# i2s_dac_tx_flat

==> src/rtl/audio_pkg.sv <==
// Shared types and constants for the I2S DAC transmit path.
// Sample pairs travel as one packed struct: left in the upper half, right in the lower half.
package audio_pkg;

  localparam int SMPL_W     = 16;
  localparam int FRAME_BITS = 2 * SMPL_W;
  localparam int BIT_CNT_W  = $clog2(FRAME_BITS);

  localparam logic [BIT_CNT_W-1:0] LR_HI_FIRST = BIT_CNT_W'(15);
  localparam logic [BIT_CNT_W-1:0] LR_HI_LAST  = BIT_CNT_W'(30);
  localparam logic [BIT_CNT_W-1:0] LAST_BIT    = BIT_CNT_W'(FRAME_BITS - 1);

  typedef struct packed {
    logic signed [SMPL_W-1:0] lft;
    logic signed [SMPL_W-1:0] rht;
  } stereo_smpl_t;

  typedef enum logic {
    IDLE = 1'b0,
    RUN  = 1'b1
  } tx_state_t;

  // Word select is high one slot early so each MSB follows an LRCLK edge by one SCLK.
  function automatic logic lr_sel(input logic [BIT_CNT_W-1:0] bit_idx);
    return (bit_idx >= LR_HI_FIRST) && (bit_idx <= LR_HI_LAST);
  endfunction

endpackage

==> src/rtl/i2s_dac_tx_if.sv <==
// Sample-pair valid/ready handshake between the audio datapath and the I2S transmitter.
// The datapath is the master; the transmitter answers with smpl_rdy while its holding register is empty.
interface i2s_dac_tx_if;
  import audio_pkg::*;

  logic signed [SMPL_W-1:0] lft_in;
  logic signed [SMPL_W-1:0] rht_in;
  logic                     smpl_vld;
  logic                     smpl_rdy;

  modport master (output lft_in, output rht_in, output smpl_vld, input  smpl_rdy);
  modport slave  (input  lft_in, input  rht_in, input  smpl_vld, output smpl_rdy);
endinterface

==> src/rtl/sclk_gen.sv <==
// SCLK divider: toggles SCLK every SCLK_HALF clks and flags the clk on which SCLK rises or falls.
// Strobes are combinational and coincide with the edge that toggles SCLK; i_clr parks SCLK low.
module sclk_gen #(
  parameter int SCLK_HALF = 16
) (
  input  logic clk,
  input  logic rst_n,
  input  logic i_clr,
  output logic o_sclk,
  output logic o_fall_evt,
  output logic o_rise_evt
);

  localparam int DIV_W = $clog2(SCLK_HALF);

  logic [DIV_W-1:0] r_div_cnt;
  logic             r_sclk;
  logic             w_wrap;

  assign w_wrap = !i_clr && (r_div_cnt == DIV_W'(SCLK_HALF - 1));

  always_ff @(posedge clk or negedge rst_n) begin
    if (!rst_n) begin
      r_div_cnt <= '0;
      r_sclk    <= 1'b0;
    end else if (i_clr) begin
      r_div_cnt <= '0;
      r_sclk    <= 1'b0;
    end else begin
      r_div_cnt <= w_wrap ? '0 : r_div_cnt + DIV_W'(1);
      if (w_wrap) r_sclk <= ~r_sclk;
    end
  end

  assign o_sclk     = r_sclk;
  assign o_fall_evt = w_wrap & r_sclk;
  assign o_rise_evt = w_wrap & ~r_sclk;

endmodule

==> src/rtl/i2s_dac_tx.sv <==
// Philips I2S transmitter: one holding register in front of a 32-bit frame shifter, MSB first.
// First MSB 1 clk after acceptance from IDLE; in RUN a pair goes out next frame; smpl_rdy low while hold is full.
module i2s_dac_tx
  import audio_pkg::*;
#(
  parameter int SCLK_HALF = 16
) (
  input  logic             clk,
  input  logic             rst_n,
  input  logic             en,
  i2s_dac_tx_if.slave      smpl,
  output logic             SCLK,
  output logic             LRCLK,
  output logic             SDout,
  output logic             underrun
);

  tx_state_t              r_state;
  tx_state_t              w_state_nxt;
  stereo_smpl_t           r_hold;
  logic                   r_hold_full;
  logic                   r_smpl_rdy;
  logic [FRAME_BITS-1:0]  r_frame_sr;
  logic [BIT_CNT_W-1:0]   r_bit_cnt;
  logic                   r_sdout;
  logic                   r_lrclk;
  logic                   r_underrun;

  logic                   w_sclk;
  logic                   w_fall_evt;
  logic                   w_rise_evt;
  logic                   w_accept;
  logic                   w_start;
  logic                   w_load;
  logic                   w_stop;
  logic                   w_urun;
  logic [FRAME_BITS-1:0]  w_frame_nxt;
  logic [BIT_CNT_W-1:0]   w_bit_nxt;

  sclk_gen #(.SCLK_HALF(SCLK_HALF)) u_sclk_gen (
    .clk        (clk),
    .rst_n      (rst_n),
    .i_clr      (r_state == IDLE),
    .o_sclk     (w_sclk),
    .o_fall_evt (w_fall_evt),
    .o_rise_evt (w_rise_evt)
  );

  assign w_accept = smpl.smpl_vld && r_smpl_rdy;

  always_ff @(posedge clk or negedge rst_n) begin
    if (!rst_n) r_state <= IDLE;
    else        r_state <= w_state_nxt;
  end

  always_comb begin
    w_state_nxt = r_state;
    w_start     = 1'b0;
    w_load      = 1'b0;
    w_stop      = 1'b0;
    w_urun      = 1'b0;
    case (r_state)
      IDLE: begin
        if (en && r_hold_full) begin
          w_state_nxt = RUN;
          w_start     = 1'b1;
          w_load      = 1'b1;
        end
      end
      RUN: begin
        if (w_fall_evt && (r_bit_cnt == LAST_BIT)) begin
          if (!en) begin
            w_state_nxt = IDLE;
            w_stop      = 1'b1;
          end else if (r_hold_full) begin
            w_load = 1'b1;
          end else begin
            w_urun = 1'b1;
          end
        end
      end
      default: w_state_nxt = IDLE;
    endcase
  end

  // Accept and load are exclusive: accept needs hold empty, load needs it full.
  always_ff @(posedge clk or negedge rst_n) begin
    if (!rst_n) begin
      r_hold      <= '0;
      r_hold_full <= 1'b0;
      r_smpl_rdy  <= 1'b1;
    end else if (w_accept) begin
      r_hold      <= '{lft: smpl.lft_in, rht: smpl.rht_in};
      r_hold_full <= 1'b1;
      r_smpl_rdy  <= 1'b0;
    end else if (w_load) begin
      r_hold_full <= 1'b0;
      r_smpl_rdy  <= 1'b1;
    end
  end

  assign w_frame_nxt = w_load ? FRAME_BITS'(r_hold) : r_frame_sr;
  assign w_bit_nxt   = r_bit_cnt + BIT_CNT_W'(1);

  // SDout/LRCLK move only on the SCLK fall so they are settled at every rising edge.
  always_ff @(posedge clk or negedge rst_n) begin
    if (!rst_n) begin
      r_frame_sr <= '0;
      r_bit_cnt  <= '0;
      r_sdout    <= 1'b0;
      r_lrclk    <= 1'b0;
      r_underrun <= 1'b0;
    end else begin
      r_underrun <= w_urun;
      if (w_start) begin
        r_frame_sr <= FRAME_BITS'(r_hold);
        r_bit_cnt  <= '0;
        r_sdout    <= r_hold.lft[SMPL_W-1];
        r_lrclk    <= 1'b0;
      end else if ((r_state == IDLE) || w_stop) begin
        r_bit_cnt  <= '0;
        r_sdout    <= 1'b0;
        r_lrclk    <= 1'b0;
      end else if (w_fall_evt) begin
        r_frame_sr <= w_frame_nxt;
        r_bit_cnt  <= w_bit_nxt;
        r_sdout    <= w_frame_nxt[~w_bit_nxt];
        r_lrclk    <= lr_sel(w_bit_nxt);
      end
    end
  end

  a_stable_on_rise: assert property (@(posedge clk) disable iff (!rst_n)
    w_rise_evt |=> ($stable(r_sdout) && $stable(r_lrclk)));

  assign smpl.smpl_rdy = r_smpl_rdy;
  assign SCLK          = w_sclk;
  assign LRCLK         = r_lrclk;
  assign SDout         = r_sdout;
  assign underrun      = r_underrun;

endmodule

==> src/flat_wrapper.sv <==
// flat-port wrapper written by rule: the top's interface ports become plain ports
module i2s_dac_tx_flat import audio_pkg::*;
#(
  parameter int SCLK_HALF = 16
)
  (clk, rst_n, en, SCLK, LRCLK, SDout, underrun, smpl_lft_in, smpl_rht_in, smpl_smpl_vld, smpl_smpl_rdy);
  i2s_dac_tx_if smpl_i ();
  input  logic clk;
  input  logic rst_n;
  input  logic en;
  output logic SCLK;
  output logic LRCLK;
  output logic SDout;
  output logic underrun;
  input wire logic [$bits(smpl_i.lft_in)-1:0] smpl_lft_in;
  input wire logic [$bits(smpl_i.rht_in)-1:0] smpl_rht_in;
  input wire logic [$bits(smpl_i.smpl_vld)-1:0] smpl_smpl_vld;
  output wire logic [$bits(smpl_i.smpl_rdy)-1:0] smpl_smpl_rdy;
  assign smpl_i.lft_in = smpl_lft_in;
  assign smpl_i.rht_in = smpl_rht_in;
  assign smpl_i.smpl_vld = smpl_smpl_vld;
  assign smpl_smpl_rdy = smpl_i.smpl_rdy;
  i2s_dac_tx #(.SCLK_HALF(SCLK_HALF)) u_core (.clk(clk), .rst_n(rst_n), .en(en), .smpl(smpl_i), .SCLK(SCLK), .LRCLK(LRCLK), .SDout(SDout), .underrun(underrun));
endmodule
==> config.mk <==
export PLATFORM = sky130hd
export DESIGN_NAME = i2s_dac_tx_flat
export DESIGN_NICKNAME = d
export VERILOG_FILES = /design/src/rtl/audio_pkg.sv /design/src/rtl/i2s_dac_tx_if.sv /design/src/rtl/sclk_gen.sv /design/src/rtl/i2s_dac_tx.sv /design/src/flat_wrapper.sv
export SDC_FILE = /design/constraint.sdc
export NUM_CORES = 1
export LEC_CHECK = 0
export CAP_MARGIN = 20
export CELL_PAD_IN_SITES_DETAIL_PLACEMENT = 1
export CELL_PAD_IN_SITES_GLOBAL_PLACEMENT = 2
export CORE_MARGIN = 3
export CORE_UTILIZATION = 37
export CTS_CLUSTER_SIZE = 20
export DETAILED_ROUTE_END_ITERATION = 7
export PLACE_DENSITY = 0.81
export SETUP_SLACK_MARGIN = 0.05
export SYNTH_ARGS = -nofsm -noshare
export SYNTH_HDL_FRONTEND = slang
export SYNTH_SLANG_ARGS = --single-unit
==> constraint.sdc <==
create_clock -name clk -period 3.5 [get_ports clk]
set_clock_uncertainty 0.2 [all_clocks]
set_input_delay 0.35 -clock clk [delete_from_list [all_inputs] [get_ports clk]]
set_output_delay 0.35 -clock clk [all_outputs]
set_load 0.005 [all_outputs]
# fold_lut_writer

[src/rtl/fold_lut_writer.sv]
// Builds the 16-entry nibble-fold table T[k] = k * (2^shift mod Q) mod Q and
// streams it out over a one-write-per-cycle RAM port.
//
// state | meaning
// IDLE  | waiting for start; shift sampled with start
// BASE  | modular doubling, shift+1 cycles, yields 2^shift mod Q
// FILL  | one write per cycle, addresses 0..15
// DONE  | one-cycle done pulse, then back to IDLE
module fold_lut_writer #(
  parameter int Q      = 3329,
  parameter int DATA_W = 12,
  parameter int ADDR_W = 4
) (
  input  logic              clk,
  input  logic              rst_n,
  input  logic              start,
  input  logic [4:0]        shift,
  output logic              busy,
  output logic              wr_en,
  output logic [ADDR_W-1:0] wr_addr,
  output logic [DATA_W-1:0] wr_data,
  output logic [DATA_W-1:0] base,
  output logic              done
);

  typedef enum logic [1:0] {IDLE, BASE, FILL, DONE} state_t;

  localparam logic [DATA_W:0] Q_W = Q[DATA_W:0];

  state_t            state_q, state_d;
  logic [4:0]        shift_q, shift_d;
  logic [4:0]        cnt_q, cnt_d;
  logic [DATA_W-1:0] r_q, r_d;
  logic [DATA_W-1:0] base_q, base_d;
  logic [DATA_W-1:0] acc_q, acc_d;
  logic [ADDR_W-1:0] idx_q, idx_d;

  logic [DATA_W:0] dbl, dbl_mod, sum, sum_mod;

  // Both operands are already reduced, so one conditional subtract is exact.
  always_comb begin
    dbl     = {r_q, 1'b0};
    dbl_mod = (dbl >= Q_W) ? dbl - Q_W : dbl;
    sum     = {1'b0, acc_q} + {1'b0, base_q};
    sum_mod = (sum >= Q_W) ? sum - Q_W : sum;
  end

  always_comb begin
    state_d = state_q;
    shift_d = shift_q;
    cnt_d   = cnt_q;
    r_d     = r_q;
    base_d  = base_q;
    acc_d   = acc_q;
    idx_d   = idx_q;
    case (state_q)
      IDLE: begin
        if (start) begin
          shift_d = shift;
          r_d     = DATA_W'(1);
          cnt_d   = '0;
          state_d = BASE;
        end
      end
      BASE: begin
        if (cnt_q == shift_q) begin
          base_d  = r_q;
          acc_d   = '0;
          idx_d   = '0;
          state_d = FILL;
        end else begin
          r_d   = dbl_mod[DATA_W-1:0];
          cnt_d = cnt_q + 5'd1;
        end
      end
      FILL: begin
        acc_d = sum_mod[DATA_W-1:0];
        idx_d = idx_q + ADDR_W'(1);
        if (idx_q == {ADDR_W{1'b1}}) state_d = DONE;
      end
      DONE:    state_d = IDLE;
      default: state_d = IDLE;
    endcase
  end

  always_ff @(posedge clk or negedge rst_n) begin
    if (!rst_n) begin
      state_q <= IDLE;
      shift_q <= '0;
      cnt_q   <= '0;
      r_q     <= '0;
      base_q  <= '0;
      acc_q   <= '0;
      idx_q   <= '0;
    end else begin
      state_q <= state_d;
      shift_q <= shift_d;
      cnt_q   <= cnt_d;
      r_q     <= r_d;
      base_q  <= base_d;
      acc_q   <= acc_d;
      idx_q   <= idx_d;
    end
  end

  // Outputs decode registered state only, so they are stable for the whole cycle.
  assign busy    = (state_q != IDLE);
  assign wr_en   = (state_q == FILL);
  assign wr_addr = wr_en ? idx_q : '0;
  assign wr_data = wr_en ? acc_q : '0;
  assign base    = base_q;
  assign done    = (state_q == DONE);

endmodule

[config.mk]
export PLATFORM = sky130hd
export DESIGN_NAME = fold_lut_writer
export DESIGN_NICKNAME = d
export VERILOG_FILES = /design/src/rtl/fold_lut_writer.sv
export SDC_FILE = /design/constraint.sdc
export NUM_CORES = 1
export LEC_CHECK = 0
export CAP_MARGIN = 20
export CORE_ASPECT_RATIO = 1.75
export CORE_MARGIN = 1.5
export CORE_UTILIZATION = 45
export CTS_CLUSTER_SIZE = 40
export DETAILED_ROUTE_END_ITERATION = 10
export GPL_ROUTABILITY_DRIVEN = 0
export PLACE_DENSITY = 0.66
export SKIP_CTS_REPAIR_TIMING = 1
export SYNTH_ARGS = -nofsm -noshare
export SYNTH_HDL_FRONTEND = slang
export SYNTH_SLANG_ARGS = --single-unit
[constraint.sdc]
create_clock -name clk -period 3.9 [get_ports clk]
set_input_delay 0.78 -clock clk [delete_from_list [all_inputs] [get_ports clk]]
set_output_delay 0.78 -clock clk [all_outputs]
set_load 0.1 [all_outputs]
# w5300_udp_mux

==> config.mk <==
export PLATFORM = sky130hd
export DESIGN_NAME = w5300_udp_mux
export DESIGN_NICKNAME = d
export VERILOG_FILES = /design/src/rtl/w5300_pkg.sv /design/src/rtl/w5300_rr_arbiter.sv /design/src/rtl/w5300_udp_mux.sv
export SDC_FILE = /design/constraint.sdc
export NUM_CORES = 1
export LEC_CHECK = 0
export ABC_CLOCK_PERIOD_IN_PS = 9000
export CORE_MARGIN = 2
export CORE_UTILIZATION = 57
export CTS_CLUSTER_DIAMETER = 50
export DETAILED_ROUTE_END_ITERATION = 6
export GPL_TIMING_DRIVEN = 0
export HOLD_SLACK_MARGIN = 0.15
export PLACE_DENSITY = 0.86
export REMOVE_ABC_BUFFERS = 1
export SYNTH_ARGS = -nofsm -noshare
export SYNTH_HDL_FRONTEND = slang
export SYNTH_SLANG_ARGS = --single-unit
==> constraint.sdc <==
create_clock -name clk -period 9 [get_ports clk]
set_input_delay 0.9 -clock clk [delete_from_list [all_inputs] [get_ports clk]]
set_output_delay 0.9 -clock clk [all_outputs]
set_load 0.03 [all_outputs]
==> src/rtl/w5300_pkg.sv <==
// w5300_pkg
//   Shared definitions for the W5300 UDP socket multiplexer: socket register
//   map offsets, command register codes, error codes, caddr field positions
//   and the controller FSM state encoding.
package w5300_pkg;

   // Socket n register block starts at SOCK_BASE + (n << SOCK_SHIFT)
   localparam logic [9:0] SOCK_BASE  = 10'h200;
   localparam int         SOCK_SHIFT = 6;

   // Socket register offsets (word addresses within the socket block)
   localparam logic [9:0] OFF_CR       = 10'h02;
   localparam logic [9:0] OFF_DPORTR   = 10'h12;
   localparam logic [9:0] OFF_DIPR0    = 10'h14;
   localparam logic [9:0] OFF_DIPR1    = 10'h16;
   localparam logic [9:0] OFF_WRSR0    = 10'h20;
   localparam logic [9:0] OFF_WRSR1    = 10'h22;
   localparam logic [9:0] OFF_TX_FSR0  = 10'h24;
   localparam logic [9:0] OFF_TX_FSR1  = 10'h26;
   localparam logic [9:0] OFF_RX_RSR0  = 10'h28;
   localparam logic [9:0] OFF_RX_RSR1  = 10'h2A;
   localparam logic [9:0] OFF_TX_FIFOR = 10'h2E;
   localparam logic [9:0] OFF_RX_FIFOR = 10'h30;

   // Command register codes
   localparam logic [15:0] CR_SEND = 16'h0020;
   localparam logic [15:0] CR_RECV = 16'h0040;

   // Sticky error codes
   localparam logic [2:0] ERR_NONE   = 3'd0;
   localparam logic [2:0] ERR_TX_OVF = 3'd4;
   localparam logic [2:0] ERR_RX_OVF = 3'd5;

   // caddr = {valid_n, rd, addr[9:0]}
   localparam int          CADDR_VALID_N = 11;
   localparam int          CADDR_RD      = 10;
   localparam int          CADDR_AW      = 10;
   localparam logic [11:0] CADDR_IDLE    = 12'hC00;

   typedef enum logic [4:0] {
      IDLE, ARB,
      TX_FSR0, TX_FSR1, TX_CHK, DIPR0, DIPR1, DPORT, TX_FIFO, TX_INC,
      WRSR0, WRSR1, TX_CMD,
      RX_RSR0, RX_RSR1, RX_CHK, RX_HDR, RX_FIFO, RX_CMD,
      DONE
   } state_t;

   // Number of 16-bit words needed to carry a byte count (rounded up)
   function automatic logic [16:0] words_of(input logic [15:0] bytes);
      return ({1'b0, bytes} + 17'd1) >> 1;
   endfunction

endpackage

==> src/rtl/w5300_rr_arbiter.sv <==
// w5300_rr_arbiter
//   Combinational round-robin arbiter: grants the lowest requesting index at
//   or after ptr, wrapping modulo N_SOCK.
//   Ports: req   - request vector
//          ptr   - search start index
//          grant - granted index (0 when nothing requests)
//          valid - at least one request present
module w5300_rr_arbiter #(
   parameter int  N_SOCK = 2,
   localparam int SW     = (N_SOCK > 1) ? $clog2(N_SOCK) : 1
) (
   input  logic [N_SOCK-1:0] req,
   input  logic [SW-1:0]     ptr,
   output logic [SW-1:0]     grant,
   output logic              valid
);

   always_comb begin
      int          sum;
      logic [SW-1:0] idx;
      grant = '0;
      valid = 1'b0;
      sum   = 0;
      idx   = '0;
      // Walk from the farthest offset down so the nearest requester wins last
      for (int i = N_SOCK - 1; i >= 0; i--) begin
         sum = int'(ptr) + i;
         if (sum >= N_SOCK) sum = sum - N_SOCK;
         idx = SW'(sum);
         if (req[idx]) begin
            grant = idx;
            valid = 1'b1;
         end
      end
   end

endmodule

==> src/rtl/w5300_udp_mux.sv <==
// w5300_udp_mux
//   Serves N_SOCK W5300 UDP sockets over the W5300 host bus. Transmit
//   requests are granted round-robin; a pending interrupt takes priority and
//   drains one received packet from socket rx_ptr.
//   Ports:
//     clk, rst_n            clock, async active-low reset
//     init_done             chip/socket init complete; stay idle while low
//     tx_req/tx_ack         per-socket send request / completion pulse
//     dest_ip/port/tx_size  per-socket send parameters (latched on grant)
//     tx_data/tx_sock/tx_buffer_addr  external TX payload buffer port
//     rx_data/rx_valid/rx_buffer_addr/rx_sock/rx_size  received payload
//     busy, err_code        status; err_code is sticky
//     caddr/wr_data/rd_data/op_status  W5300 bus access handshake
//     int_n                 W5300 interrupt, active low
module w5300_udp_mux
   import w5300_pkg::*;
#(
   parameter int  N_SOCK = 2,
   parameter int  BUF_AW = 12,
   localparam int SW     = (N_SOCK > 1) ? $clog2(N_SOCK) : 1
) (
   input  logic                 clk,
   input  logic                 rst_n,
   input  logic                 init_done,
   input  logic [N_SOCK-1:0]    tx_req,
   input  logic [32*N_SOCK-1:0] dest_ip,
   input  logic [16*N_SOCK-1:0] dest_port,
   input  logic [16*N_SOCK-1:0] tx_size,
   input  logic [15:0]          tx_data,
   output logic [SW-1:0]        tx_sock,
   output logic [BUF_AW-1:0]    tx_buffer_addr,
   output logic [N_SOCK-1:0]    tx_ack,
   output logic [15:0]          rx_data,
   output logic                 rx_valid,
   output logic [BUF_AW-1:0]    rx_buffer_addr,
   output logic [SW-1:0]        rx_sock,
   output logic [15:0]          rx_size,
   output logic                 busy,
   output logic [2:0]           err_code,
   input  logic                 op_status,
   input  logic [15:0]          rd_data,
   output logic [15:0]          wr_data,
   output logic [11:0]          caddr,
   input  logic                 int_n
);

   localparam logic [17:0] BUF_WORDS = 18'(1) << BUF_AW;

   state_t        state, state_nx;
   logic [SW-1:0] tx_ptr, rx_ptr;
   logic [SW-1:0] arb_grant;
   logic          arb_valid;
   logic          is_rx;
   logic [31:0]   ip_q;
   logic [15:0]   port_q;
   logic [15:0]   size_q;
   logic [16:0]   tx_words;
   logic [31:0]   fsr;
   logic [31:0]   rsr;
   logic [1:0]    hdr_cnt;
   logic [16:0]   rx_words;
   logic [16:0]   rx_cnt;

   // Fields of the socket the arbiter would grant this cycle
   logic [31:0]   g_ip;
   logic [15:0]   g_port, g_size;
   logic [16:0]   g_words;
   logic          g_too_big;
   logic          tx_last, rx_last;
   logic [SW-1:0] cur_sock;
   logic [9:0]    base;

   // Bus access decode
   logic          acc, rd;
   logic [9:0]    off;
   logic [15:0]   wdat;

   w5300_rr_arbiter #(.N_SOCK(N_SOCK)) u_arb (
      .req   (tx_req),
      .ptr   (tx_ptr),
      .grant (arb_grant),
      .valid (arb_valid)
   );

   function automatic logic [SW-1:0] inc_mod(input logic [SW-1:0] p);
      return (int'(p) == N_SOCK - 1) ? '0 : p + 1'b1;
   endfunction

   assign g_ip      = dest_ip[32*arb_grant +: 32];
   assign g_port    = dest_port[16*arb_grant +: 16];
   assign g_size    = tx_size[16*arb_grant +: 16];
   assign g_words   = words_of(g_size);
   assign g_too_big = ({1'b0, g_words} > BUF_WORDS);
   assign tx_last   = (17'(tx_buffer_addr) == tx_words - 17'd1);
   assign rx_last   = (rx_cnt == rx_words - 17'd1);
   assign cur_sock  = is_rx ? rx_sock : tx_sock;
   assign base      = SOCK_BASE + (10'(cur_sock) << SOCK_SHIFT);
   assign busy      = (state != IDLE);

   always_comb begin
      for (int i = 0; i < N_SOCK; i++)
         tx_ack[i] = (state == DONE) && !is_rx && (tx_sock == SW'(i));
   end

   always_ff @(posedge clk or negedge rst_n) begin
      if (!rst_n) state <= IDLE;
      else        state <= state_nx;
   end

   // Next state and bus access outputs. Access states hold caddr/wr_data
   // until op_status is seen, then advance on that same cycle.
   always_comb begin
      state_nx = state;
      acc      = 1'b0;
      rd       = 1'b0;
      off      = '0;
      wdat     = '0;
      unique case (state)
         IDLE:
            if (init_done && (!int_n || (|tx_req))) state_nx = ARB;
         ARB: begin
            if (!int_n)                          state_nx = RX_RSR0;
            else if (!arb_valid)                 state_nx = IDLE;
            else if (g_size == 16'd0 || g_too_big) state_nx = DONE;
            else                                 state_nx = TX_FSR0;
         end
         TX_FSR0: begin
            acc = 1'b1; rd = 1'b1; off = OFF_TX_FSR0;
            if (op_status) state_nx = TX_FSR1;
         end
         TX_FSR1: begin
            acc = 1'b1; rd = 1'b1; off = OFF_TX_FSR1;
            if (op_status) state_nx = TX_CHK;
         end
         TX_CHK:
            state_nx = (fsr < {16'h0, size_q}) ? TX_FSR0 : DIPR0;
         DIPR0: begin
            acc = 1'b1; off = OFF_DIPR0; wdat = ip_q[31:16];
            if (op_status) state_nx = DIPR1;
         end
         DIPR1: begin
            acc = 1'b1; off = OFF_DIPR1; wdat = ip_q[15:0];
            if (op_status) state_nx = DPORT;
         end
         DPORT: begin
            acc = 1'b1; off = OFF_DPORTR; wdat = port_q;
            if (op_status) state_nx = TX_FIFO;
         end
         TX_FIFO: begin
            acc = 1'b1; off = OFF_TX_FIFOR; wdat = tx_data;
            if (op_status) state_nx = tx_last ? WRSR0 : TX_INC;
         end
         // One idle cycle lets the external buffer present the next word
         TX_INC:
            state_nx = TX_FIFO;
         WRSR0: begin
            acc = 1'b1; off = OFF_WRSR0; wdat = 16'h0000;
            if (op_status) state_nx = WRSR1;
         end
         WRSR1: begin
            acc = 1'b1; off = OFF_WRSR1; wdat = size_q;
            if (op_status) state_nx = TX_CMD;
         end
         TX_CMD: begin
            acc = 1'b1; off = OFF_CR; wdat = CR_SEND;
            if (op_status) state_nx = DONE;
         end
         RX_RSR0: begin
            acc = 1'b1; rd = 1'b1; off = OFF_RX_RSR0;
            if (op_status) state_nx = RX_RSR1;
         end
         RX_RSR1: begin
            acc = 1'b1; rd = 1'b1; off = OFF_RX_RSR1;
            if (op_status) state_nx = RX_CHK;
         end
         RX_CHK:
            state_nx = (rsr == 32'h0) ? IDLE : RX_HDR;
         RX_HDR: begin
            acc = 1'b1; rd = 1'b1; off = OFF_RX_FIFOR;
            if (op_status && hdr_cnt == 2'd3)
               state_nx = (rd_data == 16'h0) ? RX_CMD : RX_FIFO;
         end
         RX_FIFO: begin
            acc = 1'b1; rd = 1'b1; off = OFF_RX_FIFOR;
            if (op_status && rx_last) state_nx = RX_CMD;
         end
         RX_CMD: begin
            acc = 1'b1; off = OFF_CR; wdat = CR_RECV;
            if (op_status) state_nx = DONE;
         end
         DONE:
            state_nx = IDLE;
         default:
            state_nx = IDLE;
      endcase

      caddr   = CADDR_IDLE;
      wr_data = 16'h0000;
      if (acc) begin
         caddr[CADDR_VALID_N]    = 1'b0;
         caddr[CADDR_RD]         = rd;
         caddr[CADDR_AW-1:0]     = base + off;
         wr_data                 = wdat;
      end
   end

   always_ff @(posedge clk or negedge rst_n) begin
      if (!rst_n) begin
         tx_ptr         <= '0;
         rx_ptr         <= '0;
         is_rx          <= 1'b0;
         tx_sock        <= '0;
         rx_sock        <= '0;
         ip_q           <= '0;
         port_q         <= '0;
         size_q         <= '0;
         tx_words       <= '0;
         tx_buffer_addr <= '0;
         fsr            <= '0;
         rsr            <= '0;
         hdr_cnt        <= '0;
         rx_words       <= '0;
         rx_cnt         <= '0;
         rx_size        <= '0;
         rx_data        <= '0;
         rx_valid       <= 1'b0;
         rx_buffer_addr <= '0;
         err_code       <= ERR_NONE;
      end else begin
         rx_valid <= 1'b0;
         unique case (state)
            ARB: begin
               if (!int_n) begin
                  is_rx   <= 1'b1;
                  rx_sock <= rx_ptr;
               end else if (arb_valid) begin
                  is_rx          <= 1'b0;
                  tx_sock        <= arb_grant;
                  ip_q           <= g_ip;
                  port_q         <= g_port;
                  size_q         <= g_size;
                  tx_words       <= g_words;
                  tx_buffer_addr <= '0;
                  if (g_size != 16'd0 && g_too_big) err_code <= ERR_TX_OVF;
               end
            end
            TX_FSR0: if (op_status) fsr[31:16] <= rd_data;
            TX_FSR1: if (op_status) fsr[15:0]  <= rd_data;
            TX_FIFO:
               if (op_status && !tx_last) tx_buffer_addr <= tx_buffer_addr + 1'b1;
            RX_RSR0: if (op_status) rsr[31:16] <= rd_data;
            RX_RSR1: if (op_status) rsr[15:0]  <= rd_data;
            RX_CHK: begin
               hdr_cnt <= '0;
               if (rsr == 32'h0) rx_ptr <= inc_mod(rx_ptr);
            end
            RX_HDR:
               if (op_status) begin
                  hdr_cnt <= hdr_cnt + 2'd1;
                  // Fourth header word carries the payload byte count
                  if (hdr_cnt == 2'd3) begin
                     rx_size  <= rd_data;
                     rx_words <= words_of(rd_data);
                     rx_cnt   <= '0;
                  end
               end
            RX_FIFO:
               if (op_status) begin
                  // Words past the buffer limit are drained but dropped
                  if ({1'b0, rx_cnt} < BUF_WORDS) begin
                     rx_valid       <= 1'b1;
                     rx_data        <= rd_data;
                     rx_buffer_addr <= BUF_AW'(rx_cnt);
                  end else begin
                     err_code <= ERR_RX_OVF;
                  end
                  rx_cnt <= rx_cnt + 17'd1;
               end
            DONE:
               if (is_rx) rx_ptr <= inc_mod(rx_ptr);
               else       tx_ptr <= inc_mod(tx_sock);
            default: ;
         endcase
      end
   end

endmodule

# bus_response_mux

==> src/rtl/bus_response_mux.sv <==
// Response mux: captures the slave select per request and returns the selected slave's read data with a one-cycle completion.
// Latency: master_ready no earlier than 2 clocks after req_valid. Single outstanding transaction; req_valid while busy is dropped.
// RESP_TIMEOUT_EN: ends a WAIT with master_err after TIMEOUT_CYCLES cycles that see no selected ready.
module bus_response_mux #(
    parameter int DATA_W         = 32,
    parameter int TIMEOUT_CYCLES = 16,
    parameter int CNT_W          = 8
) (
    input  logic              clk,
    input  logic              rst_n,
    input  logic              req_valid,
    input  logic              req_write,
    input  logic [1:0]        slave_output_sel,
    input  logic [DATA_W-1:0] slave_rdata0,
    input  logic [DATA_W-1:0] slave_rdata1,
    input  logic [DATA_W-1:0] slave_rdata2,
    input  logic [DATA_W-1:0] slave_rdata3,
    input  logic [3:0]        slave_ready,
    output logic [DATA_W-1:0] master_rdata,
    output logic              master_ready,
    output logic              master_err,
    output logic              busy,
    output logic [1:0]        active_sel
);

    if (TIMEOUT_CYCLES < 1 || TIMEOUT_CYCLES > 255 || TIMEOUT_CYCLES >= (1 << CNT_W)) begin : g_param_chk
        $error("bus_response_mux: TIMEOUT_CYCLES must be 1..255 and below 2**CNT_W");
    end

    typedef enum logic {
        ST_IDLE = 1'b0,
        ST_WAIT = 1'b1
    } state_t;

    state_t              state_q, state_d;
    logic [1:0]          sel_q, sel_d;
    logic                wr_q, wr_d;
    logic [CNT_W-1:0]    cnt_q, cnt_d;
    logic [DATA_W-1:0]   rdata_q, rdata_d;
    logic                rdy_q, rdy_d;
    logic                sel_rdy;
    logic [DATA_W-1:0]   sel_rdata;

`ifdef RESP_TIMEOUT_EN
    localparam logic [CNT_W-1:0] TO_LAST = CNT_W'(TIMEOUT_CYCLES - 1);
    logic err_q, err_d;
`endif

    assign sel_rdy = slave_ready[sel_q];

    always_comb begin
        sel_rdata = slave_rdata0;
        case (sel_q)
            2'd0:    sel_rdata = slave_rdata0;
            2'd1:    sel_rdata = slave_rdata1;
            2'd2:    sel_rdata = slave_rdata2;
            default: sel_rdata = slave_rdata3;
        endcase
    end

    always_comb begin
        state_d = state_q;
        sel_d   = sel_q;
        wr_d    = wr_q;
        cnt_d   = cnt_q;
        rdata_d = rdata_q;
        rdy_d   = 1'b0;
`ifdef RESP_TIMEOUT_EN
        err_d   = 1'b0;
`endif
        case (state_q)
            ST_IDLE: begin
                if (req_valid) begin
                    sel_d   = slave_output_sel;
                    wr_d    = req_write;
                    cnt_d   = '0;
                    state_d = ST_WAIT;
                end
            end
            ST_WAIT: begin
                // Selected ready is checked first so it beats a timeout in the same cycle.
                if (sel_rdy) begin
                    rdata_d = wr_q ? '0 : sel_rdata;
                    rdy_d   = 1'b1;
                    state_d = ST_IDLE;
`ifdef RESP_TIMEOUT_EN
                end else if (cnt_q == TO_LAST) begin
                    rdata_d = '0;
                    rdy_d   = 1'b1;
                    err_d   = 1'b1;
                    state_d = ST_IDLE;
`endif
                end else if (cnt_q != {CNT_W{1'b1}}) begin
                    cnt_d = cnt_q + 1'b1;
                end
            end
            default: state_d = ST_IDLE;
        endcase
    end

    always_ff @(posedge clk or negedge rst_n) begin
        if (!rst_n) begin
            state_q <= ST_IDLE;
            sel_q   <= '0;
            wr_q    <= 1'b0;
            cnt_q   <= '0;
            rdata_q <= '0;
            rdy_q   <= 1'b0;
        end else begin
            state_q <= state_d;
            sel_q   <= sel_d;
            wr_q    <= wr_d;
            cnt_q   <= cnt_d;
            rdata_q <= rdata_d;
            rdy_q   <= rdy_d;
        end
    end

`ifdef RESP_TIMEOUT_EN
    always_ff @(posedge clk or negedge rst_n) begin
        if (!rst_n) begin
            err_q <= 1'b0;
        end else begin
            err_q <= err_d;
        end
    end
    assign master_err = err_q;
`else
    assign master_err = 1'b0;
`endif

    assign master_rdata = rdata_q;
    assign master_ready = rdy_q;
    assign busy         = (state_q == ST_WAIT);
    assign active_sel   = sel_q;

endmodule

==> config.mk <==
export PLATFORM = sky130hd
export DESIGN_NAME = bus_response_mux
export DESIGN_NICKNAME = d
export VERILOG_FILES = /design/src/rtl/bus_response_mux.sv
export SDC_FILE = /design/constraint.sdc
export NUM_CORES = 1
export LEC_CHECK = 0
export CAP_MARGIN = 15
export CELL_PAD_IN_SITES_DETAIL_PLACEMENT = 0
export CELL_PAD_IN_SITES_GLOBAL_PLACEMENT = 2
export CORE_MARGIN = 3
export CORE_UTILIZATION = 20
export DETAILED_ROUTE_END_ITERATION = 10
export PLACE_DENSITY = 0.81
export SLEW_MARGIN = 20
export SYNTH_ARGS = -nofsm -noshare
export SYNTH_HDL_FRONTEND = slang
export SYNTH_SLANG_ARGS = --single-unit
==> constraint.sdc <==
create_clock -name clk -period 2.05 [get_ports clk]
set_clock_uncertainty 0.15 [all_clocks]
set_input_delay 0.41 -clock clk [delete_from_list [all_inputs] [get_ports clk]]
set_output_delay 0.41 -clock clk [all_outputs]
set_load 0.01 [all_outputs]
Figure 1. Metal layers overlaid (bus_response_mux).
Two of the layers only.
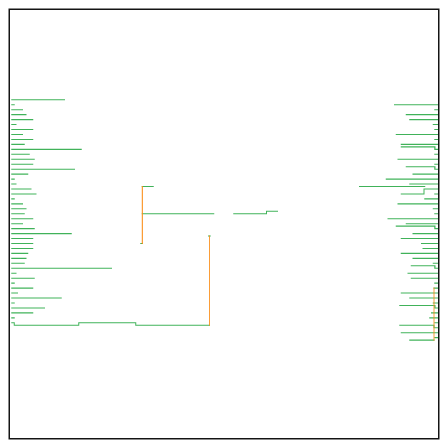
- orange: metal 4 (wire length 54.4 um)
- green: metal 3 (wire length 676 um)
WL/cell: 15.01 um
Total GRT Usage: 11.35%
routed vias: 2,213
Total Wirelength: 8.063 mm

==> ci_impl_report.md, bus_response_mux <==
### Yosys + OpenROAD results

| Metric | Value |
|---|---|
| Comb pwr | `3620 uW` |
| Synth Area in Simple Gates | `between 1.5 and 2%` |
| Final hold violations | `0` |
| GRT met2 Usage | `around a fifth` |
| Layout area overhead | `83.33%` |
| Sw Ratio | `about a third` |
| Vias in the first global route | `approximately 2,400` |
| Finished Cell Area | `around 4600 sq um` |
| Reg2Reg Depth | `3` |
| P_leak | `between 0.0015 and 0.002 uW` |
| Total power draw | `about 5600 uW` |
| ClkCell Share | `3.213%` |
| Top-count cell post-synth | `mux2i_1` |
| Cts hold-fix bufs | `1` |
| Largest register FFs | `32` |
| RSZ-0062 raised after global routing | `false` |
| Met1 usage | `between 10% and 20%` |
| Synthesized flop and latch total | `37` |
| Comb_multi_in | `about 140` |
| Slowest stage cell, crit path | `clkdlybuf4s50_1` |
| Status | `finished, final reports clean` |
| Gate power share | `between 60 and 70%` |
| Post-cts gate resize count | `0` |
| Cts bufs inserted | `5` |
| Synth Flop Type | `dfrtp_1` |
| FP Core Util | `20.60%` |
| Min-Delay Path Depth | `1` |
| CP endpoint | `active_sel[1]` |
| Avg Inst Size Synth | `12.55 sq um` |
| Die Height | `about 120 um` |
| PD cells | `between 1000 and 1500 nW/um^2` |
| Grt total ovfl | `0` |
| Combinational fraction of the cell area | `a little under a third` |
| CTS tree | `done` |
| Row count | `~40` |
| Post-Route Setup TNS | `0 ns` |
| Metal3 WL | `between 600 and 700 um` |
| WHS Endpoint | `master_rdata[31]$_DFFE_PN0P_` |
| First drt pass iteration count | `4` |
| GR met3 Demand/Resource | `under 10%` |
| R2R setup slack | `between 0.2 and 0.3 ns` |
| Share of power burned in the clock network | `between 10% and 20%` |
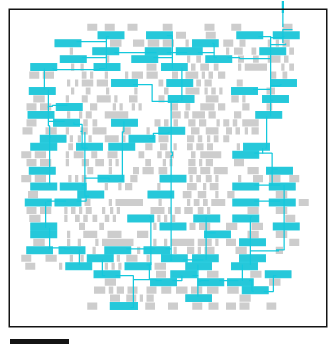
Figure 2: i2s_dac_tx_flat, I/O nets highlighted.
Scale bar: 20 um.
- cyan: rst_n (direction input; edge north; end cells 80; buffers 4; wire 686 um)
IO Count: 41
Port Buffers: 40

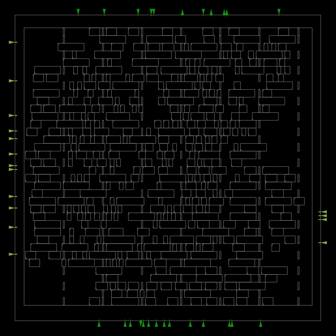
Figure 3: i2s_dac_tx_flat, cell placement.
utilization after layout: 46.23%
FILL cells: 1,084
core area: 9955 sq um

==> ci_impl_report.md, i2s_dac_tx_flat <==
### Yosys + OpenROAD results

| Metric | Value |
|---|---|
| Status | `finished, final reports clean` |
| Worst slew margin | `~54%` |
| CTS tree | `done` |
| Setup CP Type | `flop to flop` |
| GR met3 Demand/Resource | `~2.6%` |
| Seq share, synth | `between 50% and 60%` |
| HPWL after DPL | `6.229 mm` |
| Total GRT Usage | `between 10% and 20%` |
| Clk latency of the worst-skew pair | `about 0.35 ns` |
| Non-clk invs | `11` |
| Cell area after synthesis | `around 3800 sq um` |
| Sequential Area | `2003 sq um` |
| Worst VDD drop | `232.5 uV` |
| Peak Freq | `approximately 0.31 GHz` |
| Met1 usage | `21.26%` |
| Die area | `roughly 12,000 sq um` |
| Hold Path Class | `flop to flop` |
| Worst-margin pin slew | `a little under 0.7 ns` |
| Non-clk buf share | `about a tenth` |
| Fa+ha+maj area frac | `1.629%` |
| Sequential cell area share | `about 44%` |
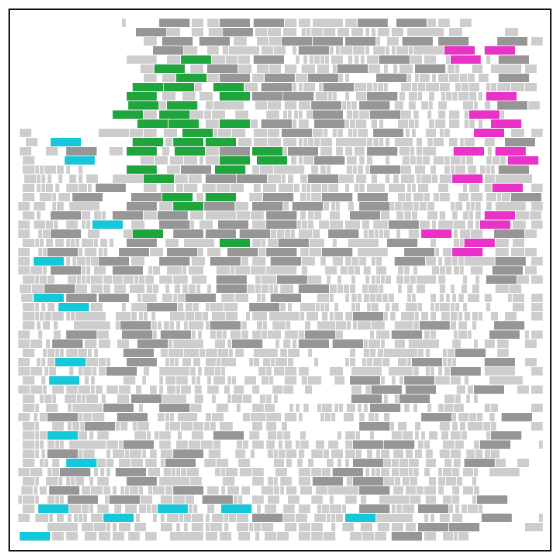
Figure 4: w5300_udp_mux, sequential cells grouped by signal name.
Other sequential cells in the stronger grey, the rest of the logic in the fainter grey.
- green: rsr (placed flops 32)
- magenta: rx_cnt (placed flops 17)
- cyan: port_q (placed flops 16)
- not coloured: 183
utilization after layout: 73.53%
seq pwr: 1850 uW
sequential cell area share: 34.91%

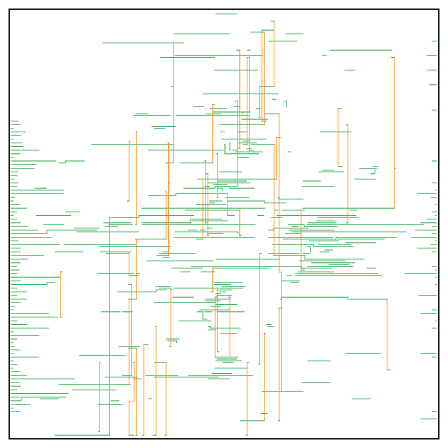
Figure 5: w5300_udp_mux, metal layers overlaid.
Two of the layers only.
- orange: metal 4 (wire length 1,480 um)
- green: metal 3 (wire length 3,260 um)
WL/cell: 19.70 um
Total Wirelength: 41.11 mm
routed vias: 12,680

==> ci_impl_report.md, w5300_udp_mux <==
### Yosys + OpenROAD results

| Metric | Value |
|---|---|
| Status | `finished, final reports clean` |
| Non-clk buf share | `roughly 16%` |
| RSZ-0062 raised after global routing | `false` |
| Total power draw | `roughly 5000 uW` |
| Post-synth EDFFs | `0` |
| Worst slew margin | `slightly below 8%` |
| Top cell excl fill/tap | `nand2_1` |
| Xor+xnor area frac | `between 5 and 6%` |
| CP Capture Type | `output port` |
| Seq share, synth | `44.60%` |
| Antenna Nets Post-Route | `0` |
| DRC viols | `0` |
| Share of layout cells above drive strength 1 | `about 11%` |
| Global-route wire length before repair | `65.79 mm` |
| Clock Path Buffers | `3` |
| Port Buffers | `roughly 260` |
| Slowest stage cell, crit path | `nor2_1` |
| Syn Inst Count | `1,544` |
| P_leak | `0.007667 uW` |
| Max cap viols | `0` |
| Non-clk invs | `just over 40` |
| Final nets | `between 1,500 and 2,000` |
| Peak Freq | `0.1792 GHz` |
| Setup bufs post-CTS | `0` |
| Sequential Area | `approximately 6200 sq um` |
| Initial antenna violation count | `0` |
| Finished Cell Area | `~18,000 sq um` |
| Largest net degree at the start of global routing | `130` |
| CTS tree | `done` |
| Crit path from | `state[1]$_DFFE_PN0P_` |
| Flip-flops | `between 200 and 250` |
| Clk latency of the worst-skew pair | `0.57 ns` |
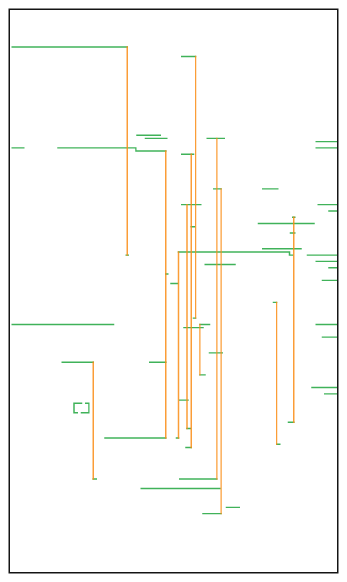
Figure 6: fold_lut_writer, metal layers overlaid.
Two of the layers only.
- green: metal 3 (wire length 282 um)
- orange: metal 4 (wire length 569 um)
WL/cell: 17.17 um
Total GRT Usage: 20.80%
routed vias: 3,063
Total Wirelength: 8.670 mm

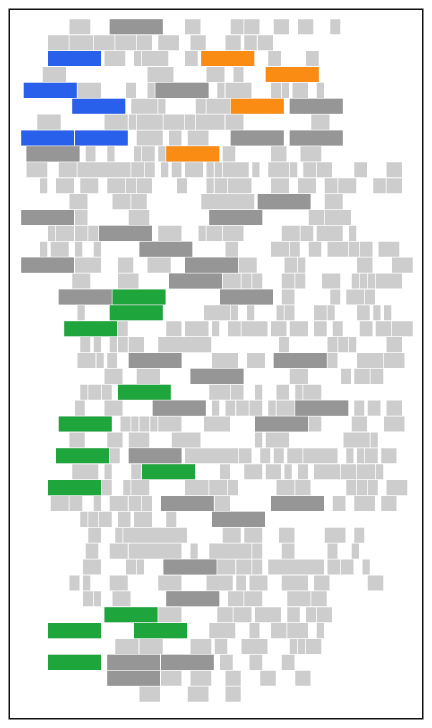
Figure 7: fold_lut_writer, sequential cells grouped by signal name.
Other sequential cells in the stronger grey, the rest of the logic in the fainter grey.
- blue: shift_q (placed flops 5; where north-west)
- green: r_q (placed flops 12)
- orange: idx_q (placed flops 4; where north)
sequential cell area share: 31.22%
utilization after layout: 53.06%
Sequential Area: 1301 sq um
seq pwr: 869 uW

==> ci_impl_report.md, fold_lut_writer <==
### Yosys + OpenROAD results

| Metric | Value |
|---|---|
| Status | `finished, final reports clean` |
| Crit path from | `base[0]$_DFFE_PN0P_` |
| M1 WL | `3.380 mm` |
| Cts bufs inserted | `5` |
| CTS clk-pin slew, worst paths | `approximately 0.070 ns` |
| WHS Endpoint | `r_q[11]$_DFFE_PN0P_` |
| Sw Ratio | `49.60%` |
| Clk power | `between 500 and 600 uW` |
| Pwr top | `combinational logic` |
| Flip-flops | `around 52` |
| Reg-to-reg startpoint | `base[0]$_DFFE_PN0P_` |
| Cell area after synthesis | `approximately 3600 sq um` |
| Non-CTS buffers | `42` |
| Xor+xnor area frac | `6.304%` |
| Grt total ovfl | `0` |
| FP Core Util | `about 46%` |
| CTS tree | `done` |
| WP buf/inv | `0` |
| Seq share, synth | `a little over a third` |
| Slew Viols, Final | `0` |
| GRT met2 Usage | `~36%` |
| Tap Count | `about 90` |
| Final nets | `~450` |

==> screenshots <==
Metal 2.
Plate I
Scale bar: 50 um.
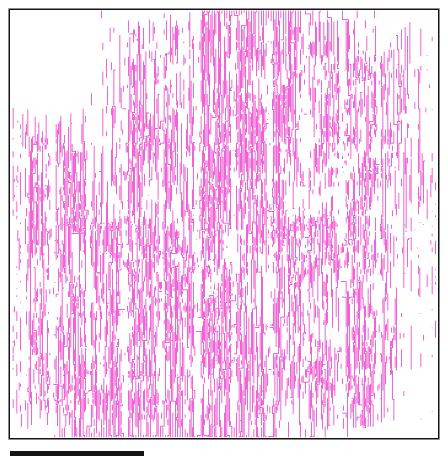
Plate II
Scale bar: 20 um.
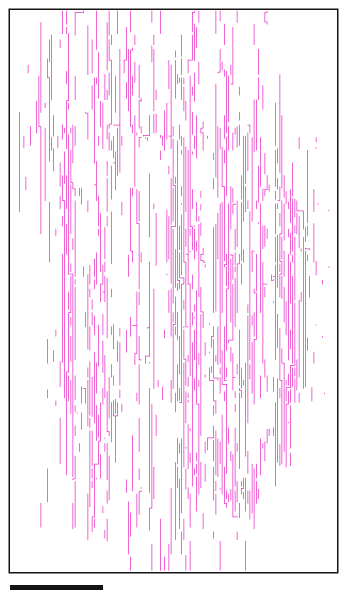
Plate III
Scale bar: 20 um.
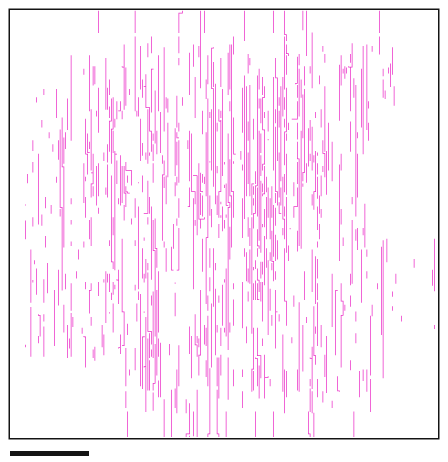
Plate IV
Scale bar: 20 um.
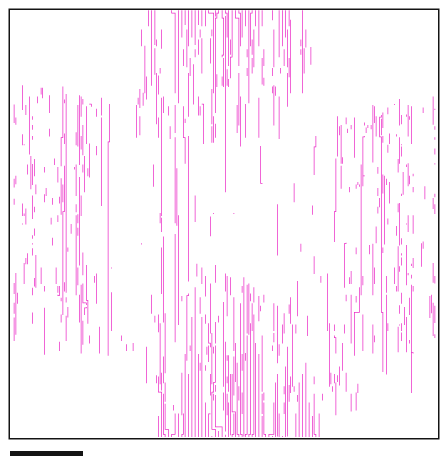
| from | picture |
|---|---|
| fold_lut_writer | Plate II |
| i2s_dac_tx_flat | Plate III |
| w5300_udp_mux | Plate I |
| bus_response_mux | Plate IV |


# cpld_uart_slave_flat

Figure 8. Metal 2 (cpld_uart_slave_flat).
Scale bar: 20 um.
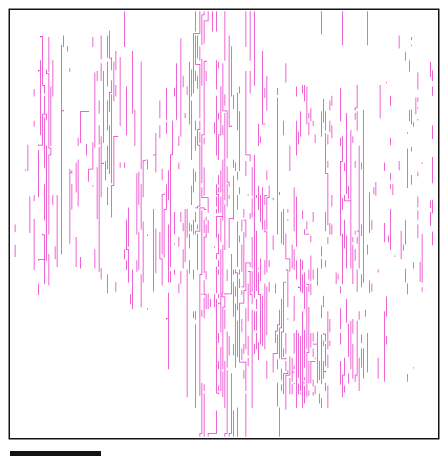

--- config.mk ---
export PLATFORM = sky130hd
export DESIGN_NAME = cpld_uart_slave_flat
export DESIGN_NICKNAME = d
export VERILOG_FILES = /design/src/rtl/cpld_uart_slave_pkg.sv /design/src/rtl/cpld_uart_slave_if.sv /design/src/rtl/cpld_uart_slave_rx_fifo.sv /design/src/rtl/cpld_uart_slave.sv /design/src/flat_wrapper.sv
export SDC_FILE = /design/constraint.sdc
export NUM_CORES = 1
export LEC_CHECK = 0
export CORE_MARGIN = 3
export CORE_UTILIZATION = 48
export DETAILED_ROUTE_END_ITERATION = 7
export GPL_TIMING_DRIVEN = 0
export PLACE_DENSITY = 0.85
export SLEW_MARGIN = 20
export SYNTH_ARGS = -nofsm -noshare
export SYNTH_HDL_FRONTEND = slang
export SYNTH_SLANG_ARGS = --single-unit
--- constraint.sdc ---
create_clock -name clk_bus -period 6.75 [get_ports clk_bus]
set_input_delay 0.675 -clock clk_bus [delete_from_list [all_inputs] [get_ports clk_bus]]
set_output_delay 0.675 -clock clk_bus [all_outputs]
set_load 0.005 [all_outputs]
--- src/rtl/cpld_uart_slave_pkg.sv ---
// Shared types and register map for the CPLD UART Wishbone slave.
// Port-side FSM states, register offsets and STATUS bit positions.
package cpld_uart_pkg;

  typedef enum logic [2:0] {
    IDLE,
    REQ,
    RD,
    RD_REC,
    WR_SU,
    WR,
    WR_HLD,
    TX_WAIT
  } port_state_t;

  localparam logic [31:0] REG_DATA   = 32'h0;
  localparam logic [31:0] REG_STATUS = 32'h4;

  localparam int ST_RX_AVAIL = 0;
  localparam int ST_TX_IDLE  = 1;
  localparam int ST_RX_FULL  = 2;

  function automatic logic [31:0] status_word(
    input logic rx_avail,
    input logic tx_idle,
    input logic rx_full
  );
    logic [31:0] w;
    w = '0;
    w[ST_RX_AVAIL] = rx_avail;
    w[ST_TX_IDLE]  = tx_idle;
    w[ST_RX_FULL]  = rx_full;
    return w;
  endfunction

endpackage

--- src/rtl/cpld_uart_slave_if.sv ---
// Wishbone classic-pipelined bus bundle for the CPLD UART slave.
// Master drives request fields; slave returns data and handshake.
interface cpld_uart_slave_if;

  logic [31:0] dat_i;
  logic [31:0] dat_o;
  logic [31:0] adr_i;
  logic [3:0]  sel_i;
  logic        cyc_i;
  logic        stb_i;
  logic        we_i;
  logic        ack_o;
  logic        stall_o;
  logic        err_o;
  logic        rty_o;

  modport master (
    output dat_i, adr_i, sel_i,
    output cyc_i, stb_i, we_i,
    input  dat_o, ack_o, stall_o,
    input  err_o, rty_o
  );

  modport slave (
    input  dat_i, adr_i, sel_i,
    input  cyc_i, stb_i, we_i,
    output dat_o, ack_o, stall_o,
    output err_o, rty_o
  );

endinterface

--- src/rtl/cpld_uart_slave_rx_fifo.sv ---
// Receive byte FIFO: synchronous push/pop, full/empty flags.
// Push and pop in one cycle both take effect; count is unchanged.
module uart_rx_fifo #(
  parameter int DEPTH = 4
) (
  input  logic       clk,
  input  logic       rst,
  input  logic       push,
  input  logic [7:0] din,
  input  logic       pop,
  output logic [7:0] dout,
  output logic       empty,
  output logic       full
);

  localparam int AW = $clog2(DEPTH);
  localparam int CW = AW + 1;

  logic [7:0]    mem [DEPTH];
  logic [AW-1:0] wp;
  logic [AW-1:0] rp;
  logic [CW-1:0] cnt;
  logic          do_push;
  logic          do_pop;

  assign empty   = (cnt == '0);
  assign full    = (cnt == CW'(DEPTH));
  assign do_push = push & ~full;
  assign do_pop  = pop & ~empty;
  assign dout    = mem[rp];

  always_ff @(posedge clk) begin
    if (do_push) mem[wp] <= din;
  end

  always_ff @(posedge clk) begin
    if (rst) begin
      wp  <= '0;
      rp  <= '0;
      cnt <= '0;
    end else begin
      if (do_push) wp <= wp + AW'(1);
      if (do_pop)  rp <= rp + AW'(1);
      cnt <= cnt + CW'(do_push) - CW'(do_pop);
    end
  end

endmodule

--- src/rtl/cpld_uart_slave.sv ---
// Wishbone slave bridging the system bus to the CPLD UART.
// Shares the BaseRAM low byte via a request/grant pad mux.
module cpld_uart_slave
  import cpld_uart_pkg::*;
#(
  parameter int RX_DEPTH = 4,
  parameter int RD_PULSE = 2,
  parameter int WR_PULSE = 2
) (
  input  logic       clk_bus,
  input  logic       rst_bus,
  cpld_uart_slave_if.slave wb,
  output logic       bus_req,
  input  logic       bus_gnt,
  input  logic [7:0] uart_dat_i,
  output logic [7:0] uart_dat_o,
  output logic       uart_dat_oe,
  output logic       uart_rdn,
  output logic       uart_wrn,
  input  logic       uart_dataready,
  input  logic       uart_tbre,
  input  logic       uart_tsre,
  output logic       irq,
  input  logic       irq_permitted
);

  localparam logic [7:0] RD_LAST = 8'(RD_PULSE - 1);
  localparam logic [7:0] WR_LAST = 8'(WR_PULSE - 1);

  port_state_t state;
  logic [7:0]  pcnt;
  logic        dir_wr;
  logic        ack_q;
  logic [31:0] dat_q;
  logic [7:0]  tx_hold;
  logic        tx_full;
  logic        tsre_seen;

  logic        is_status;
  logic        wr_data_req;
  logic        accept;
  logic        tx_load;
  logic        rx_push;
  logic        rx_pop;
  logic [7:0]  rx_head;
  logic        rx_empty;
  logic        rx_full;
  logic [31:0] status;
  logic        unused_ok;

  assign is_status   = (wb.adr_i[2] == REG_STATUS[2]);
  assign wr_data_req = wb.cyc_i & wb.stb_i & wb.we_i & ~is_status;
  assign wb.stall_o  = ack_q | (wr_data_req & tx_full);
  assign accept      = wb.cyc_i & wb.stb_i & ~wb.stall_o;
  assign tx_load     = accept & wb.we_i & ~is_status;
  assign rx_pop      = accept & ~wb.we_i & ~is_status;
  assign rx_push     = (state == RD) && (pcnt == RD_LAST);

  assign status = status_word(~rx_empty,
                              ~tx_full & tsre_seen,
                              rx_full);

  assign wb.ack_o = ack_q;
  assign wb.dat_o = dat_q;
  assign wb.err_o = 1'b0;
  assign wb.rty_o = 1'b0;

  assign unused_ok = ^{wb.sel_i, wb.adr_i[31:3],
                       wb.adr_i[1:0], wb.dat_i[31:8],
                       uart_tbre};

  uart_rx_fifo #(
    .DEPTH (RX_DEPTH)
  ) u_rx_fifo (
    .clk   (clk_bus),
    .rst   (rst_bus),
    .push  (rx_push),
    .din   (uart_dat_i),
    .pop   (rx_pop),
    .dout  (rx_head),
    .empty (rx_empty),
    .full  (rx_full)
  );

  always_ff @(posedge clk_bus) begin
    if (rst_bus) begin
      ack_q   <= 1'b0;
      dat_q   <= '0;
      tx_hold <= '0;
    end else begin
      ack_q <= accept;
      if (accept && !wb.we_i) begin
        if (is_status)     dat_q <= status;
        else if (rx_empty) dat_q <= '0;
        else               dat_q <= {24'h0, rx_head};
      end
      if (tx_load) tx_hold <= wb.dat_i[7:0];
    end
  end

  // RX has priority; a byte is only fetched while the FIFO has room
  always_ff @(posedge clk_bus) begin
    if (rst_bus) begin
      state       <= IDLE;
      pcnt        <= '0;
      dir_wr      <= 1'b0;
      bus_req     <= 1'b0;
      uart_rdn    <= 1'b1;
      uart_wrn    <= 1'b1;
      uart_dat_oe <= 1'b0;
      uart_dat_o  <= '0;
      tx_full     <= 1'b0;
      tsre_seen   <= 1'b1;
      irq         <= 1'b0;
    end else begin
      irq <= irq_permitted & ~rx_empty;
      if (tx_load) tx_full <= 1'b1;
      unique case (state)
        IDLE: begin
          if (uart_dataready && !rx_full) begin
            dir_wr  <= 1'b0;
            bus_req <= 1'b1;
            state   <= REQ;
          end else if (tx_full) begin
            dir_wr  <= 1'b1;
            bus_req <= 1'b1;
            state   <= REQ;
          end
        end
        REQ: begin
          if (bus_gnt) begin
            pcnt <= '0;
            if (dir_wr) begin
              uart_dat_oe <= 1'b1;
              uart_dat_o  <= tx_hold;
              state       <= WR_SU;
            end else begin
              uart_rdn <= 1'b0;
              state    <= RD;
            end
          end
        end
        RD: begin
          if (pcnt == RD_LAST) begin
            uart_rdn <= 1'b1;
            state    <= RD_REC;
          end else begin
            pcnt <= pcnt + 8'd1;
          end
        end
        RD_REC: begin
          bus_req <= 1'b0;
          state   <= IDLE;
        end
        WR_SU: begin
          uart_wrn <= 1'b0;
          state    <= WR;
        end
        WR: begin
          // holding frees here so a queued write lands during hold
          if (pcnt == WR_LAST) begin
            uart_wrn  <= 1'b1;
            tx_full   <= 1'b0;
            tsre_seen <= 1'b0;
            state     <= WR_HLD;
          end else begin
            pcnt <= pcnt + 8'd1;
          end
        end
        WR_HLD: begin
          uart_dat_oe <= 1'b0;
          bus_req     <= 1'b0;
          state       <= TX_WAIT;
        end
        TX_WAIT: begin
          if (uart_tsre) begin
            tsre_seen <= 1'b1;
            state     <= IDLE;
          end
        end
        default: state <= IDLE;
      endcase
    end
  end

endmodule

--- src/flat_wrapper.sv ---
// flat-port wrapper written by rule: the top's interface ports become plain ports
module cpld_uart_slave_flat import cpld_uart_pkg::*;
#(
  parameter int RX_DEPTH = 4,
  parameter int RD_PULSE = 2,
  parameter int WR_PULSE = 2
)
  (clk_bus, rst_bus, bus_req, bus_gnt, uart_dat_i, uart_dat_o, uart_dat_oe, uart_rdn, uart_wrn, uart_dataready, uart_tbre, uart_tsre, irq, irq_permitted, wb_dat_i, wb_adr_i, wb_sel_i, wb_cyc_i, wb_stb_i, wb_we_i, wb_dat_o, wb_ack_o, wb_stall_o, wb_err_o, wb_rty_o);
  cpld_uart_slave_if wb_i ();
  input  logic clk_bus;
  input  logic rst_bus;
  output logic bus_req;
  input  logic bus_gnt;
  input  logic [7:0] uart_dat_i;
  output logic [7:0] uart_dat_o;
  output logic uart_dat_oe;
  output logic uart_rdn;
  output logic uart_wrn;
  input  logic uart_dataready;
  input  logic uart_tbre;
  input  logic uart_tsre;
  output logic irq;
  input  logic irq_permitted;
  input wire logic [$bits(wb_i.dat_i)-1:0] wb_dat_i;
  input wire logic [$bits(wb_i.adr_i)-1:0] wb_adr_i;
  input wire logic [$bits(wb_i.sel_i)-1:0] wb_sel_i;
  input wire logic [$bits(wb_i.cyc_i)-1:0] wb_cyc_i;
  input wire logic [$bits(wb_i.stb_i)-1:0] wb_stb_i;
  input wire logic [$bits(wb_i.we_i)-1:0] wb_we_i;
  output wire logic [$bits(wb_i.dat_o)-1:0] wb_dat_o;
  output wire logic [$bits(wb_i.ack_o)-1:0] wb_ack_o;
  output wire logic [$bits(wb_i.stall_o)-1:0] wb_stall_o;
  output wire logic [$bits(wb_i.err_o)-1:0] wb_err_o;
  output wire logic [$bits(wb_i.rty_o)-1:0] wb_rty_o;
  assign wb_i.dat_i = wb_dat_i;
  assign wb_i.adr_i = wb_adr_i;
  assign wb_i.sel_i = wb_sel_i;
  assign wb_i.cyc_i = wb_cyc_i;
  assign wb_i.stb_i = wb_stb_i;
  assign wb_i.we_i = wb_we_i;
  assign wb_dat_o = wb_i.dat_o;
  assign wb_ack_o = wb_i.ack_o;
  assign wb_stall_o = wb_i.stall_o;
  assign wb_err_o = wb_i.err_o;
  assign wb_rty_o = wb_i.rty_o;
  cpld_uart_slave #(.RX_DEPTH(RX_DEPTH), .RD_PULSE(RD_PULSE), .WR_PULSE(WR_PULSE)) u_core (.clk_bus(clk_bus), .rst_bus(rst_bus), .wb(wb_i), .bus_req(bus_req), .bus_gnt(bus_gnt), .uart_dat_i(uart_dat_i), .uart_dat_o(uart_dat_o), .uart_dat_oe(uart_dat_oe), .uart_rdn(uart_rdn), .uart_wrn(uart_wrn), .uart_dataready(uart_dataready), .uart_tbre(uart_tbre), .uart_tsre(uart_tsre), .irq(irq), .irq_permitted(irq_permitted));
endmodule
# gray_updown_counter_system

<file path="src/rtl/gray_updown_counter_system.sv">
// Push-button Gray counter: synchronise and debounce the button, turn each accepted press
// into one up/down step of a binary counter, and mirror it as Gray code on the LEDs.
module gray_updown_counter_system #(
  parameter int unsigned N          = 8,
  parameter int unsigned DEB_CYCLES = 4,
  parameter bit          WRAP       = 1'b1
) (
  input  logic         clk,
  input  logic         reset,
  input  logic         noisy,
  input  logic         dir,
  input  logic         clr,
  output logic [N-1:0] leds,
  output logic [N-1:0] bin,
  output logic         step,
  output logic         at_limit
);

  localparam int unsigned DCW = $clog2(DEB_CYCLES + 1);
  localparam logic [DCW-1:0] DLAST = DCW'(DEB_CYCLES - 1);

  // Two-flop synchronisers, bit 0 = noisy, 1 = dir, 2 = clr
  logic [2:0] s1_d, s1_q, s2_d, s2_q;
  logic       noisy_s2, dir_s2, clr_s2;

  logic [DCW-1:0] dcnt_d, dcnt_q;
  logic           db_d, db_q;
  logic           db_dly_d, db_dly_q;
  logic [N-1:0]   bin_d, bin_q;
  logic [N-1:0]   leds_d, leds_q;

  assign noisy_s2 = s2_q[0];
  assign dir_s2   = s2_q[1];
  assign clr_s2   = s2_q[2];

  always_comb begin
    s1_d = {clr, dir, noisy};
    s2_d = s1_q;
  end

  // Debouncer: a new level must persist DEB_CYCLES consecutive synchronised cycles
  always_comb begin
    dcnt_d   = '0;
    db_d     = db_q;
    db_dly_d = db_q;
    if (noisy_s2 != db_q) begin
      if (dcnt_q == DLAST) begin
        db_d = ~db_q;
      end else begin
        dcnt_d = dcnt_q + DCW'(1);
      end
    end
  end

  assign step = db_q & ~db_dly_q;

  // Clear beats step; saturating mode holds at the limit in the current direction
  always_comb begin
    bin_d = bin_q;
    if (clr_s2) begin
      bin_d = '0;
    end else if (step) begin
      if (dir_s2) begin
        if (WRAP || (bin_q != '1)) bin_d = bin_q + N'(1);
      end else begin
        if (WRAP || (bin_q != '0)) bin_d = bin_q - N'(1);
      end
    end
    leds_d = bin_d ^ (bin_d >> 1);
  end

  assign at_limit = !WRAP && (dir_s2 ? (bin_q == '1) : (bin_q == '0));
  assign bin      = bin_q;
  assign leds     = leds_q;

  always_ff @(posedge clk or negedge reset) begin
    if (!reset) begin
      s1_q     <= '0;
      s2_q     <= '0;
      dcnt_q   <= '0;
      db_q     <= 1'b0;
      db_dly_q <= 1'b0;
      bin_q    <= '0;
      leds_q   <= '0;
    end else begin
      s1_q     <= s1_d;
      s2_q     <= s2_d;
      dcnt_q   <= dcnt_d;
      db_q     <= db_d;
      db_dly_q <= db_dly_d;
      bin_q    <= bin_d;
      leds_q   <= leds_d;
    end
  end

endmodule

</file>
<file path="config.mk">
export PLATFORM = sky130hd
export DESIGN_NAME = gray_updown_counter_system
export DESIGN_NICKNAME = d
export VERILOG_FILES = /design/src/rtl/gray_updown_counter_system.sv
export SDC_FILE = /design/constraint.sdc
export NUM_CORES = 1
export LEC_CHECK = 0
export CORE_UTILIZATION = 40
export CTS_CLUSTER_DIAMETER = 60
export DETAILED_ROUTE_END_ITERATION = 10
export DONT_BUFFER_PORTS = 1
export GPL_ROUTABILITY_DRIVEN = 0
export SLEW_MARGIN = 20
export SYNTH_ARGS = -nofsm -noshare
export SYNTH_HDL_FRONTEND = slang
export SYNTH_SLANG_ARGS = --single-unit
export TNS_END_PERCENT = 20
</file>
<file path="constraint.sdc">
create_clock -name clk -period 4 [get_ports clk]
set_input_delay 0.8 -clock clk [delete_from_list [all_inputs] [get_ports clk]]
set_output_delay 0.8 -clock clk [all_outputs]
set_load 0.02 [all_outputs]
</file>
# audio_dsm_out_flat

**config.mk**
```make
export PLATFORM = sky130hd
export DESIGN_NAME = audio_dsm_out_flat
export DESIGN_NICKNAME = d
export VERILOG_FILES = /design/src/rtl/audio_pkg.sv /design/src/rtl/audio_dsm_out_if.sv /design/src/rtl/audio_dsm_channel.sv /design/src/rtl/audio_dsm_out.sv /design/src/flat_wrapper.sv
export SDC_FILE = /design/constraint.sdc
export NUM_CORES = 1
export LEC_CHECK = 0
export ABC_AREA = 1
export CORE_AREA = 2 2 162 164
export CTS_BUF_LIST = sky130_fd_sc_hd__clkbuf_4 sky130_fd_sc_hd__clkbuf_8
export CTS_CLUSTER_SIZE = 14
export DETAILED_ROUTE_END_ITERATION = 8
export DIE_AREA = 0 0 164 166
export PLACE_DENSITY = 0.77
export REMOVE_ABC_BUFFERS = 1
export SETUP_SLACK_MARGIN = 0.2
export SLEW_MARGIN = 20
export SYNTH_ARGS = -nofsm -noshare
export SYNTH_HDL_FRONTEND = slang
export SYNTH_SLANG_ARGS = --single-unit
```
**constraint.sdc**
```tcl
create_clock -name sys_clock -period 3.15 [get_ports sys_clock]
set_clock_uncertainty 0.05 [all_clocks]
set_input_delay 0.7875 -clock sys_clock [delete_from_list [all_inputs] [get_ports sys_clock]]
set_output_delay 0.7875 -clock sys_clock [all_outputs]
set_load 0.05 [all_outputs]
```
**src/rtl/audio_pkg.sv**
```systemverilog
// Shared constants and helpers for the delta-sigma audio output block.
//   DEF_*    : default parameter values used by audio_dsm_out and its channels
//   level_w  : width of a 0..depth occupancy count
package audio_pkg;

    localparam int DEF_CHANNELS   = 2;
    localparam int DEF_SAMPLE_W   = 16;
    localparam int DEF_FIFO_DEPTH = 8;
    localparam int DEF_OSR        = 256;

    // The count must represent "depth" itself, hence the extra bit.
    function automatic int level_w(input int depth);
        return $clog2(depth) + 1;
    endfunction

endpackage

```
**src/rtl/audio_dsm_out_if.sv**
```systemverilog
// Frame write channel of the audio delta-sigma output block.
//   wr_valid : producer has a frame
//   wr_data  : frame, channel k at [k*SAMPLE_W +: SAMPLE_W]
//   wr_ready : block can accept a frame this cycle
interface audio_dsm_out_if #(
    parameter int CHANNELS = 2,
    parameter int SAMPLE_W = 16
);
    logic                         wr_valid;
    logic [CHANNELS*SAMPLE_W-1:0] wr_data;
    logic                         wr_ready;

    modport master (output wr_valid, output wr_data, input  wr_ready);
    modport slave  (input  wr_valid, input  wr_data, output wr_ready);
endinterface

```
**src/rtl/audio_dsm_channel.sv**
```systemverilog
// First-order delta-sigma modulator for one audio channel.
//   sys_clock   : clock
//   reset_      : async active-low reset
//   held_sample : signed sample currently being played
//   audio_out   : registered 1-bit density output
module audio_dsm_channel
    import audio_pkg::*;
#(
    parameter int SAMPLE_W = DEF_SAMPLE_W
) (
    input  logic                sys_clock,
    input  logic                reset_,
    input  logic [SAMPLE_W-1:0] held_sample,
    output logic                audio_out
);

    localparam logic [SAMPLE_W-1:0] MSB_MASK = {1'b1, {(SAMPLE_W-1){1'b0}}};

    // Flipping the sign bit maps two's complement onto offset binary, so
    // midscale (0) becomes 2^(SAMPLE_W-1) and yields a 50% ones density.
    logic [SAMPLE_W-1:0] offset;
    logic [SAMPLE_W:0]   acc;

    assign offset = held_sample ^ MSB_MASK;

    // The carry out of the accumulator is the output bit; it is dropped
    // before the next add, which gives the overflow-density behaviour.
    always_ff @(posedge sys_clock or negedge reset_) begin
        if (!reset_) begin
            acc       <= '0;
            audio_out <= 1'b0;
        end else begin
            acc       <= {1'b0, acc[SAMPLE_W-1:0]} + {1'b0, offset};
            audio_out <= acc[SAMPLE_W];
        end
    end

endmodule

```
**src/rtl/audio_dsm_out.sv**
```systemverilog
// Multi-channel delta-sigma audio output: frame FIFO, sample-rate tick
// counter, held-sample registers and one modulator per channel.
//   sys_clock        : sole clock
//   reset_           : async active-low reset
//   enable           : run tick counter / allow pops
//   wr               : frame write channel (slave)
//   audio_fifo_full  : FIFO holds FIFO_DEPTH frames
//   audio_fifo_empty : FIFO holds no frames
//   fifo_level       : frames stored
//   underrun         : one-cycle pulse after a tick found the FIFO empty
//   audio_out        : 1-bit modulator output per channel
module audio_dsm_out
    import audio_pkg::*;
#(
    parameter int CHANNELS   = DEF_CHANNELS,
    parameter int SAMPLE_W   = DEF_SAMPLE_W,
    parameter int FIFO_DEPTH = DEF_FIFO_DEPTH,
    parameter int OSR        = DEF_OSR
) (
    input  logic                             sys_clock,
    input  logic                             reset_,
    input  logic                             enable,
    audio_dsm_out_if.slave                   wr,
    output logic                             audio_fifo_full,
    output logic                             audio_fifo_empty,
    output logic [level_w(FIFO_DEPTH)-1:0]   fifo_level,
    output logic                             underrun,
    output logic [CHANNELS-1:0]              audio_out
);

    localparam int PTR_W = $clog2(FIFO_DEPTH);
    localparam int LVL_W = level_w(FIFO_DEPTH);
    localparam int CNT_W = $clog2(OSR);
    localparam int FRM_W = CHANNELS * SAMPLE_W;

    logic [CNT_W-1:0]                   tick_cnt;
    logic                               sample_tick;
    logic [PTR_W-1:0]                   wr_ptr;
    logic [PTR_W-1:0]                   rd_ptr;
    logic                               do_wr;
    logic                               do_rd;
    logic [FIFO_DEPTH-1:0][FRM_W-1:0]   fifo_mem;
    logic [CHANNELS-1:0][SAMPLE_W-1:0]  held;

    // Tick is gated by enable so a counter frozen at OSR-1 does not
    // keep firing.
    assign sample_tick      = enable && (tick_cnt == CNT_W'(OSR - 1));
    assign audio_fifo_full  = (fifo_level == LVL_W'(FIFO_DEPTH));
    assign audio_fifo_empty = (fifo_level == '0);
    assign wr.wr_ready      = !audio_fifo_full;

    // Write acceptance only looks at the pre-cycle full flag, so a pop in
    // the same cycle never opens room for a write to a full FIFO.
    assign do_wr = wr.wr_valid && !audio_fifo_full;
    assign do_rd = sample_tick && !audio_fifo_empty;

    always_ff @(posedge sys_clock or negedge reset_) begin
        if (!reset_) begin
            tick_cnt <= '0;
        end else if (enable) begin
            tick_cnt <= sample_tick ? '0 : tick_cnt + CNT_W'(1);
        end
    end

    always_ff @(posedge sys_clock or negedge reset_) begin
        if (!reset_) begin
            wr_ptr     <= '0;
            rd_ptr     <= '0;
            fifo_level <= '0;
            underrun   <= 1'b0;
        end else begin
            underrun <= sample_tick && audio_fifo_empty;
            if (do_wr) wr_ptr <= wr_ptr + PTR_W'(1);
            if (do_rd) rd_ptr <= rd_ptr + PTR_W'(1);
            case ({do_wr, do_rd})
                2'b10:   fifo_level <= fifo_level + LVL_W'(1);
                2'b01:   fifo_level <= fifo_level - LVL_W'(1);
                default: fifo_level <= fifo_level;
            endcase
        end
    end

    // Storage is only meaningful behind the pointers, so it carries no reset.
    always_ff @(posedge sys_clock) begin
        if (do_wr) fifo_mem[wr_ptr] <= wr.wr_data;
    end

    // All channels load together from one frame, so there is no skew.
    always_ff @(posedge sys_clock or negedge reset_) begin
        if (!reset_) begin
            held <= '0;
        end else if (do_rd) begin
            held <= fifo_mem[rd_ptr];
        end
    end

    for (genvar k = 0; k < CHANNELS; k++) begin : g_ch
        audio_dsm_channel #(
            .SAMPLE_W (SAMPLE_W)
        ) u_ch (
            .sys_clock   (sys_clock),
            .reset_      (reset_),
            .held_sample (held[k]),
            .audio_out   (audio_out[k])
        );
    end

endmodule

```
**src/flat_wrapper.sv**
```systemverilog
// flat-port wrapper written by rule: the top's interface ports become plain ports
module audio_dsm_out_flat import audio_pkg::*;
#(
    parameter int CHANNELS   = DEF_CHANNELS,
    parameter int SAMPLE_W   = DEF_SAMPLE_W,
    parameter int FIFO_DEPTH = DEF_FIFO_DEPTH,
    parameter int OSR        = DEF_OSR
)
  (sys_clock, reset_, enable, audio_fifo_full, audio_fifo_empty, fifo_level, underrun, audio_out, wr_wr_valid, wr_wr_data, wr_wr_ready);
  audio_dsm_out_if #(.CHANNELS(CHANNELS), .SAMPLE_W(SAMPLE_W)) wr_i ();
  input  logic sys_clock;
  input  logic reset_;
  input  logic enable;
  output logic audio_fifo_full;
  output logic audio_fifo_empty;
  output logic [level_w(FIFO_DEPTH)-1:0] fifo_level;
  output logic underrun;
  output logic [CHANNELS-1:0] audio_out;
  input wire logic [$bits(wr_i.wr_valid)-1:0] wr_wr_valid;
  input wire logic [$bits(wr_i.wr_data)-1:0] wr_wr_data;
  output wire logic [$bits(wr_i.wr_ready)-1:0] wr_wr_ready;
  assign wr_i.wr_valid = wr_wr_valid;
  assign wr_i.wr_data = wr_wr_data;
  assign wr_wr_ready = wr_i.wr_ready;
  audio_dsm_out #(.CHANNELS(CHANNELS), .SAMPLE_W(SAMPLE_W), .FIFO_DEPTH(FIFO_DEPTH), .OSR(OSR)) u_core (.sys_clock(sys_clock), .reset_(reset_), .enable(enable), .wr(wr_i), .audio_fifo_full(audio_fifo_full), .audio_fifo_empty(audio_fifo_empty), .fifo_level(fifo_level), .underrun(underrun), .audio_out(audio_out));
endmodule
```
# wb_io_msi_ctrl_flat

**config.mk**
```make
export PLATFORM = sky130hd
export DESIGN_NAME = wb_io_msi_ctrl_flat
export DESIGN_NICKNAME = d
export VERILOG_FILES = /design/src/rtl/wb_io_msi_ctrl_pkg.sv /design/src/rtl/wb_io_msi_ctrl_if.sv /design/src/rtl/wb_msi_prienc.sv /design/src/rtl/wb_io_msi_ctrl.sv /design/src/flat_wrapper.sv
export SDC_FILE = /design/constraint.sdc
export NUM_CORES = 1
export LEC_CHECK = 0
export CORE_AREA = 10 10 243 245
export DETAILED_ROUTE_END_ITERATION = 6
export DIE_AREA = 0 0 253 255
export PLACE_DENSITY_LB_ADDON = 0.3
export SLEW_MARGIN = 20
export SYNTH_ARGS = -nofsm -noshare
export SYNTH_HDL_FRONTEND = slang
export SYNTH_SLANG_ARGS = --single-unit
export TNS_END_PERCENT = 100
```
**constraint.sdc**
```tcl
create_clock -name clk_i -period 4.68 [get_ports clk_i]
set_input_delay 0.936 -clock clk_i [delete_from_list [all_inputs] [get_ports clk_i]]
set_output_delay 0.936 -clock clk_i [all_outputs]
set_load 0.05 [all_outputs]
```
**src/rtl/wb_io_msi_ctrl_pkg.sv**
```systemverilog
`default_nettype none
// ============================================================================
// wb_io_msi_ctrl_pkg
// Bridge request/response types, error codes and MSI register map constants.
// Revision: 1.0
// ============================================================================
package wb_io_msi_ctrl_pkg;

    typedef struct packed {
        logic         cyc;
        logic         stb;
        logic         we;
        logic [31:0]  adr;
        logic [31:0]  sel;
        logic [255:0] dat;
        logic [15:0]  tid;
        logic [2:0]   cti;
        logic [7:0]   blen;
    } wb_cmd_request256_t;

    typedef struct packed {
        logic         ack;
        logic [1:0]   err;
        logic [3:0]   pri;
        logic [15:0]  tid;
        logic [255:0] dat;
    } wb_cmd_response256_t;

    localparam logic [1:0] WB_ERR_OKAY = 2'd0;
    localparam logic [1:0] WB_ERR_ERR  = 2'd1;
    localparam logic [1:0] WB_ERR_IRQ  = 2'd2;

    localparam logic [1:0] MSI_REG_PEND   = 2'd0;
    localparam logic [1:0] MSI_REG_ENABLE = 2'd1;
    localparam logic [1:0] MSI_REG_CTRL   = 2'd2;
    localparam logic [1:0] MSI_REG_STATUS = 2'd3;

    // CTRL keeps only vector base [7:0], global enable [8] and tid [31:16]
    localparam logic [31:0] MSI_CTRL_WMASK = 32'hFFFF_01FF;

    typedef enum logic [1:0] {
        ST_IDLE    = 2'd0,
        ST_BUS_ACK = 2'd1,
        ST_MSI     = 2'd2,
        ST_GAP     = 2'd3
    } msi_state_t;

    function automatic logic [255:0] replicate64(input logic [63:0] d);
        return {4{d}};
    endfunction

endpackage
`default_nettype wire

```
**src/rtl/wb_io_msi_ctrl_if.sv**
```systemverilog
`default_nettype none
// ============================================================================
// wb_io_msi_ctrl_if
// One bridge channel: master request in, channel response out.
// Revision: 1.0
// ============================================================================
interface wb_io_msi_ctrl_if;
    import wb_io_msi_ctrl_pkg::*;

    wb_cmd_request256_t  req;
    wb_cmd_response256_t resp;

    modport master (output req, input resp);
    modport slave  (input req, output resp);
endinterface
`default_nettype wire

```
**src/rtl/wb_msi_prienc.sv**
```systemverilog
`default_nettype none
// ============================================================================
// wb_msi_prienc
// Lowest-set-bit priority encoder returning index and valid.
// Revision: 1.0
// ============================================================================
module wb_msi_prienc #(
    parameter int N = 8
) (
    input  logic [N-1:0] vec_i,
    output logic [4:0]   idx_o,
    output logic         valid_o
);

    // Scanning downward lets the lowest set bit win the last assignment
    always_comb begin
        idx_o   = '0;
        valid_o = 1'b0;
        for (int i = N - 1; i >= 0; i--) begin
            if (vec_i[i]) begin
                idx_o   = 5'(i);
                valid_o = 1'b1;
            end
        end
    end

endmodule
`default_nettype wire

```
**src/rtl/wb_io_msi_ctrl.sv**
```systemverilog
`default_nettype none
// ============================================================================
// wb_io_msi_ctrl
// Interrupt edge latch emitting one-cycle MSI responses, plus PEND/ENABLE/CTRL/STATUS registers.
// Revision: 1.0
// ============================================================================
module wb_io_msi_ctrl
    import wb_io_msi_ctrl_pkg::*;
#(
    parameter int          NIRQ     = 8,
    parameter logic [31:0] BASE_ADR = 32'hFEE2_0000,
    parameter logic [31:0] ADR_MASK = 32'hFFFF_FFE0,
    parameter logic [3:0]  MSI_PRI  = 4'd8
) (
    input  logic               clk_i,
    input  logic               rst_i,
    wb_io_msi_ctrl_if.slave    bus,
    input  logic [NIRQ-1:0]    irq_i
);

    msi_state_t          state_q;
    wb_cmd_response256_t resp_q;
    logic [NIRQ-1:0]     irq_q;
    logic [NIRQ-1:0]     pend_q;
    logic [NIRQ-1:0]     pend_d;
    logic [NIRQ-1:0]     en_q;
    logic [31:0]         ctrl_q;
    logic [5:0]          last_q;

    logic                hit;
    logic [1:0]          lane;
    logic [63:0]         wdat;
    logic                wr_en;
    logic [63:0]         rdata;
    logic [NIRQ-1:0]     active;
    logic [4:0]          pe_idx;
    logic                pe_valid;
    logic                msi_go;
    logic [NIRQ-1:0]     msi_clr;
    logic [NIRQ-1:0]     w1c;
    wb_cmd_response256_t bus_resp;
    wb_cmd_response256_t msi_resp;
    logic                unused_req;

    assign active = pend_q & en_q;

    wb_msi_prienc #(.N(NIRQ)) u_prienc (
        .vec_i   (active),
        .idx_o   (pe_idx),
        .valid_o (pe_valid)
    );

    always_comb begin
        hit   = bus.req.cyc & bus.req.stb &
                ((bus.req.adr & ADR_MASK) == (BASE_ADR & ADR_MASK));
        lane  = bus.req.adr[4:3];
        wdat  = bus.req.dat[{lane, 6'd0} +: 64];
        wr_en = hit & bus.req.we & (|bus.req.sel[{lane, 3'd0} +: 8]) &
                (state_q == ST_IDLE);

        case (lane)
            MSI_REG_PEND:   rdata = 64'(pend_q);
            MSI_REG_ENABLE: rdata = 64'(en_q);
            MSI_REG_CTRL:   rdata = {32'd0, ctrl_q};
            default:        rdata = {55'd0, |active, 2'd0, last_q};
        endcase

        // A bus hit in IDLE always takes precedence over a pending MSI
        msi_go = (state_q == ST_IDLE) & ~hit & ctrl_q[8] & pe_valid;

        msi_clr = '0;
        for (int i = 0; i < NIRQ; i++) begin
            msi_clr[i] = msi_go && (pe_idx == 5'(i));
        end

        w1c = (wr_en && lane == MSI_REG_PEND) ? wdat[NIRQ-1:0] : '0;

        // New edges are OR-ed in last so a set wins over a same-cycle clear
        pend_d = (pend_q & ~w1c & ~msi_clr) | (irq_i & ~irq_q);

        bus_resp     = '0;
        bus_resp.ack = 1'b1;
        bus_resp.err = WB_ERR_OKAY;
        bus_resp.tid = bus.req.tid;
        bus_resp.dat = replicate64(rdata);

        msi_resp          = '0;
        msi_resp.ack      = 1'b1;
        msi_resp.err      = WB_ERR_IRQ;
        msi_resp.pri      = MSI_PRI;
        msi_resp.tid      = ctrl_q[31:16];
        msi_resp.dat[7:0] = ctrl_q[7:0] + {3'd0, pe_idx};
    end

    assign unused_req = ^bus.req;

    always_ff @(posedge clk_i or posedge rst_i) begin
        if (rst_i) begin
            state_q <= ST_IDLE;
            resp_q  <= '0;
            irq_q   <= '0;
            pend_q  <= '0;
            en_q    <= '0;
            ctrl_q  <= '0;
            last_q  <= '0;
        end else begin
            irq_q  <= irq_i;
            pend_q <= pend_d;

            if (wr_en) begin
                case (lane)
                    MSI_REG_ENABLE: en_q   <= wdat[NIRQ-1:0];
                    MSI_REG_CTRL:   ctrl_q <= wdat[31:0] & MSI_CTRL_WMASK;
                    default: ;
                endcase
            end

            case (state_q)
                ST_IDLE: begin
                    if (hit) begin
                        resp_q  <= bus_resp;
                        state_q <= ST_BUS_ACK;
                    end else if (msi_go) begin
                        resp_q  <= msi_resp;
                        last_q  <= {1'b0, pe_idx};
                        state_q <= ST_MSI;
                    end
                end
                ST_BUS_ACK: begin
                    if (!bus.req.stb) begin
                        resp_q  <= '0;
                        state_q <= ST_IDLE;
                    end
                end
                ST_MSI: begin
                    resp_q  <= '0;
                    state_q <= ST_GAP;
                end
                ST_GAP: begin
                    state_q <= ST_IDLE;
                end
                default: begin
                    resp_q  <= '0;
                    state_q <= ST_IDLE;
                end
            endcase
        end
    end

    assign bus.resp = resp_q;

endmodule
`default_nettype wire

```
**src/flat_wrapper.sv**
```systemverilog
// flat-port wrapper written by rule: the top's interface ports become plain ports
module wb_io_msi_ctrl_flat import wb_io_msi_ctrl_pkg::*;
#(
    parameter int          NIRQ     = 8,
    parameter logic [31:0] BASE_ADR = 32'hFEE2_0000,
    parameter logic [31:0] ADR_MASK = 32'hFFFF_FFE0,
    parameter logic [3:0]  MSI_PRI  = 4'd8
)
  (clk_i, rst_i, irq_i, bus_req, bus_resp);
  wb_io_msi_ctrl_if bus_i ();
  input  logic clk_i;
  input  logic rst_i;
  input  logic [NIRQ-1:0] irq_i;
  input wire logic [$bits(bus_i.req)-1:0] bus_req;
  output wire logic [$bits(bus_i.resp)-1:0] bus_resp;
  assign bus_i.req = bus_req;
  assign bus_resp = bus_i.resp;
  wb_io_msi_ctrl #(.NIRQ(NIRQ), .BASE_ADR(BASE_ADR), .ADR_MASK(ADR_MASK), .MSI_PRI(MSI_PRI)) u_core (.clk_i(clk_i), .rst_i(rst_i), .bus(bus_i), .irq_i(irq_i));
endmodule
```

## Gallery

Metal 2.
(a)
Scale bar: 20 um.
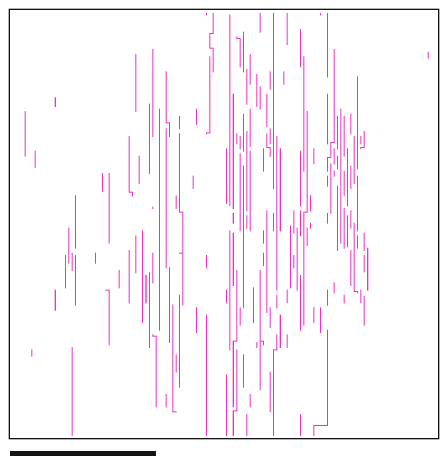
(b)
Scale bar: 50 um.
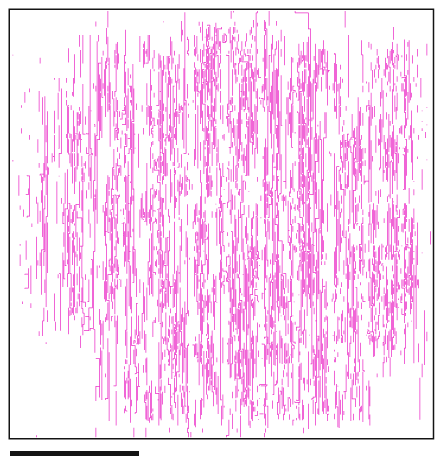
(c)
Scale bar: 100 um.
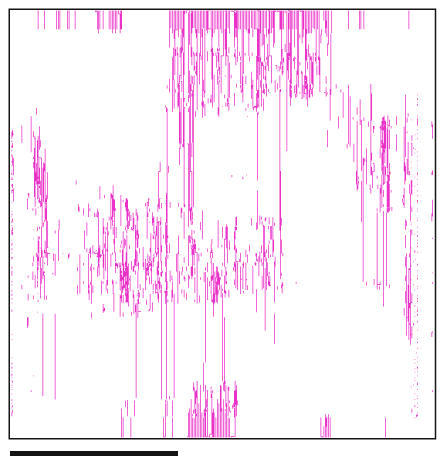
gray_updown_counter_system: (a)
wb_io_msi_ctrl_flat: (c)
audio_dsm_out_flat: (b)

Figure 9. Cell placement (audio_dsm_out_flat).
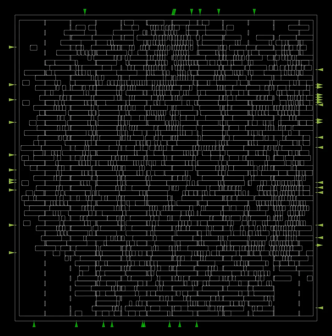
core area: 25,620 sq um
row count: 59
Tap Count: 335
FILL cells: 1,861

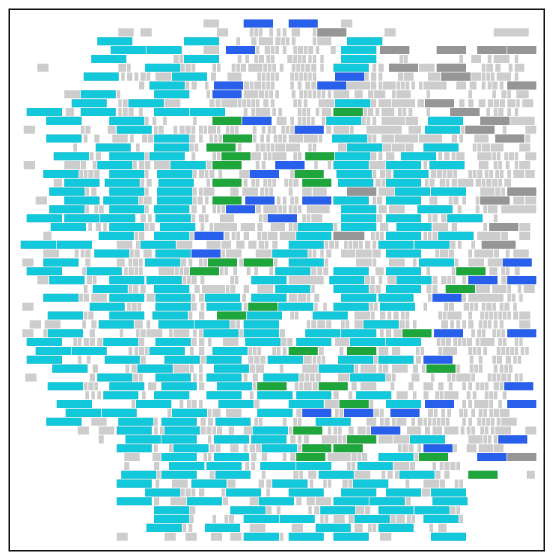
Figure 10: audio_dsm_out_flat, sequential cells grouped by signal name.
Other sequential cells in the stronger grey, the rest of the logic in the fainter grey.
- green: u_core.held (placed flops 32)
- cyan: u_core.fifo_mem (placed flops 256; where all over the die)
- blue: u_core.g_ch.u_ch.acc (placed flops 34)
- not coloured: 21
sequential cell area share: 57.64%
utilization after layout: 66.85%
Sequential Area: 9869 sq um
seq pwr: 5580 uW

==> ci_impl_report.md, audio_dsm_out_flat <==
### Yosys + OpenROAD results

| Metric | Value |
|---|---|
| WHS | `approximately 0.21 ns` |
| Final hold violations | `0` |
| Yosys Chip Area | `approximately 15,000 sq um` |
| CTS clk-pin slew, worst paths | `about 0.07 ns` |
| Status | `finished, final reports clean` |
| Minimum clock period | `approximately 2.9 ns` |
| Comb_multi_in | `roughly 930` |
| Dpl cells | `1,785` |
| Critical-path cell list | `inv_1, nand3_1, clkdlybuf4s50_1` |
| M1 WL | `~13 mm` |
| Slack of the critical path | `0.2727 ns` |
| Largest regs | `u_core.fifo_mem (256), u_core.g_ch.u_ch.acc (34), u_core.held (32)` |
| Metal3 WL | `roughly 2.5 mm` |
| Total Wirelength | `around 33 mm` |
| Critical Path RT | `approximately 2.3 ns` |
| Die Height | `~170 um` |
| Post-synth EDFFs | `between 200 and 300` |
| GR met3 Demand/Resource | `3.696%` |
| Avg Inst Size Synth | `10.44 sq um` |
| Int Power | `roughly 8000 uW` |
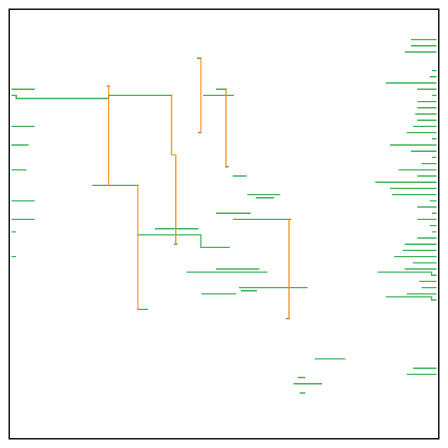
Figure 11: cpld_uart_slave_flat, metal layers overlaid.
Two of the layers only.
- green: metal 3 (wire length 441 um)
- orange: metal 4 (wire length 138 um)
WL/cell: 13.87 um
Total Wirelength: 7.145 mm
routed vias: 2,628
Total GRT Usage: 16.68%

About Figure 8:
- longest straight run: 45.9 um
- main direction: vertical
- wire length on this layer: 3,450 um
GRT met2 Usage: 27.85%

==> ci_impl_report.md, cpld_uart_slave_flat <==
### Yosys + OpenROAD results

| Metric | Value |
|---|---|
| Status | `finished, final reports clean` |
| WP buf/inv | `3` |
| Largest register FFs | `32` |
| Gate power share | `8.5%` |
| Share of layout cells above drive strength 1 | `between 15 and 20%` |
| Setup CP Type | `input pin to flop` |
| Pwr top | `registers` |
| CP Max Fanout | `8` |
| RSZ-0062 raised after global routing | `false` |
| Peak Freq | `approximately 0.33 GHz` |
| Die width | `93.87 um` |
| Aoi share | `8.913%` |
| Sequential cell area share | `between 40 and 50%` |
| Leading area contributor after synthesis | `dfxtp_1` |
| Ys cells | `~330` |
| Largest net degree at the start of global routing | `18` |
| Post-Route Setup TNS | `0 ns` |
| Setup Viol. Count Final | `0` |
| Non-clk invs | `8` |
| Slowest stage cell, crit path | `nor3_2` |
| # clock sinks | `~85` |
| Hold Path Class | `flop to flop` |
| Die area | `8812 sq um` |
| Int Power | `between 700 and 800 uW` |
| P_leak | `approximately 0.0017 uW` |
| Crit path from | `wb_we_i` |
| Finished Cell Area | `4601 sq um` |
| Layout area overhead | `24.14%` |
| Met1 usage | `21.30%` |
| Worst VDD drop | `151.1 uV` |
| CP peak stage delay | `0.53 ns` |
| Share of power burned in the clock network | `37.6%` |
| Synthesized flop and latch total | `approximately 85` |
| Seq share, synth | `between 50% and 60%` |
| Sequential Area | `roughly 2000 sq um` |
| Commonest cells post-synth | `53 x dfxtp_1, 36 x nor2_1, 32 x edfxtp_1` |
| GPL Wtd Cong | `0.7961` |
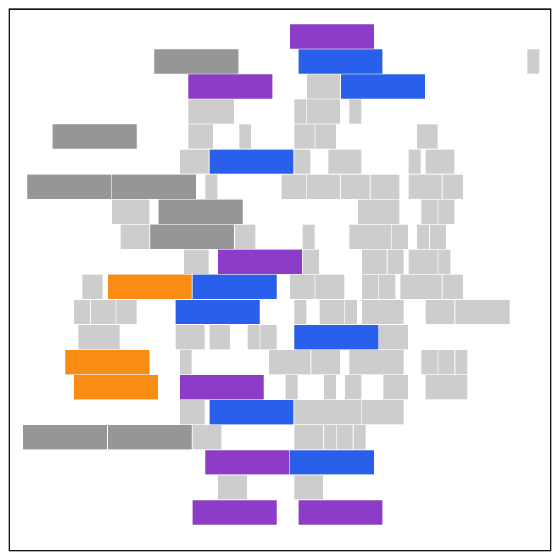
Figure 12: gray_updown_counter_system, sequential cells grouped by signal name.
Other sequential cells in the stronger grey, the rest of the logic in the fainter grey.
- purple: leds (placed flops 7)
- blue: bin (placed flops 8)
- orange: dcnt_q (placed flops 3)
Sequential Area: 650.6 sq um
seq pwr: 468 uW

==> ci_impl_report.md, gray_updown_counter_system <==
### Yosys + OpenROAD results

| Metric | Value |
|---|---|
| Status | `finished, final reports clean` |
| Minimum clock period | `about 2.3 ns` |
| Synthesized flop and latch total | `26` |
| Syn nets | `125` |
| Hold Path Class | `input pin to asynchronous set/reset pin` |
| Slowest stage cell, crit path | `dfrtp_1` |
| Flip-flops | `26` |
| Placement Setup Slack | `~1.7 ns` |
| Final nets | `124` |
| Largest register FFs | `8` |
| Clk latency of the worst-skew pair | `a little over 0.3 ns` |
| Die area | `approximately 3400 sq um` |
| Cell area after synthesis | `about 1300 sq um` |
| Critical path depth | `8` |
| Non-clk invs | `7` |
| Synth Area in Simple Gates | `a little under an eighth` |
| Total power draw | `around 1000 uW` |
| Ys cells | `112` |
| Sequential cell area share | `48.87%` |
| Crit path from | `s2_q[1]$_DFF_PN0_` |
| WHS | `~0.16 ns` |
| H-tree depth | `1` |
| Netlist cell types | `34` |
| Grt total ovfl | `0` |
| Root Driver | `clkbuf_4` |
| Port Buffers | `0` |
| Non-CTS buffers | `0` |
| Worst-margin pin slew | `0.5331 ns` |
| Slack of the critical path | `1.671 ns` |
| Placed Area | `approximately 1300 sq um` |
| Initial antenna violation count | `0` |
| Pwr top | `registers` |
| Non-clk buf share | `0%` |
| Area-dominant class | `registers` |
| Utilization after layout | `43.61%` |
| Dominant combinational family | `simple AND/OR/NAND/NOR gates` |
| Top cell excl fill/tap | `dfrtp_1` |
| Tool warnings | `26` |
| Reg-to-reg startpoint | `s2_q[1]$_DFF_PN0_` |
| Setup Skew | `0.001014 ns` |
| Syn Inst Count | `112` |
| Leading area contributor after synthesis | `dfrtp_1` |
| WP buf/inv | `1` |
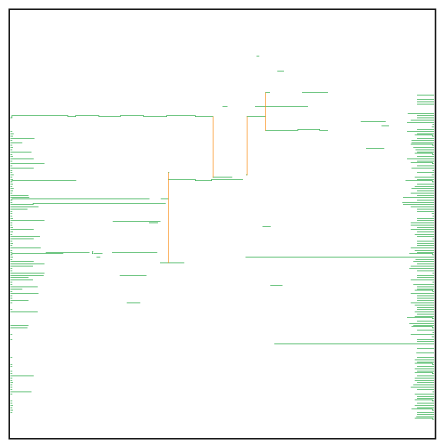
Figure 13: wb_io_msi_ctrl_flat, metal layers overlaid.
Two of the layers only.
- green: metal 3 (wire length 2,830 um)
- orange: metal 4 (wire length 147 um)
Total GRT Usage: 7.579%
Total Wirelength: 26.20 mm
WL/cell: 16.88 um

==> ci_impl_report.md, wb_io_msi_ctrl_flat <==
### Yosys + OpenROAD results

| Metric | Value |
|---|---|
| Status | `finished, final reports clean` |
| Warnings, synthesis | `0` |
| Non-CTS buffers | `262` |
| Avg Inst Size Synth | `around 11 sq um` |
| Comb pwr | `between 600 and 700 uW` |
| Sw Ratio | `between 30% and 40%` |
| Finished Cell Area | `~9600 sq um` |
| Die area | `around 65,000 sq um` |
| IO Count | `around 640` |
| Die Height | `roughly 260 um` |
| Total power draw | `~2400 uW` |
| Yosys Chip Area | `~7000 sq um` |
| Cell area leaders | `dfrtp_1 37%, buf_4 24%, mux4_2 3.5%, mux2_2 3.3%, mux2i_1 3.3%` |
| Die width | `253 um` |
| Utilization after layout | `approximately 18%` |
| Async S/R FF share, synth | `100.0%` |
| Critical Path RT | `4.92 ns` |
| Peak Freq | `0.2842 GHz` |
| CP Capture Type | `flop` |
| Synth Flop Type | `dfrtp_1` |
| Switching pwr | `~900 uW` |
| WP buf/inv | `2` |
| Cycle use final | `~75%` |
| HPWL after DPL | `21.13 mm` |
| GRT met2 Usage | `between 10% and 20%` |
| Synthesized flop and latch total | `~110` |
| Share of layout cells above drive strength 1 | `between 10% and 20%` |
| WHS Endpoint | `u_core.last_q[0]$_DFFE_PP0P_` |
| Setup Viol. Count Final | `0` |
| Netlist cell types | `about 52` |
| P_leak | `0.004150 uW` |
| Int Power | `roughly 1500 uW` |
| Xor+xnor area frac | `less than 1%` |
| Crit path from | `bus_req[321]` |
| Grt total ovfl | `0` |
| Top area contributor share | `between 30% and 40%` |
| CP delay by family, top | `simple AND/OR/NAND/NOR gates` |
| Clk latency of the worst-skew pair | `~0.37 ns` |
| Worst slew margin | `~44%` |
| Top cell excl fill/tap | `clkdlybuf4s50_1` |
| Most frequent cells in the layout | `249 x clkdlybuf4s50_1, 160 x conb_1, 105 x dfrtp_1` |
| Placement Setup Slack | `about 0.69 ns` |
| Synth Area in Simple Gates | `about 6.4%` |

# fetch_ctrl

Figure 14. I/O nets highlighted (fetch_ctrl).
Scale bar: 50 um.
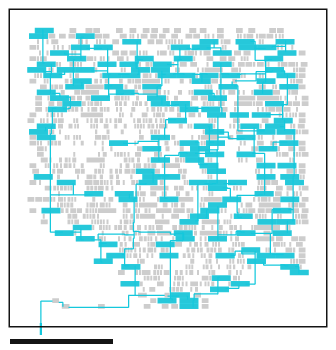

`config.mk`:
```
export PLATFORM = sky130hd
export DESIGN_NAME = fetch_ctrl
export DESIGN_NICKNAME = d
export VERILOG_FILES = /design/src/rtl/riscv_defines_pkg.sv /design/src/rtl/fetch_ctrl_pc.sv /design/src/rtl/fetch_ctrl.sv
export SDC_FILE = /design/constraint.sdc
export NUM_CORES = 1
export LEC_CHECK = 0
export ABC_AREA = 1
export CORE_MARGIN = 8
export CORE_UTILIZATION = 40
export DETAILED_ROUTE_END_ITERATION = 6
export HOLD_SLACK_MARGIN = 0.08
export PLACE_DENSITY = 0.66
export SLEW_MARGIN = 20
export SYNTH_ARGS = -nofsm -noshare
export SYNTH_HDL_FRONTEND = slang
export SYNTH_SLANG_ARGS = --single-unit
```
`constraint.sdc`:
```
create_clock -name clk -period 2.9 [get_ports clk]
set_input_delay 0.435 -clock clk [delete_from_list [all_inputs] [get_ports clk]]
set_output_delay 0.435 -clock clk [all_outputs]
set_load 0.01 [all_outputs]
```
`src/rtl/riscv_defines_pkg.sv`:
```
// ---------------------------------------------------------------------------
// riscv_defines_pkg
// Shared definitions for the RV32I core.
//   DATA_WIDTH    : datapath / address width
//   INSTR_BYTES   : size of one instruction word, used as the sequential PC step
//   fetch_state_e : states of the instruction-fetch sequencer (fetch_ctrl)
// ---------------------------------------------------------------------------
package riscv_defines_pkg;

    localparam int DATA_WIDTH  = 32;
    localparam int INSTR_BYTES = 4;

    typedef enum logic [2:0] {
        IDLE,   // one cycle after reset before the first request
        REQ,    // request offered to instruction memory
        WAIT,   // request accepted, waiting for the response
        HOLD,   // instruction presented to decode
        ERR     // misaligned target or memory timeout; no requests
    } fetch_state_e;

endpackage

```
`src/rtl/fetch_ctrl_pc.sv`:
```
// ---------------------------------------------------------------------------
// pc
// Program-counter register. Loads next_pc when we is high, otherwise holds.
//   clk        : clock
//   rst_n      : asynchronous reset, active-low (clears the PC to 0)
//   we         : write enable
//   next_pc    : value loaded when we=1
//   current_pc : registered program counter
// ---------------------------------------------------------------------------
module pc
    import riscv_defines_pkg::*;
(
    input  logic                  clk,
    input  logic                  rst_n,
    input  logic                  we,
    input  logic [DATA_WIDTH-1:0] next_pc,
    output logic [DATA_WIDTH-1:0] current_pc
);

    logic [DATA_WIDTH-1:0] pc_d;
    logic [DATA_WIDTH-1:0] pc_q;

    // NOTE: every signal written in always_comb gets a value on every path
    // (here via the conditional); a missing branch would infer a latch.
    always_comb begin
        pc_d = we ? next_pc : pc_q;
    end

    // NOTE: flops use non-blocking assignments so all registers update from
    // the same pre-edge values regardless of statement order.
    always_ff @(posedge clk or negedge rst_n) begin
        if (!rst_n) begin
            pc_q <= '0;
        end else begin
            pc_q <= pc_d;
        end
    end

    assign current_pc = pc_q;

endmodule

```
`src/rtl/fetch_ctrl.sv`:
```
// ---------------------------------------------------------------------------
// fetch_ctrl
// Instruction-fetch sequencer. Owns the PC (via the pc register), issues one
// request at a time to instruction memory, hands instructions to decode,
// applies redirects from execute and flags misaligned targets / timeouts.
//   clk, rst_n                         : clock, async active-low reset
//   redirect_valid / redirect_pc       : taken branch/jump from execute
//   imem_req_valid/_addr/_ready        : request channel to instruction memory
//   imem_rsp_valid / imem_rsp_data     : response from instruction memory
//   if_valid / if_instr / if_pc        : instruction to decode
//   if_ready                           : decode accepts the instruction
//   fetch_err                          : sticky misaligned/timeout error
// ---------------------------------------------------------------------------
module fetch_ctrl
    import riscv_defines_pkg::*;
#(
    parameter int unsigned IMEM_TIMEOUT = 255
) (
    input  logic                  clk,
    input  logic                  rst_n,
    input  logic                  redirect_valid,
    input  logic [DATA_WIDTH-1:0] redirect_pc,
    output logic                  imem_req_valid,
    output logic [DATA_WIDTH-1:0] imem_req_addr,
    input  logic                  imem_req_ready,
    input  logic                  imem_rsp_valid,
    input  logic [DATA_WIDTH-1:0] imem_rsp_data,
    output logic                  if_valid,
    output logic [DATA_WIDTH-1:0] if_instr,
    output logic [DATA_WIDTH-1:0] if_pc,
    input  logic                  if_ready,
    output logic                  fetch_err
);

    localparam logic [15:0] TIMEOUT_CNT = 16'(IMEM_TIMEOUT);

    fetch_state_e          state_d, state_q;
    logic                  kill_d, kill_q;          // outstanding response must be dropped
    logic                  err_pend_d, err_pend_q;  // enter ERR once the dropped response drains
    logic [15:0]           cnt_d, cnt_q;
    logic [DATA_WIDTH-1:0] req_addr_d, req_addr_q;
    logic                  req_valid_d, req_valid_q;
    logic                  if_valid_d, if_valid_q;
    logic [DATA_WIDTH-1:0] if_instr_d, if_instr_q;
    logic [DATA_WIDTH-1:0] if_pc_d, if_pc_q;
    logic                  fetch_err_d, fetch_err_q;

    logic                  pc_we;
    logic [DATA_WIDTH-1:0] pc_next;
    logic [DATA_WIDTH-1:0] current_pc;
    logic                  redir;
    logic                  misaligned;

    pc u_pc (
        .clk        (clk),
        .rst_n      (rst_n),
        .we         (pc_we),
        .next_pc    (pc_next),
        .current_pc (current_pc)
    );

    assign redir      = redirect_valid && (state_q != IDLE);
    assign misaligned = (redirect_pc[1:0] != 2'b00);

    always_comb begin
        state_d     = state_q;
        kill_d      = kill_q;
        err_pend_d  = err_pend_q;
        cnt_d       = cnt_q;
        req_addr_d  = req_addr_q;
        if_instr_d  = if_instr_q;
        if_pc_d     = if_pc_q;
        fetch_err_d = fetch_err_q;
        pc_we       = 1'b0;
        pc_next     = current_pc;

        // A redirect always lands in the PC and wins over the +4 step below.
        if (redir) begin
            pc_we   = 1'b1;
            pc_next = redirect_pc;
        end

        unique case (state_q)
            IDLE: state_d = REQ;

            REQ: begin
                if (imem_req_ready) begin
                    state_d = WAIT;
                    cnt_d   = '0;
                end
                // The request stays (or already went) out at the old address.
                if (redir) begin
                    kill_d     = 1'b1;
                    err_pend_d = misaligned;
                end
            end

            WAIT: begin
                cnt_d = cnt_q + 16'd1;
                if (imem_rsp_valid) begin
                    if (redir || kill_q) begin
                        // Response is stale: drop it; nothing is outstanding now.
                        kill_d     = 1'b0;
                        err_pend_d = 1'b0;
                        if (redir ? misaligned : err_pend_q) begin
                            state_d     = ERR;
                            fetch_err_d = 1'b1;
                        end else begin
                            state_d = REQ;
                        end
                    end else begin
                        if_instr_d = imem_rsp_data;
                        if_pc_d    = req_addr_q;
                        state_d    = HOLD;
                    end
                end else if (cnt_q + 16'd1 == TIMEOUT_CNT) begin
                    // Memory guarantees silence after a timeout, so nothing
                    // remains outstanding and no kill is carried into ERR.
                    state_d     = ERR;
                    fetch_err_d = 1'b1;
                    kill_d      = 1'b0;
                    err_pend_d  = 1'b0;
                end else if (redir) begin
                    kill_d     = 1'b1;
                    err_pend_d = misaligned;
                end
            end

            HOLD: begin
                if (redir) begin
                    if (misaligned) begin
                        state_d     = ERR;
                        fetch_err_d = 1'b1;
                    end else begin
                        state_d = REQ;
                    end
                end else if (if_ready) begin
                    pc_we   = 1'b1;
                    pc_next = current_pc + DATA_WIDTH'(INSTR_BYTES);
                    state_d = REQ;
                end
            end

            ERR: begin
                if (redir) begin
                    if (misaligned) begin
                        fetch_err_d = 1'b1;
                    end else begin
                        fetch_err_d = 1'b0;
                        cnt_d       = '0;
                        state_d     = kill_q ? WAIT : REQ;
                    end
                end
            end

            default: state_d = IDLE;
        endcase

        // The request address is captured on REQ entry from the PC value that
        // will be current after this edge, so redirects/increments are seen.
        if (state_d == REQ && state_q != REQ) begin
            req_addr_d = pc_we ? pc_next : current_pc;
        end

        req_valid_d = (state_d == REQ);
        if_valid_d  = (state_d == HOLD);
    end

    always_ff @(posedge clk or negedge rst_n) begin
        if (!rst_n) begin
            state_q     <= IDLE;
            kill_q      <= 1'b0;
            err_pend_q  <= 1'b0;
            cnt_q       <= '0;
            req_addr_q  <= '0;
            req_valid_q <= 1'b0;
            if_valid_q  <= 1'b0;
            if_instr_q  <= '0;
            if_pc_q     <= '0;
            fetch_err_q <= 1'b0;
        end else begin
            state_q     <= state_d;
            kill_q      <= kill_d;
            err_pend_q  <= err_pend_d;
            cnt_q       <= cnt_d;
            req_addr_q  <= req_addr_d;
            req_valid_q <= req_valid_d;
            if_valid_q  <= if_valid_d;
            if_instr_q  <= if_instr_d;
            if_pc_q     <= if_pc_d;
            fetch_err_q <= fetch_err_d;
        end
    end

    assign imem_req_valid = req_valid_q;
    assign imem_req_addr  = req_addr_q;
    assign if_valid       = if_valid_q;
    assign if_instr       = if_instr_q;
    assign if_pc          = if_pc_q;
    assign fetch_err      = fetch_err_q;

endmodule
```
# fetch_stage

<file path="src/rtl/fetch_stage.sv">
`default_nettype none
// ============================================================================
//  Module   : fetch_stage
//  Brief    : Instruction-fetch stage. Reads one 16-bit word per cycle at the
//             current PC, assembles one- or two-word instructions and loads
//             the IF/ID pipeline register. Drives pc_hold so the PC keeps its
//             address while fetch is stalled.
//  Options  : FETCH_PERF_CNT_EN adds fetch_count / bubble_count counters.
//  Revision : 1.0 - initial release
// ============================================================================
module fetch_stage #(
  parameter int               INSTR_W      = 16,
  parameter int               PC_W         = 32,
  parameter int               IMM_FLAG_BIT = 0,
  parameter logic [INSTR_W-1:0] NOP_WORD   = 16'h0000
) (
  input  logic               clk,
  input  logic               reset,
  input  logic [PC_W-1:0]    pc,
  input  logic [INSTR_W-1:0] imem_data,
  input  logic               stall,
  input  logic               flush,
  output logic               pc_hold,
  output logic [INSTR_W-1:0] if_id_instr,
  output logic [INSTR_W-1:0] if_id_imm,
  output logic [PC_W-1:0]    if_id_pc,
  output logic [PC_W-1:0]    if_id_next_pc,
  output logic               if_id_valid
`ifdef FETCH_PERF_CNT_EN
  ,
  output logic [31:0]        fetch_count,
  output logic [31:0]        bubble_count
`endif
);

  // OPCODE: expecting the first word of an instruction.
  // SECOND: opcode word captured, expecting its immediate word.
  typedef enum logic [0:0] {
    ST_OPCODE = 1'b0,
    ST_SECOND = 1'b1
  } state_t;

  state_t             state_q, state_d;
  logic [INSTR_W-1:0] instr_q, instr_d;
  logic [INSTR_W-1:0] imm_q, imm_d;
  logic [PC_W-1:0]    pc_out_q, pc_out_d;
  logic [PC_W-1:0]    next_pc_q, next_pc_d;
  logic               valid_q, valid_d;
  logic [INSTR_W-1:0] op_hold_q, op_hold_d;
  logic [PC_W-1:0]    hold_pc_q, hold_pc_d;
  logic [PC_W-1:0]    pc_plus1;

  // PC is told to hold only for a genuine stall; flush wins, reset forces 0.
  assign pc_hold  = reset & stall & ~flush;
  assign pc_plus1 = pc + PC_W'(1);

  // Next-state and IF/ID load logic: flush > stall > normal fetch.
  always_comb begin
    state_d   = state_q;
    instr_d   = instr_q;
    imm_d     = imm_q;
    pc_out_d  = pc_out_q;
    next_pc_d = next_pc_q;
    valid_d   = valid_q;
    op_hold_d = op_hold_q;
    hold_pc_d = hold_pc_q;
    if (flush) begin
      // Squash: IF/ID becomes a bubble; addresses are kept for debug visibility.
      instr_d   = NOP_WORD;
      imm_d     = '0;
      valid_d   = 1'b0;
      op_hold_d = '0;
      state_d   = ST_OPCODE;
    end else if (!stall) begin
      case (state_q)
        ST_OPCODE: begin
          if (imem_data[IMM_FLAG_BIT]) begin
            // First half of a two-word instruction: park it, emit a bubble.
            op_hold_d = imem_data;
            hold_pc_d = pc;
            instr_d   = NOP_WORD;
            imm_d     = '0;
            valid_d   = 1'b0;
            state_d   = ST_SECOND;
          end else begin
            instr_d   = imem_data;
            imm_d     = '0;
            pc_out_d  = pc;
            next_pc_d = pc_plus1;
            valid_d   = 1'b1;
          end
        end
        ST_SECOND: begin
          // The immediate word is data; its flag bit carries no meaning here.
          instr_d   = op_hold_q;
          imm_d     = imem_data;
          pc_out_d  = hold_pc_q;
          next_pc_d = pc_plus1;
          valid_d   = 1'b1;
          state_d   = ST_OPCODE;
        end
        default: state_d = ST_OPCODE;
      endcase
    end
  end

  // State and IF/ID registers with synchronous active-low reset.
  always_ff @(posedge clk) begin
    if (!reset) begin
      state_q   <= ST_OPCODE;
      instr_q   <= NOP_WORD;
      imm_q     <= '0;
      pc_out_q  <= '0;
      next_pc_q <= '0;
      valid_q   <= 1'b0;
      op_hold_q <= '0;
      hold_pc_q <= '0;
    end else begin
      state_q   <= state_d;
      instr_q   <= instr_d;
      imm_q     <= imm_d;
      pc_out_q  <= pc_out_d;
      next_pc_q <= next_pc_d;
      valid_q   <= valid_d;
      op_hold_q <= op_hold_d;
      hold_pc_q <= hold_pc_d;
    end
  end

  assign if_id_instr   = instr_q;
  assign if_id_imm     = imm_q;
  assign if_id_pc      = pc_out_q;
  assign if_id_next_pc = next_pc_q;
  assign if_id_valid   = valid_q;

`ifdef FETCH_PERF_CNT_EN
  logic [31:0] fetch_cnt_q, fetch_cnt_d;
  logic [31:0] bubble_cnt_q, bubble_cnt_d;
  logic        load_en;

  // IF/ID is written on every posedge that is not a plain stall.
  assign load_en = flush | ~stall;

  // Saturating counters of valid loads and bubble loads.
  always_comb begin
    fetch_cnt_d  = fetch_cnt_q;
    bubble_cnt_d = bubble_cnt_q;
    if (load_en) begin
      if (valid_d) begin
        if (fetch_cnt_q != 32'hFFFF_FFFF) fetch_cnt_d = fetch_cnt_q + 32'd1;
      end else begin
        if (bubble_cnt_q != 32'hFFFF_FFFF) bubble_cnt_d = bubble_cnt_q + 32'd1;
      end
    end
  end

  // Counter registers.
  always_ff @(posedge clk) begin
    if (!reset) begin
      fetch_cnt_q  <= '0;
      bubble_cnt_q <= '0;
    end else begin
      fetch_cnt_q  <= fetch_cnt_d;
      bubble_cnt_q <= bubble_cnt_d;
    end
  end

  assign fetch_count  = fetch_cnt_q;
  assign bubble_count = bubble_cnt_q;
`endif

endmodule
`default_nettype wire

</file>
<file path="config.mk">
export PLATFORM = sky130hd
export DESIGN_NAME = fetch_stage
export DESIGN_NICKNAME = d
export VERILOG_FILES = /design/src/rtl/fetch_stage.sv
export SDC_FILE = /design/constraint.sdc
export NUM_CORES = 1
export LEC_CHECK = 0
export CORE_MARGIN = 1.5
export CORE_UTILIZATION = 35
export DETAILED_ROUTE_END_ITERATION = 7
export HOLD_SLACK_MARGIN = 0.1
export PLACE_DENSITY_LB_ADDON = 0.2
export SETUP_SLACK_MARGIN = 0.2
export SYNTH_ARGS = -nofsm -noshare
export SYNTH_HDL_FRONTEND = slang
export SYNTH_SLANG_ARGS = --single-unit
</file>
<file path="constraint.sdc">
create_clock -name clk -period 1.8 [get_ports clk]
set_input_delay 0.27 -clock clk [delete_from_list [all_inputs] [get_ports clk]]
set_output_delay 0.27 -clock clk [all_outputs]
set_load 0.02 [all_outputs]
</file>
Figure 15. I/O nets highlighted (fetch_stage).
Scale bar: 50 um.
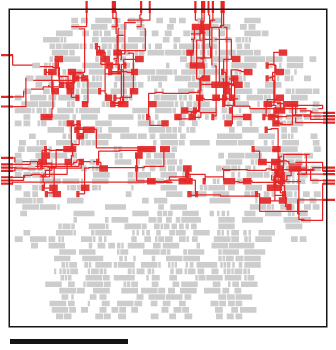
- red: pc (direction input; edge 12 north, 10 east, 10 west; end cells 132; buffers 61; wire 2,310 um)
IO Count: 150
Port Buffers: 149

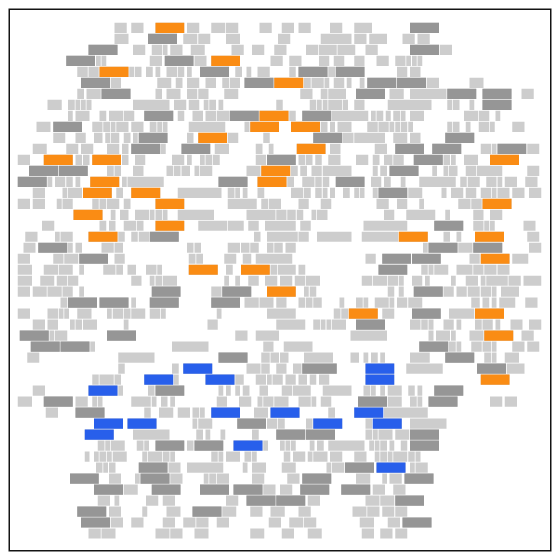
Figure 16: fetch_stage, sequential cells grouped by signal name.
Other sequential cells in the stronger grey, the rest of the logic in the fainter grey.
- blue: op_hold_q (placed flops 16)
- orange: if_id_next_pc (placed flops 32)
- not coloured: 98
Sequential Area: 2927 sq um
sequential cell area share: 33.59%
seq pwr: 3420 uW
utilization after layout: 52.35%

==> ci_impl_report.md, fetch_stage <==
### Yosys + OpenROAD results

| Metric | Value |
|---|---|
| Leading area contributor after synthesis | `dfxtp_1` |
| WHS Endpoint | `hold_pc_q[1]$_SDFFE_PN0P_` |
| Worst hold path startpoint | `pc[1]` |
| RSZ-0062 raised after global routing | `false` |
| M1 WL | `7.628 mm` |
| Largest net degree at the start of global routing | `39` |
| Top cell excl fill/tap | `dfxtp_1` |
| Comb_multi_in | `approximately 470` |
| Status | `finished, final reports clean` |
| Die area | `between 15,000 and 20,000 sq um` |
| Top area contributor share | `between 40% and 50%` |
| Reg-to-reg startpoint | `state_q$_SDFFE_PP0N_` |
| Async S/R FF share, synth | `0%` |
| CTS tree | `done` |
| Avg Inst Size Synth | `just under 9 sq um` |
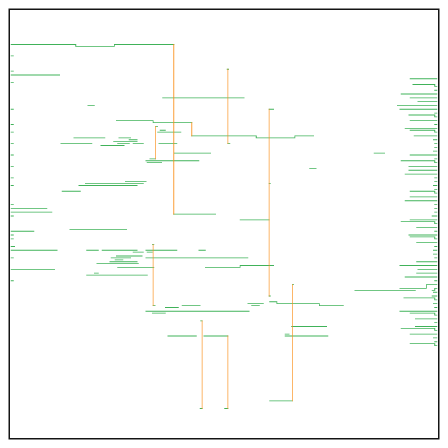
Figure 17: fetch_ctrl, metal layers overlaid.
Two of the layers only.
- green: metal 3 (wire length 1,260 um)
- orange: metal 4 (wire length 290 um)
WL/cell: 16.30 um
Total Wirelength: 22.23 mm
Total GRT Usage: 18.89%

About Figure 14:
- cyan: rst_n (direction input; edge south; end cells 152; buffers 6; wire 1,400 um)
Port Buffers: 168
IO Count: 169

==> ci_impl_report.md, fetch_ctrl <==
### Yosys + OpenROAD results

| Metric | Value |
|---|---|
| # clock sinks | `152` |
| ClkCell Share | `under 10%` |
| PD cells | `1029 nW/um^2` |
| RSZ-0062 raised after global routing | `false` |
| Aoi share | `between 8 and 9%` |
| Syn Inst Count | `approximately 950` |
| Cell area after synthesis | `around 7500 sq um` |
| Dpl cells | `1,331` |
| Sequential cell area share | `between 30% and 40%` |
| CP endpoint | `imem_req_addr[26]$_DFFE_PN0P_` |
| Synth mux share | `0%` |
| Critical path depth | `10` |
| Clock buffers | `18` |
| Reg2Reg Depth | `10` |
| DRC viols | `0` |
| DR iter-0 viols | `around 440` |
| Die area | `approximately 23,000 sq um` |
| Post-synth EDFFs | `0` |
| Pwr top | `combinational logic` |
| Synth Area in Simple Gates | `between 30% and 40%` |
| Slack of the critical path | `0.3682 ns` |
| FP Core Util | `around two fifths` |
| Gate power share | `around 42%` |
| Non-clk buf share | `a little under a fifth` |
| Post-Route Setup TNS | `0 ns` |
| Flip-flops | `approximately 150` |
| Commonest cells post-synth | `406 x nand2_1, 152 x dfrtp_1, 66 x inv_1` |
| Status | `finished, final reports clean` |
| Max layer used | `met4` |
| Comb_multi_in | `a little under 700` |
| FILL cells | `1,715` |
| Cycle use final | `between 80% and 90%` |
| Synth Flop Type | `dfrtp_1` |
| Vias in the first global route | `around 6,600` |
| First drt pass iteration count | `5` |
| Worst hold path startpoint | `if_pc[9]$_DFFE_PN0P_` |
| Finished Cell Area | `10,060 sq um` |
| Seq share, synth | `between 50% and 60%` |


==> layout pictures side by side <==
Metal layers overlaid.
Two of the layers only.
image #1
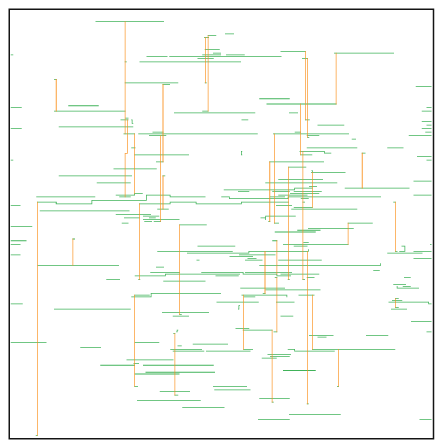
image #2
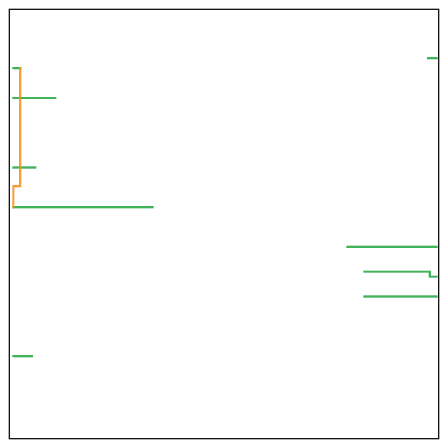
image #3
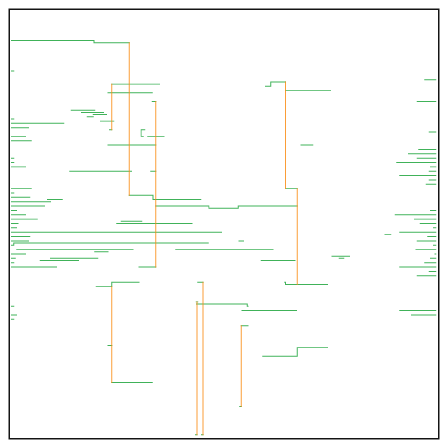
image #4
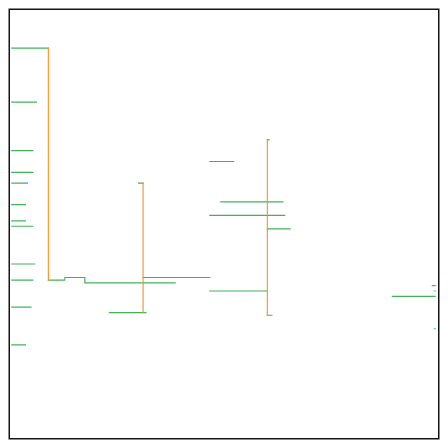
i2s_dac_tx_flat -> image #4
fetch_stage -> image #3
audio_dsm_out_flat -> image #1
gray_updown_counter_system -> image #2
- least wire: image #2
- most wire: image #1

Key to image #4:
- orange: metal 4 (wire length 135 um)
- green: metal 3 (wire length 196 um)


==> layout pictures side by side <==
Cell placement.
panel A
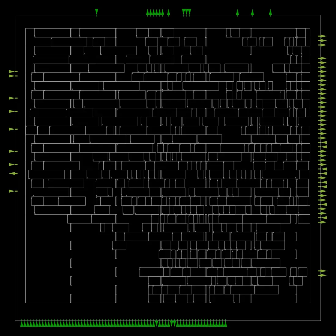
panel B
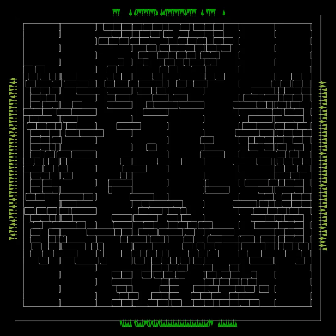
panel C
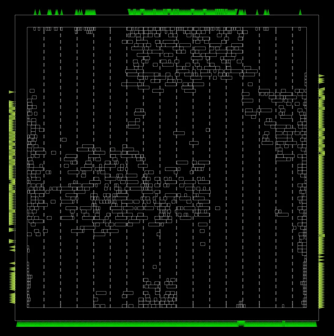
panel D
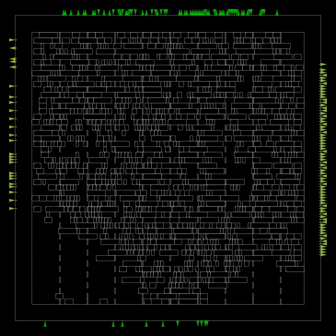
panel E
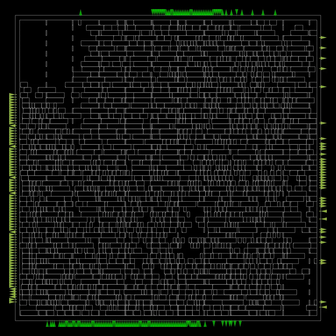
panel F
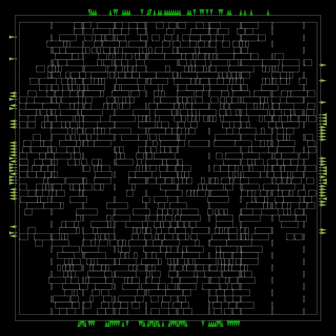
| picture | from |
|---|---|
| panel D | fetch_ctrl |
| panel F | fetch_stage |
| panel E | w5300_udp_mux |
| panel B | bus_response_mux |
| panel C | wb_io_msi_ctrl_flat |
| panel A | cpld_uart_slave_flat |
Of these, most cells: panel E

Power is estimated from default activity; no workload was simulated.
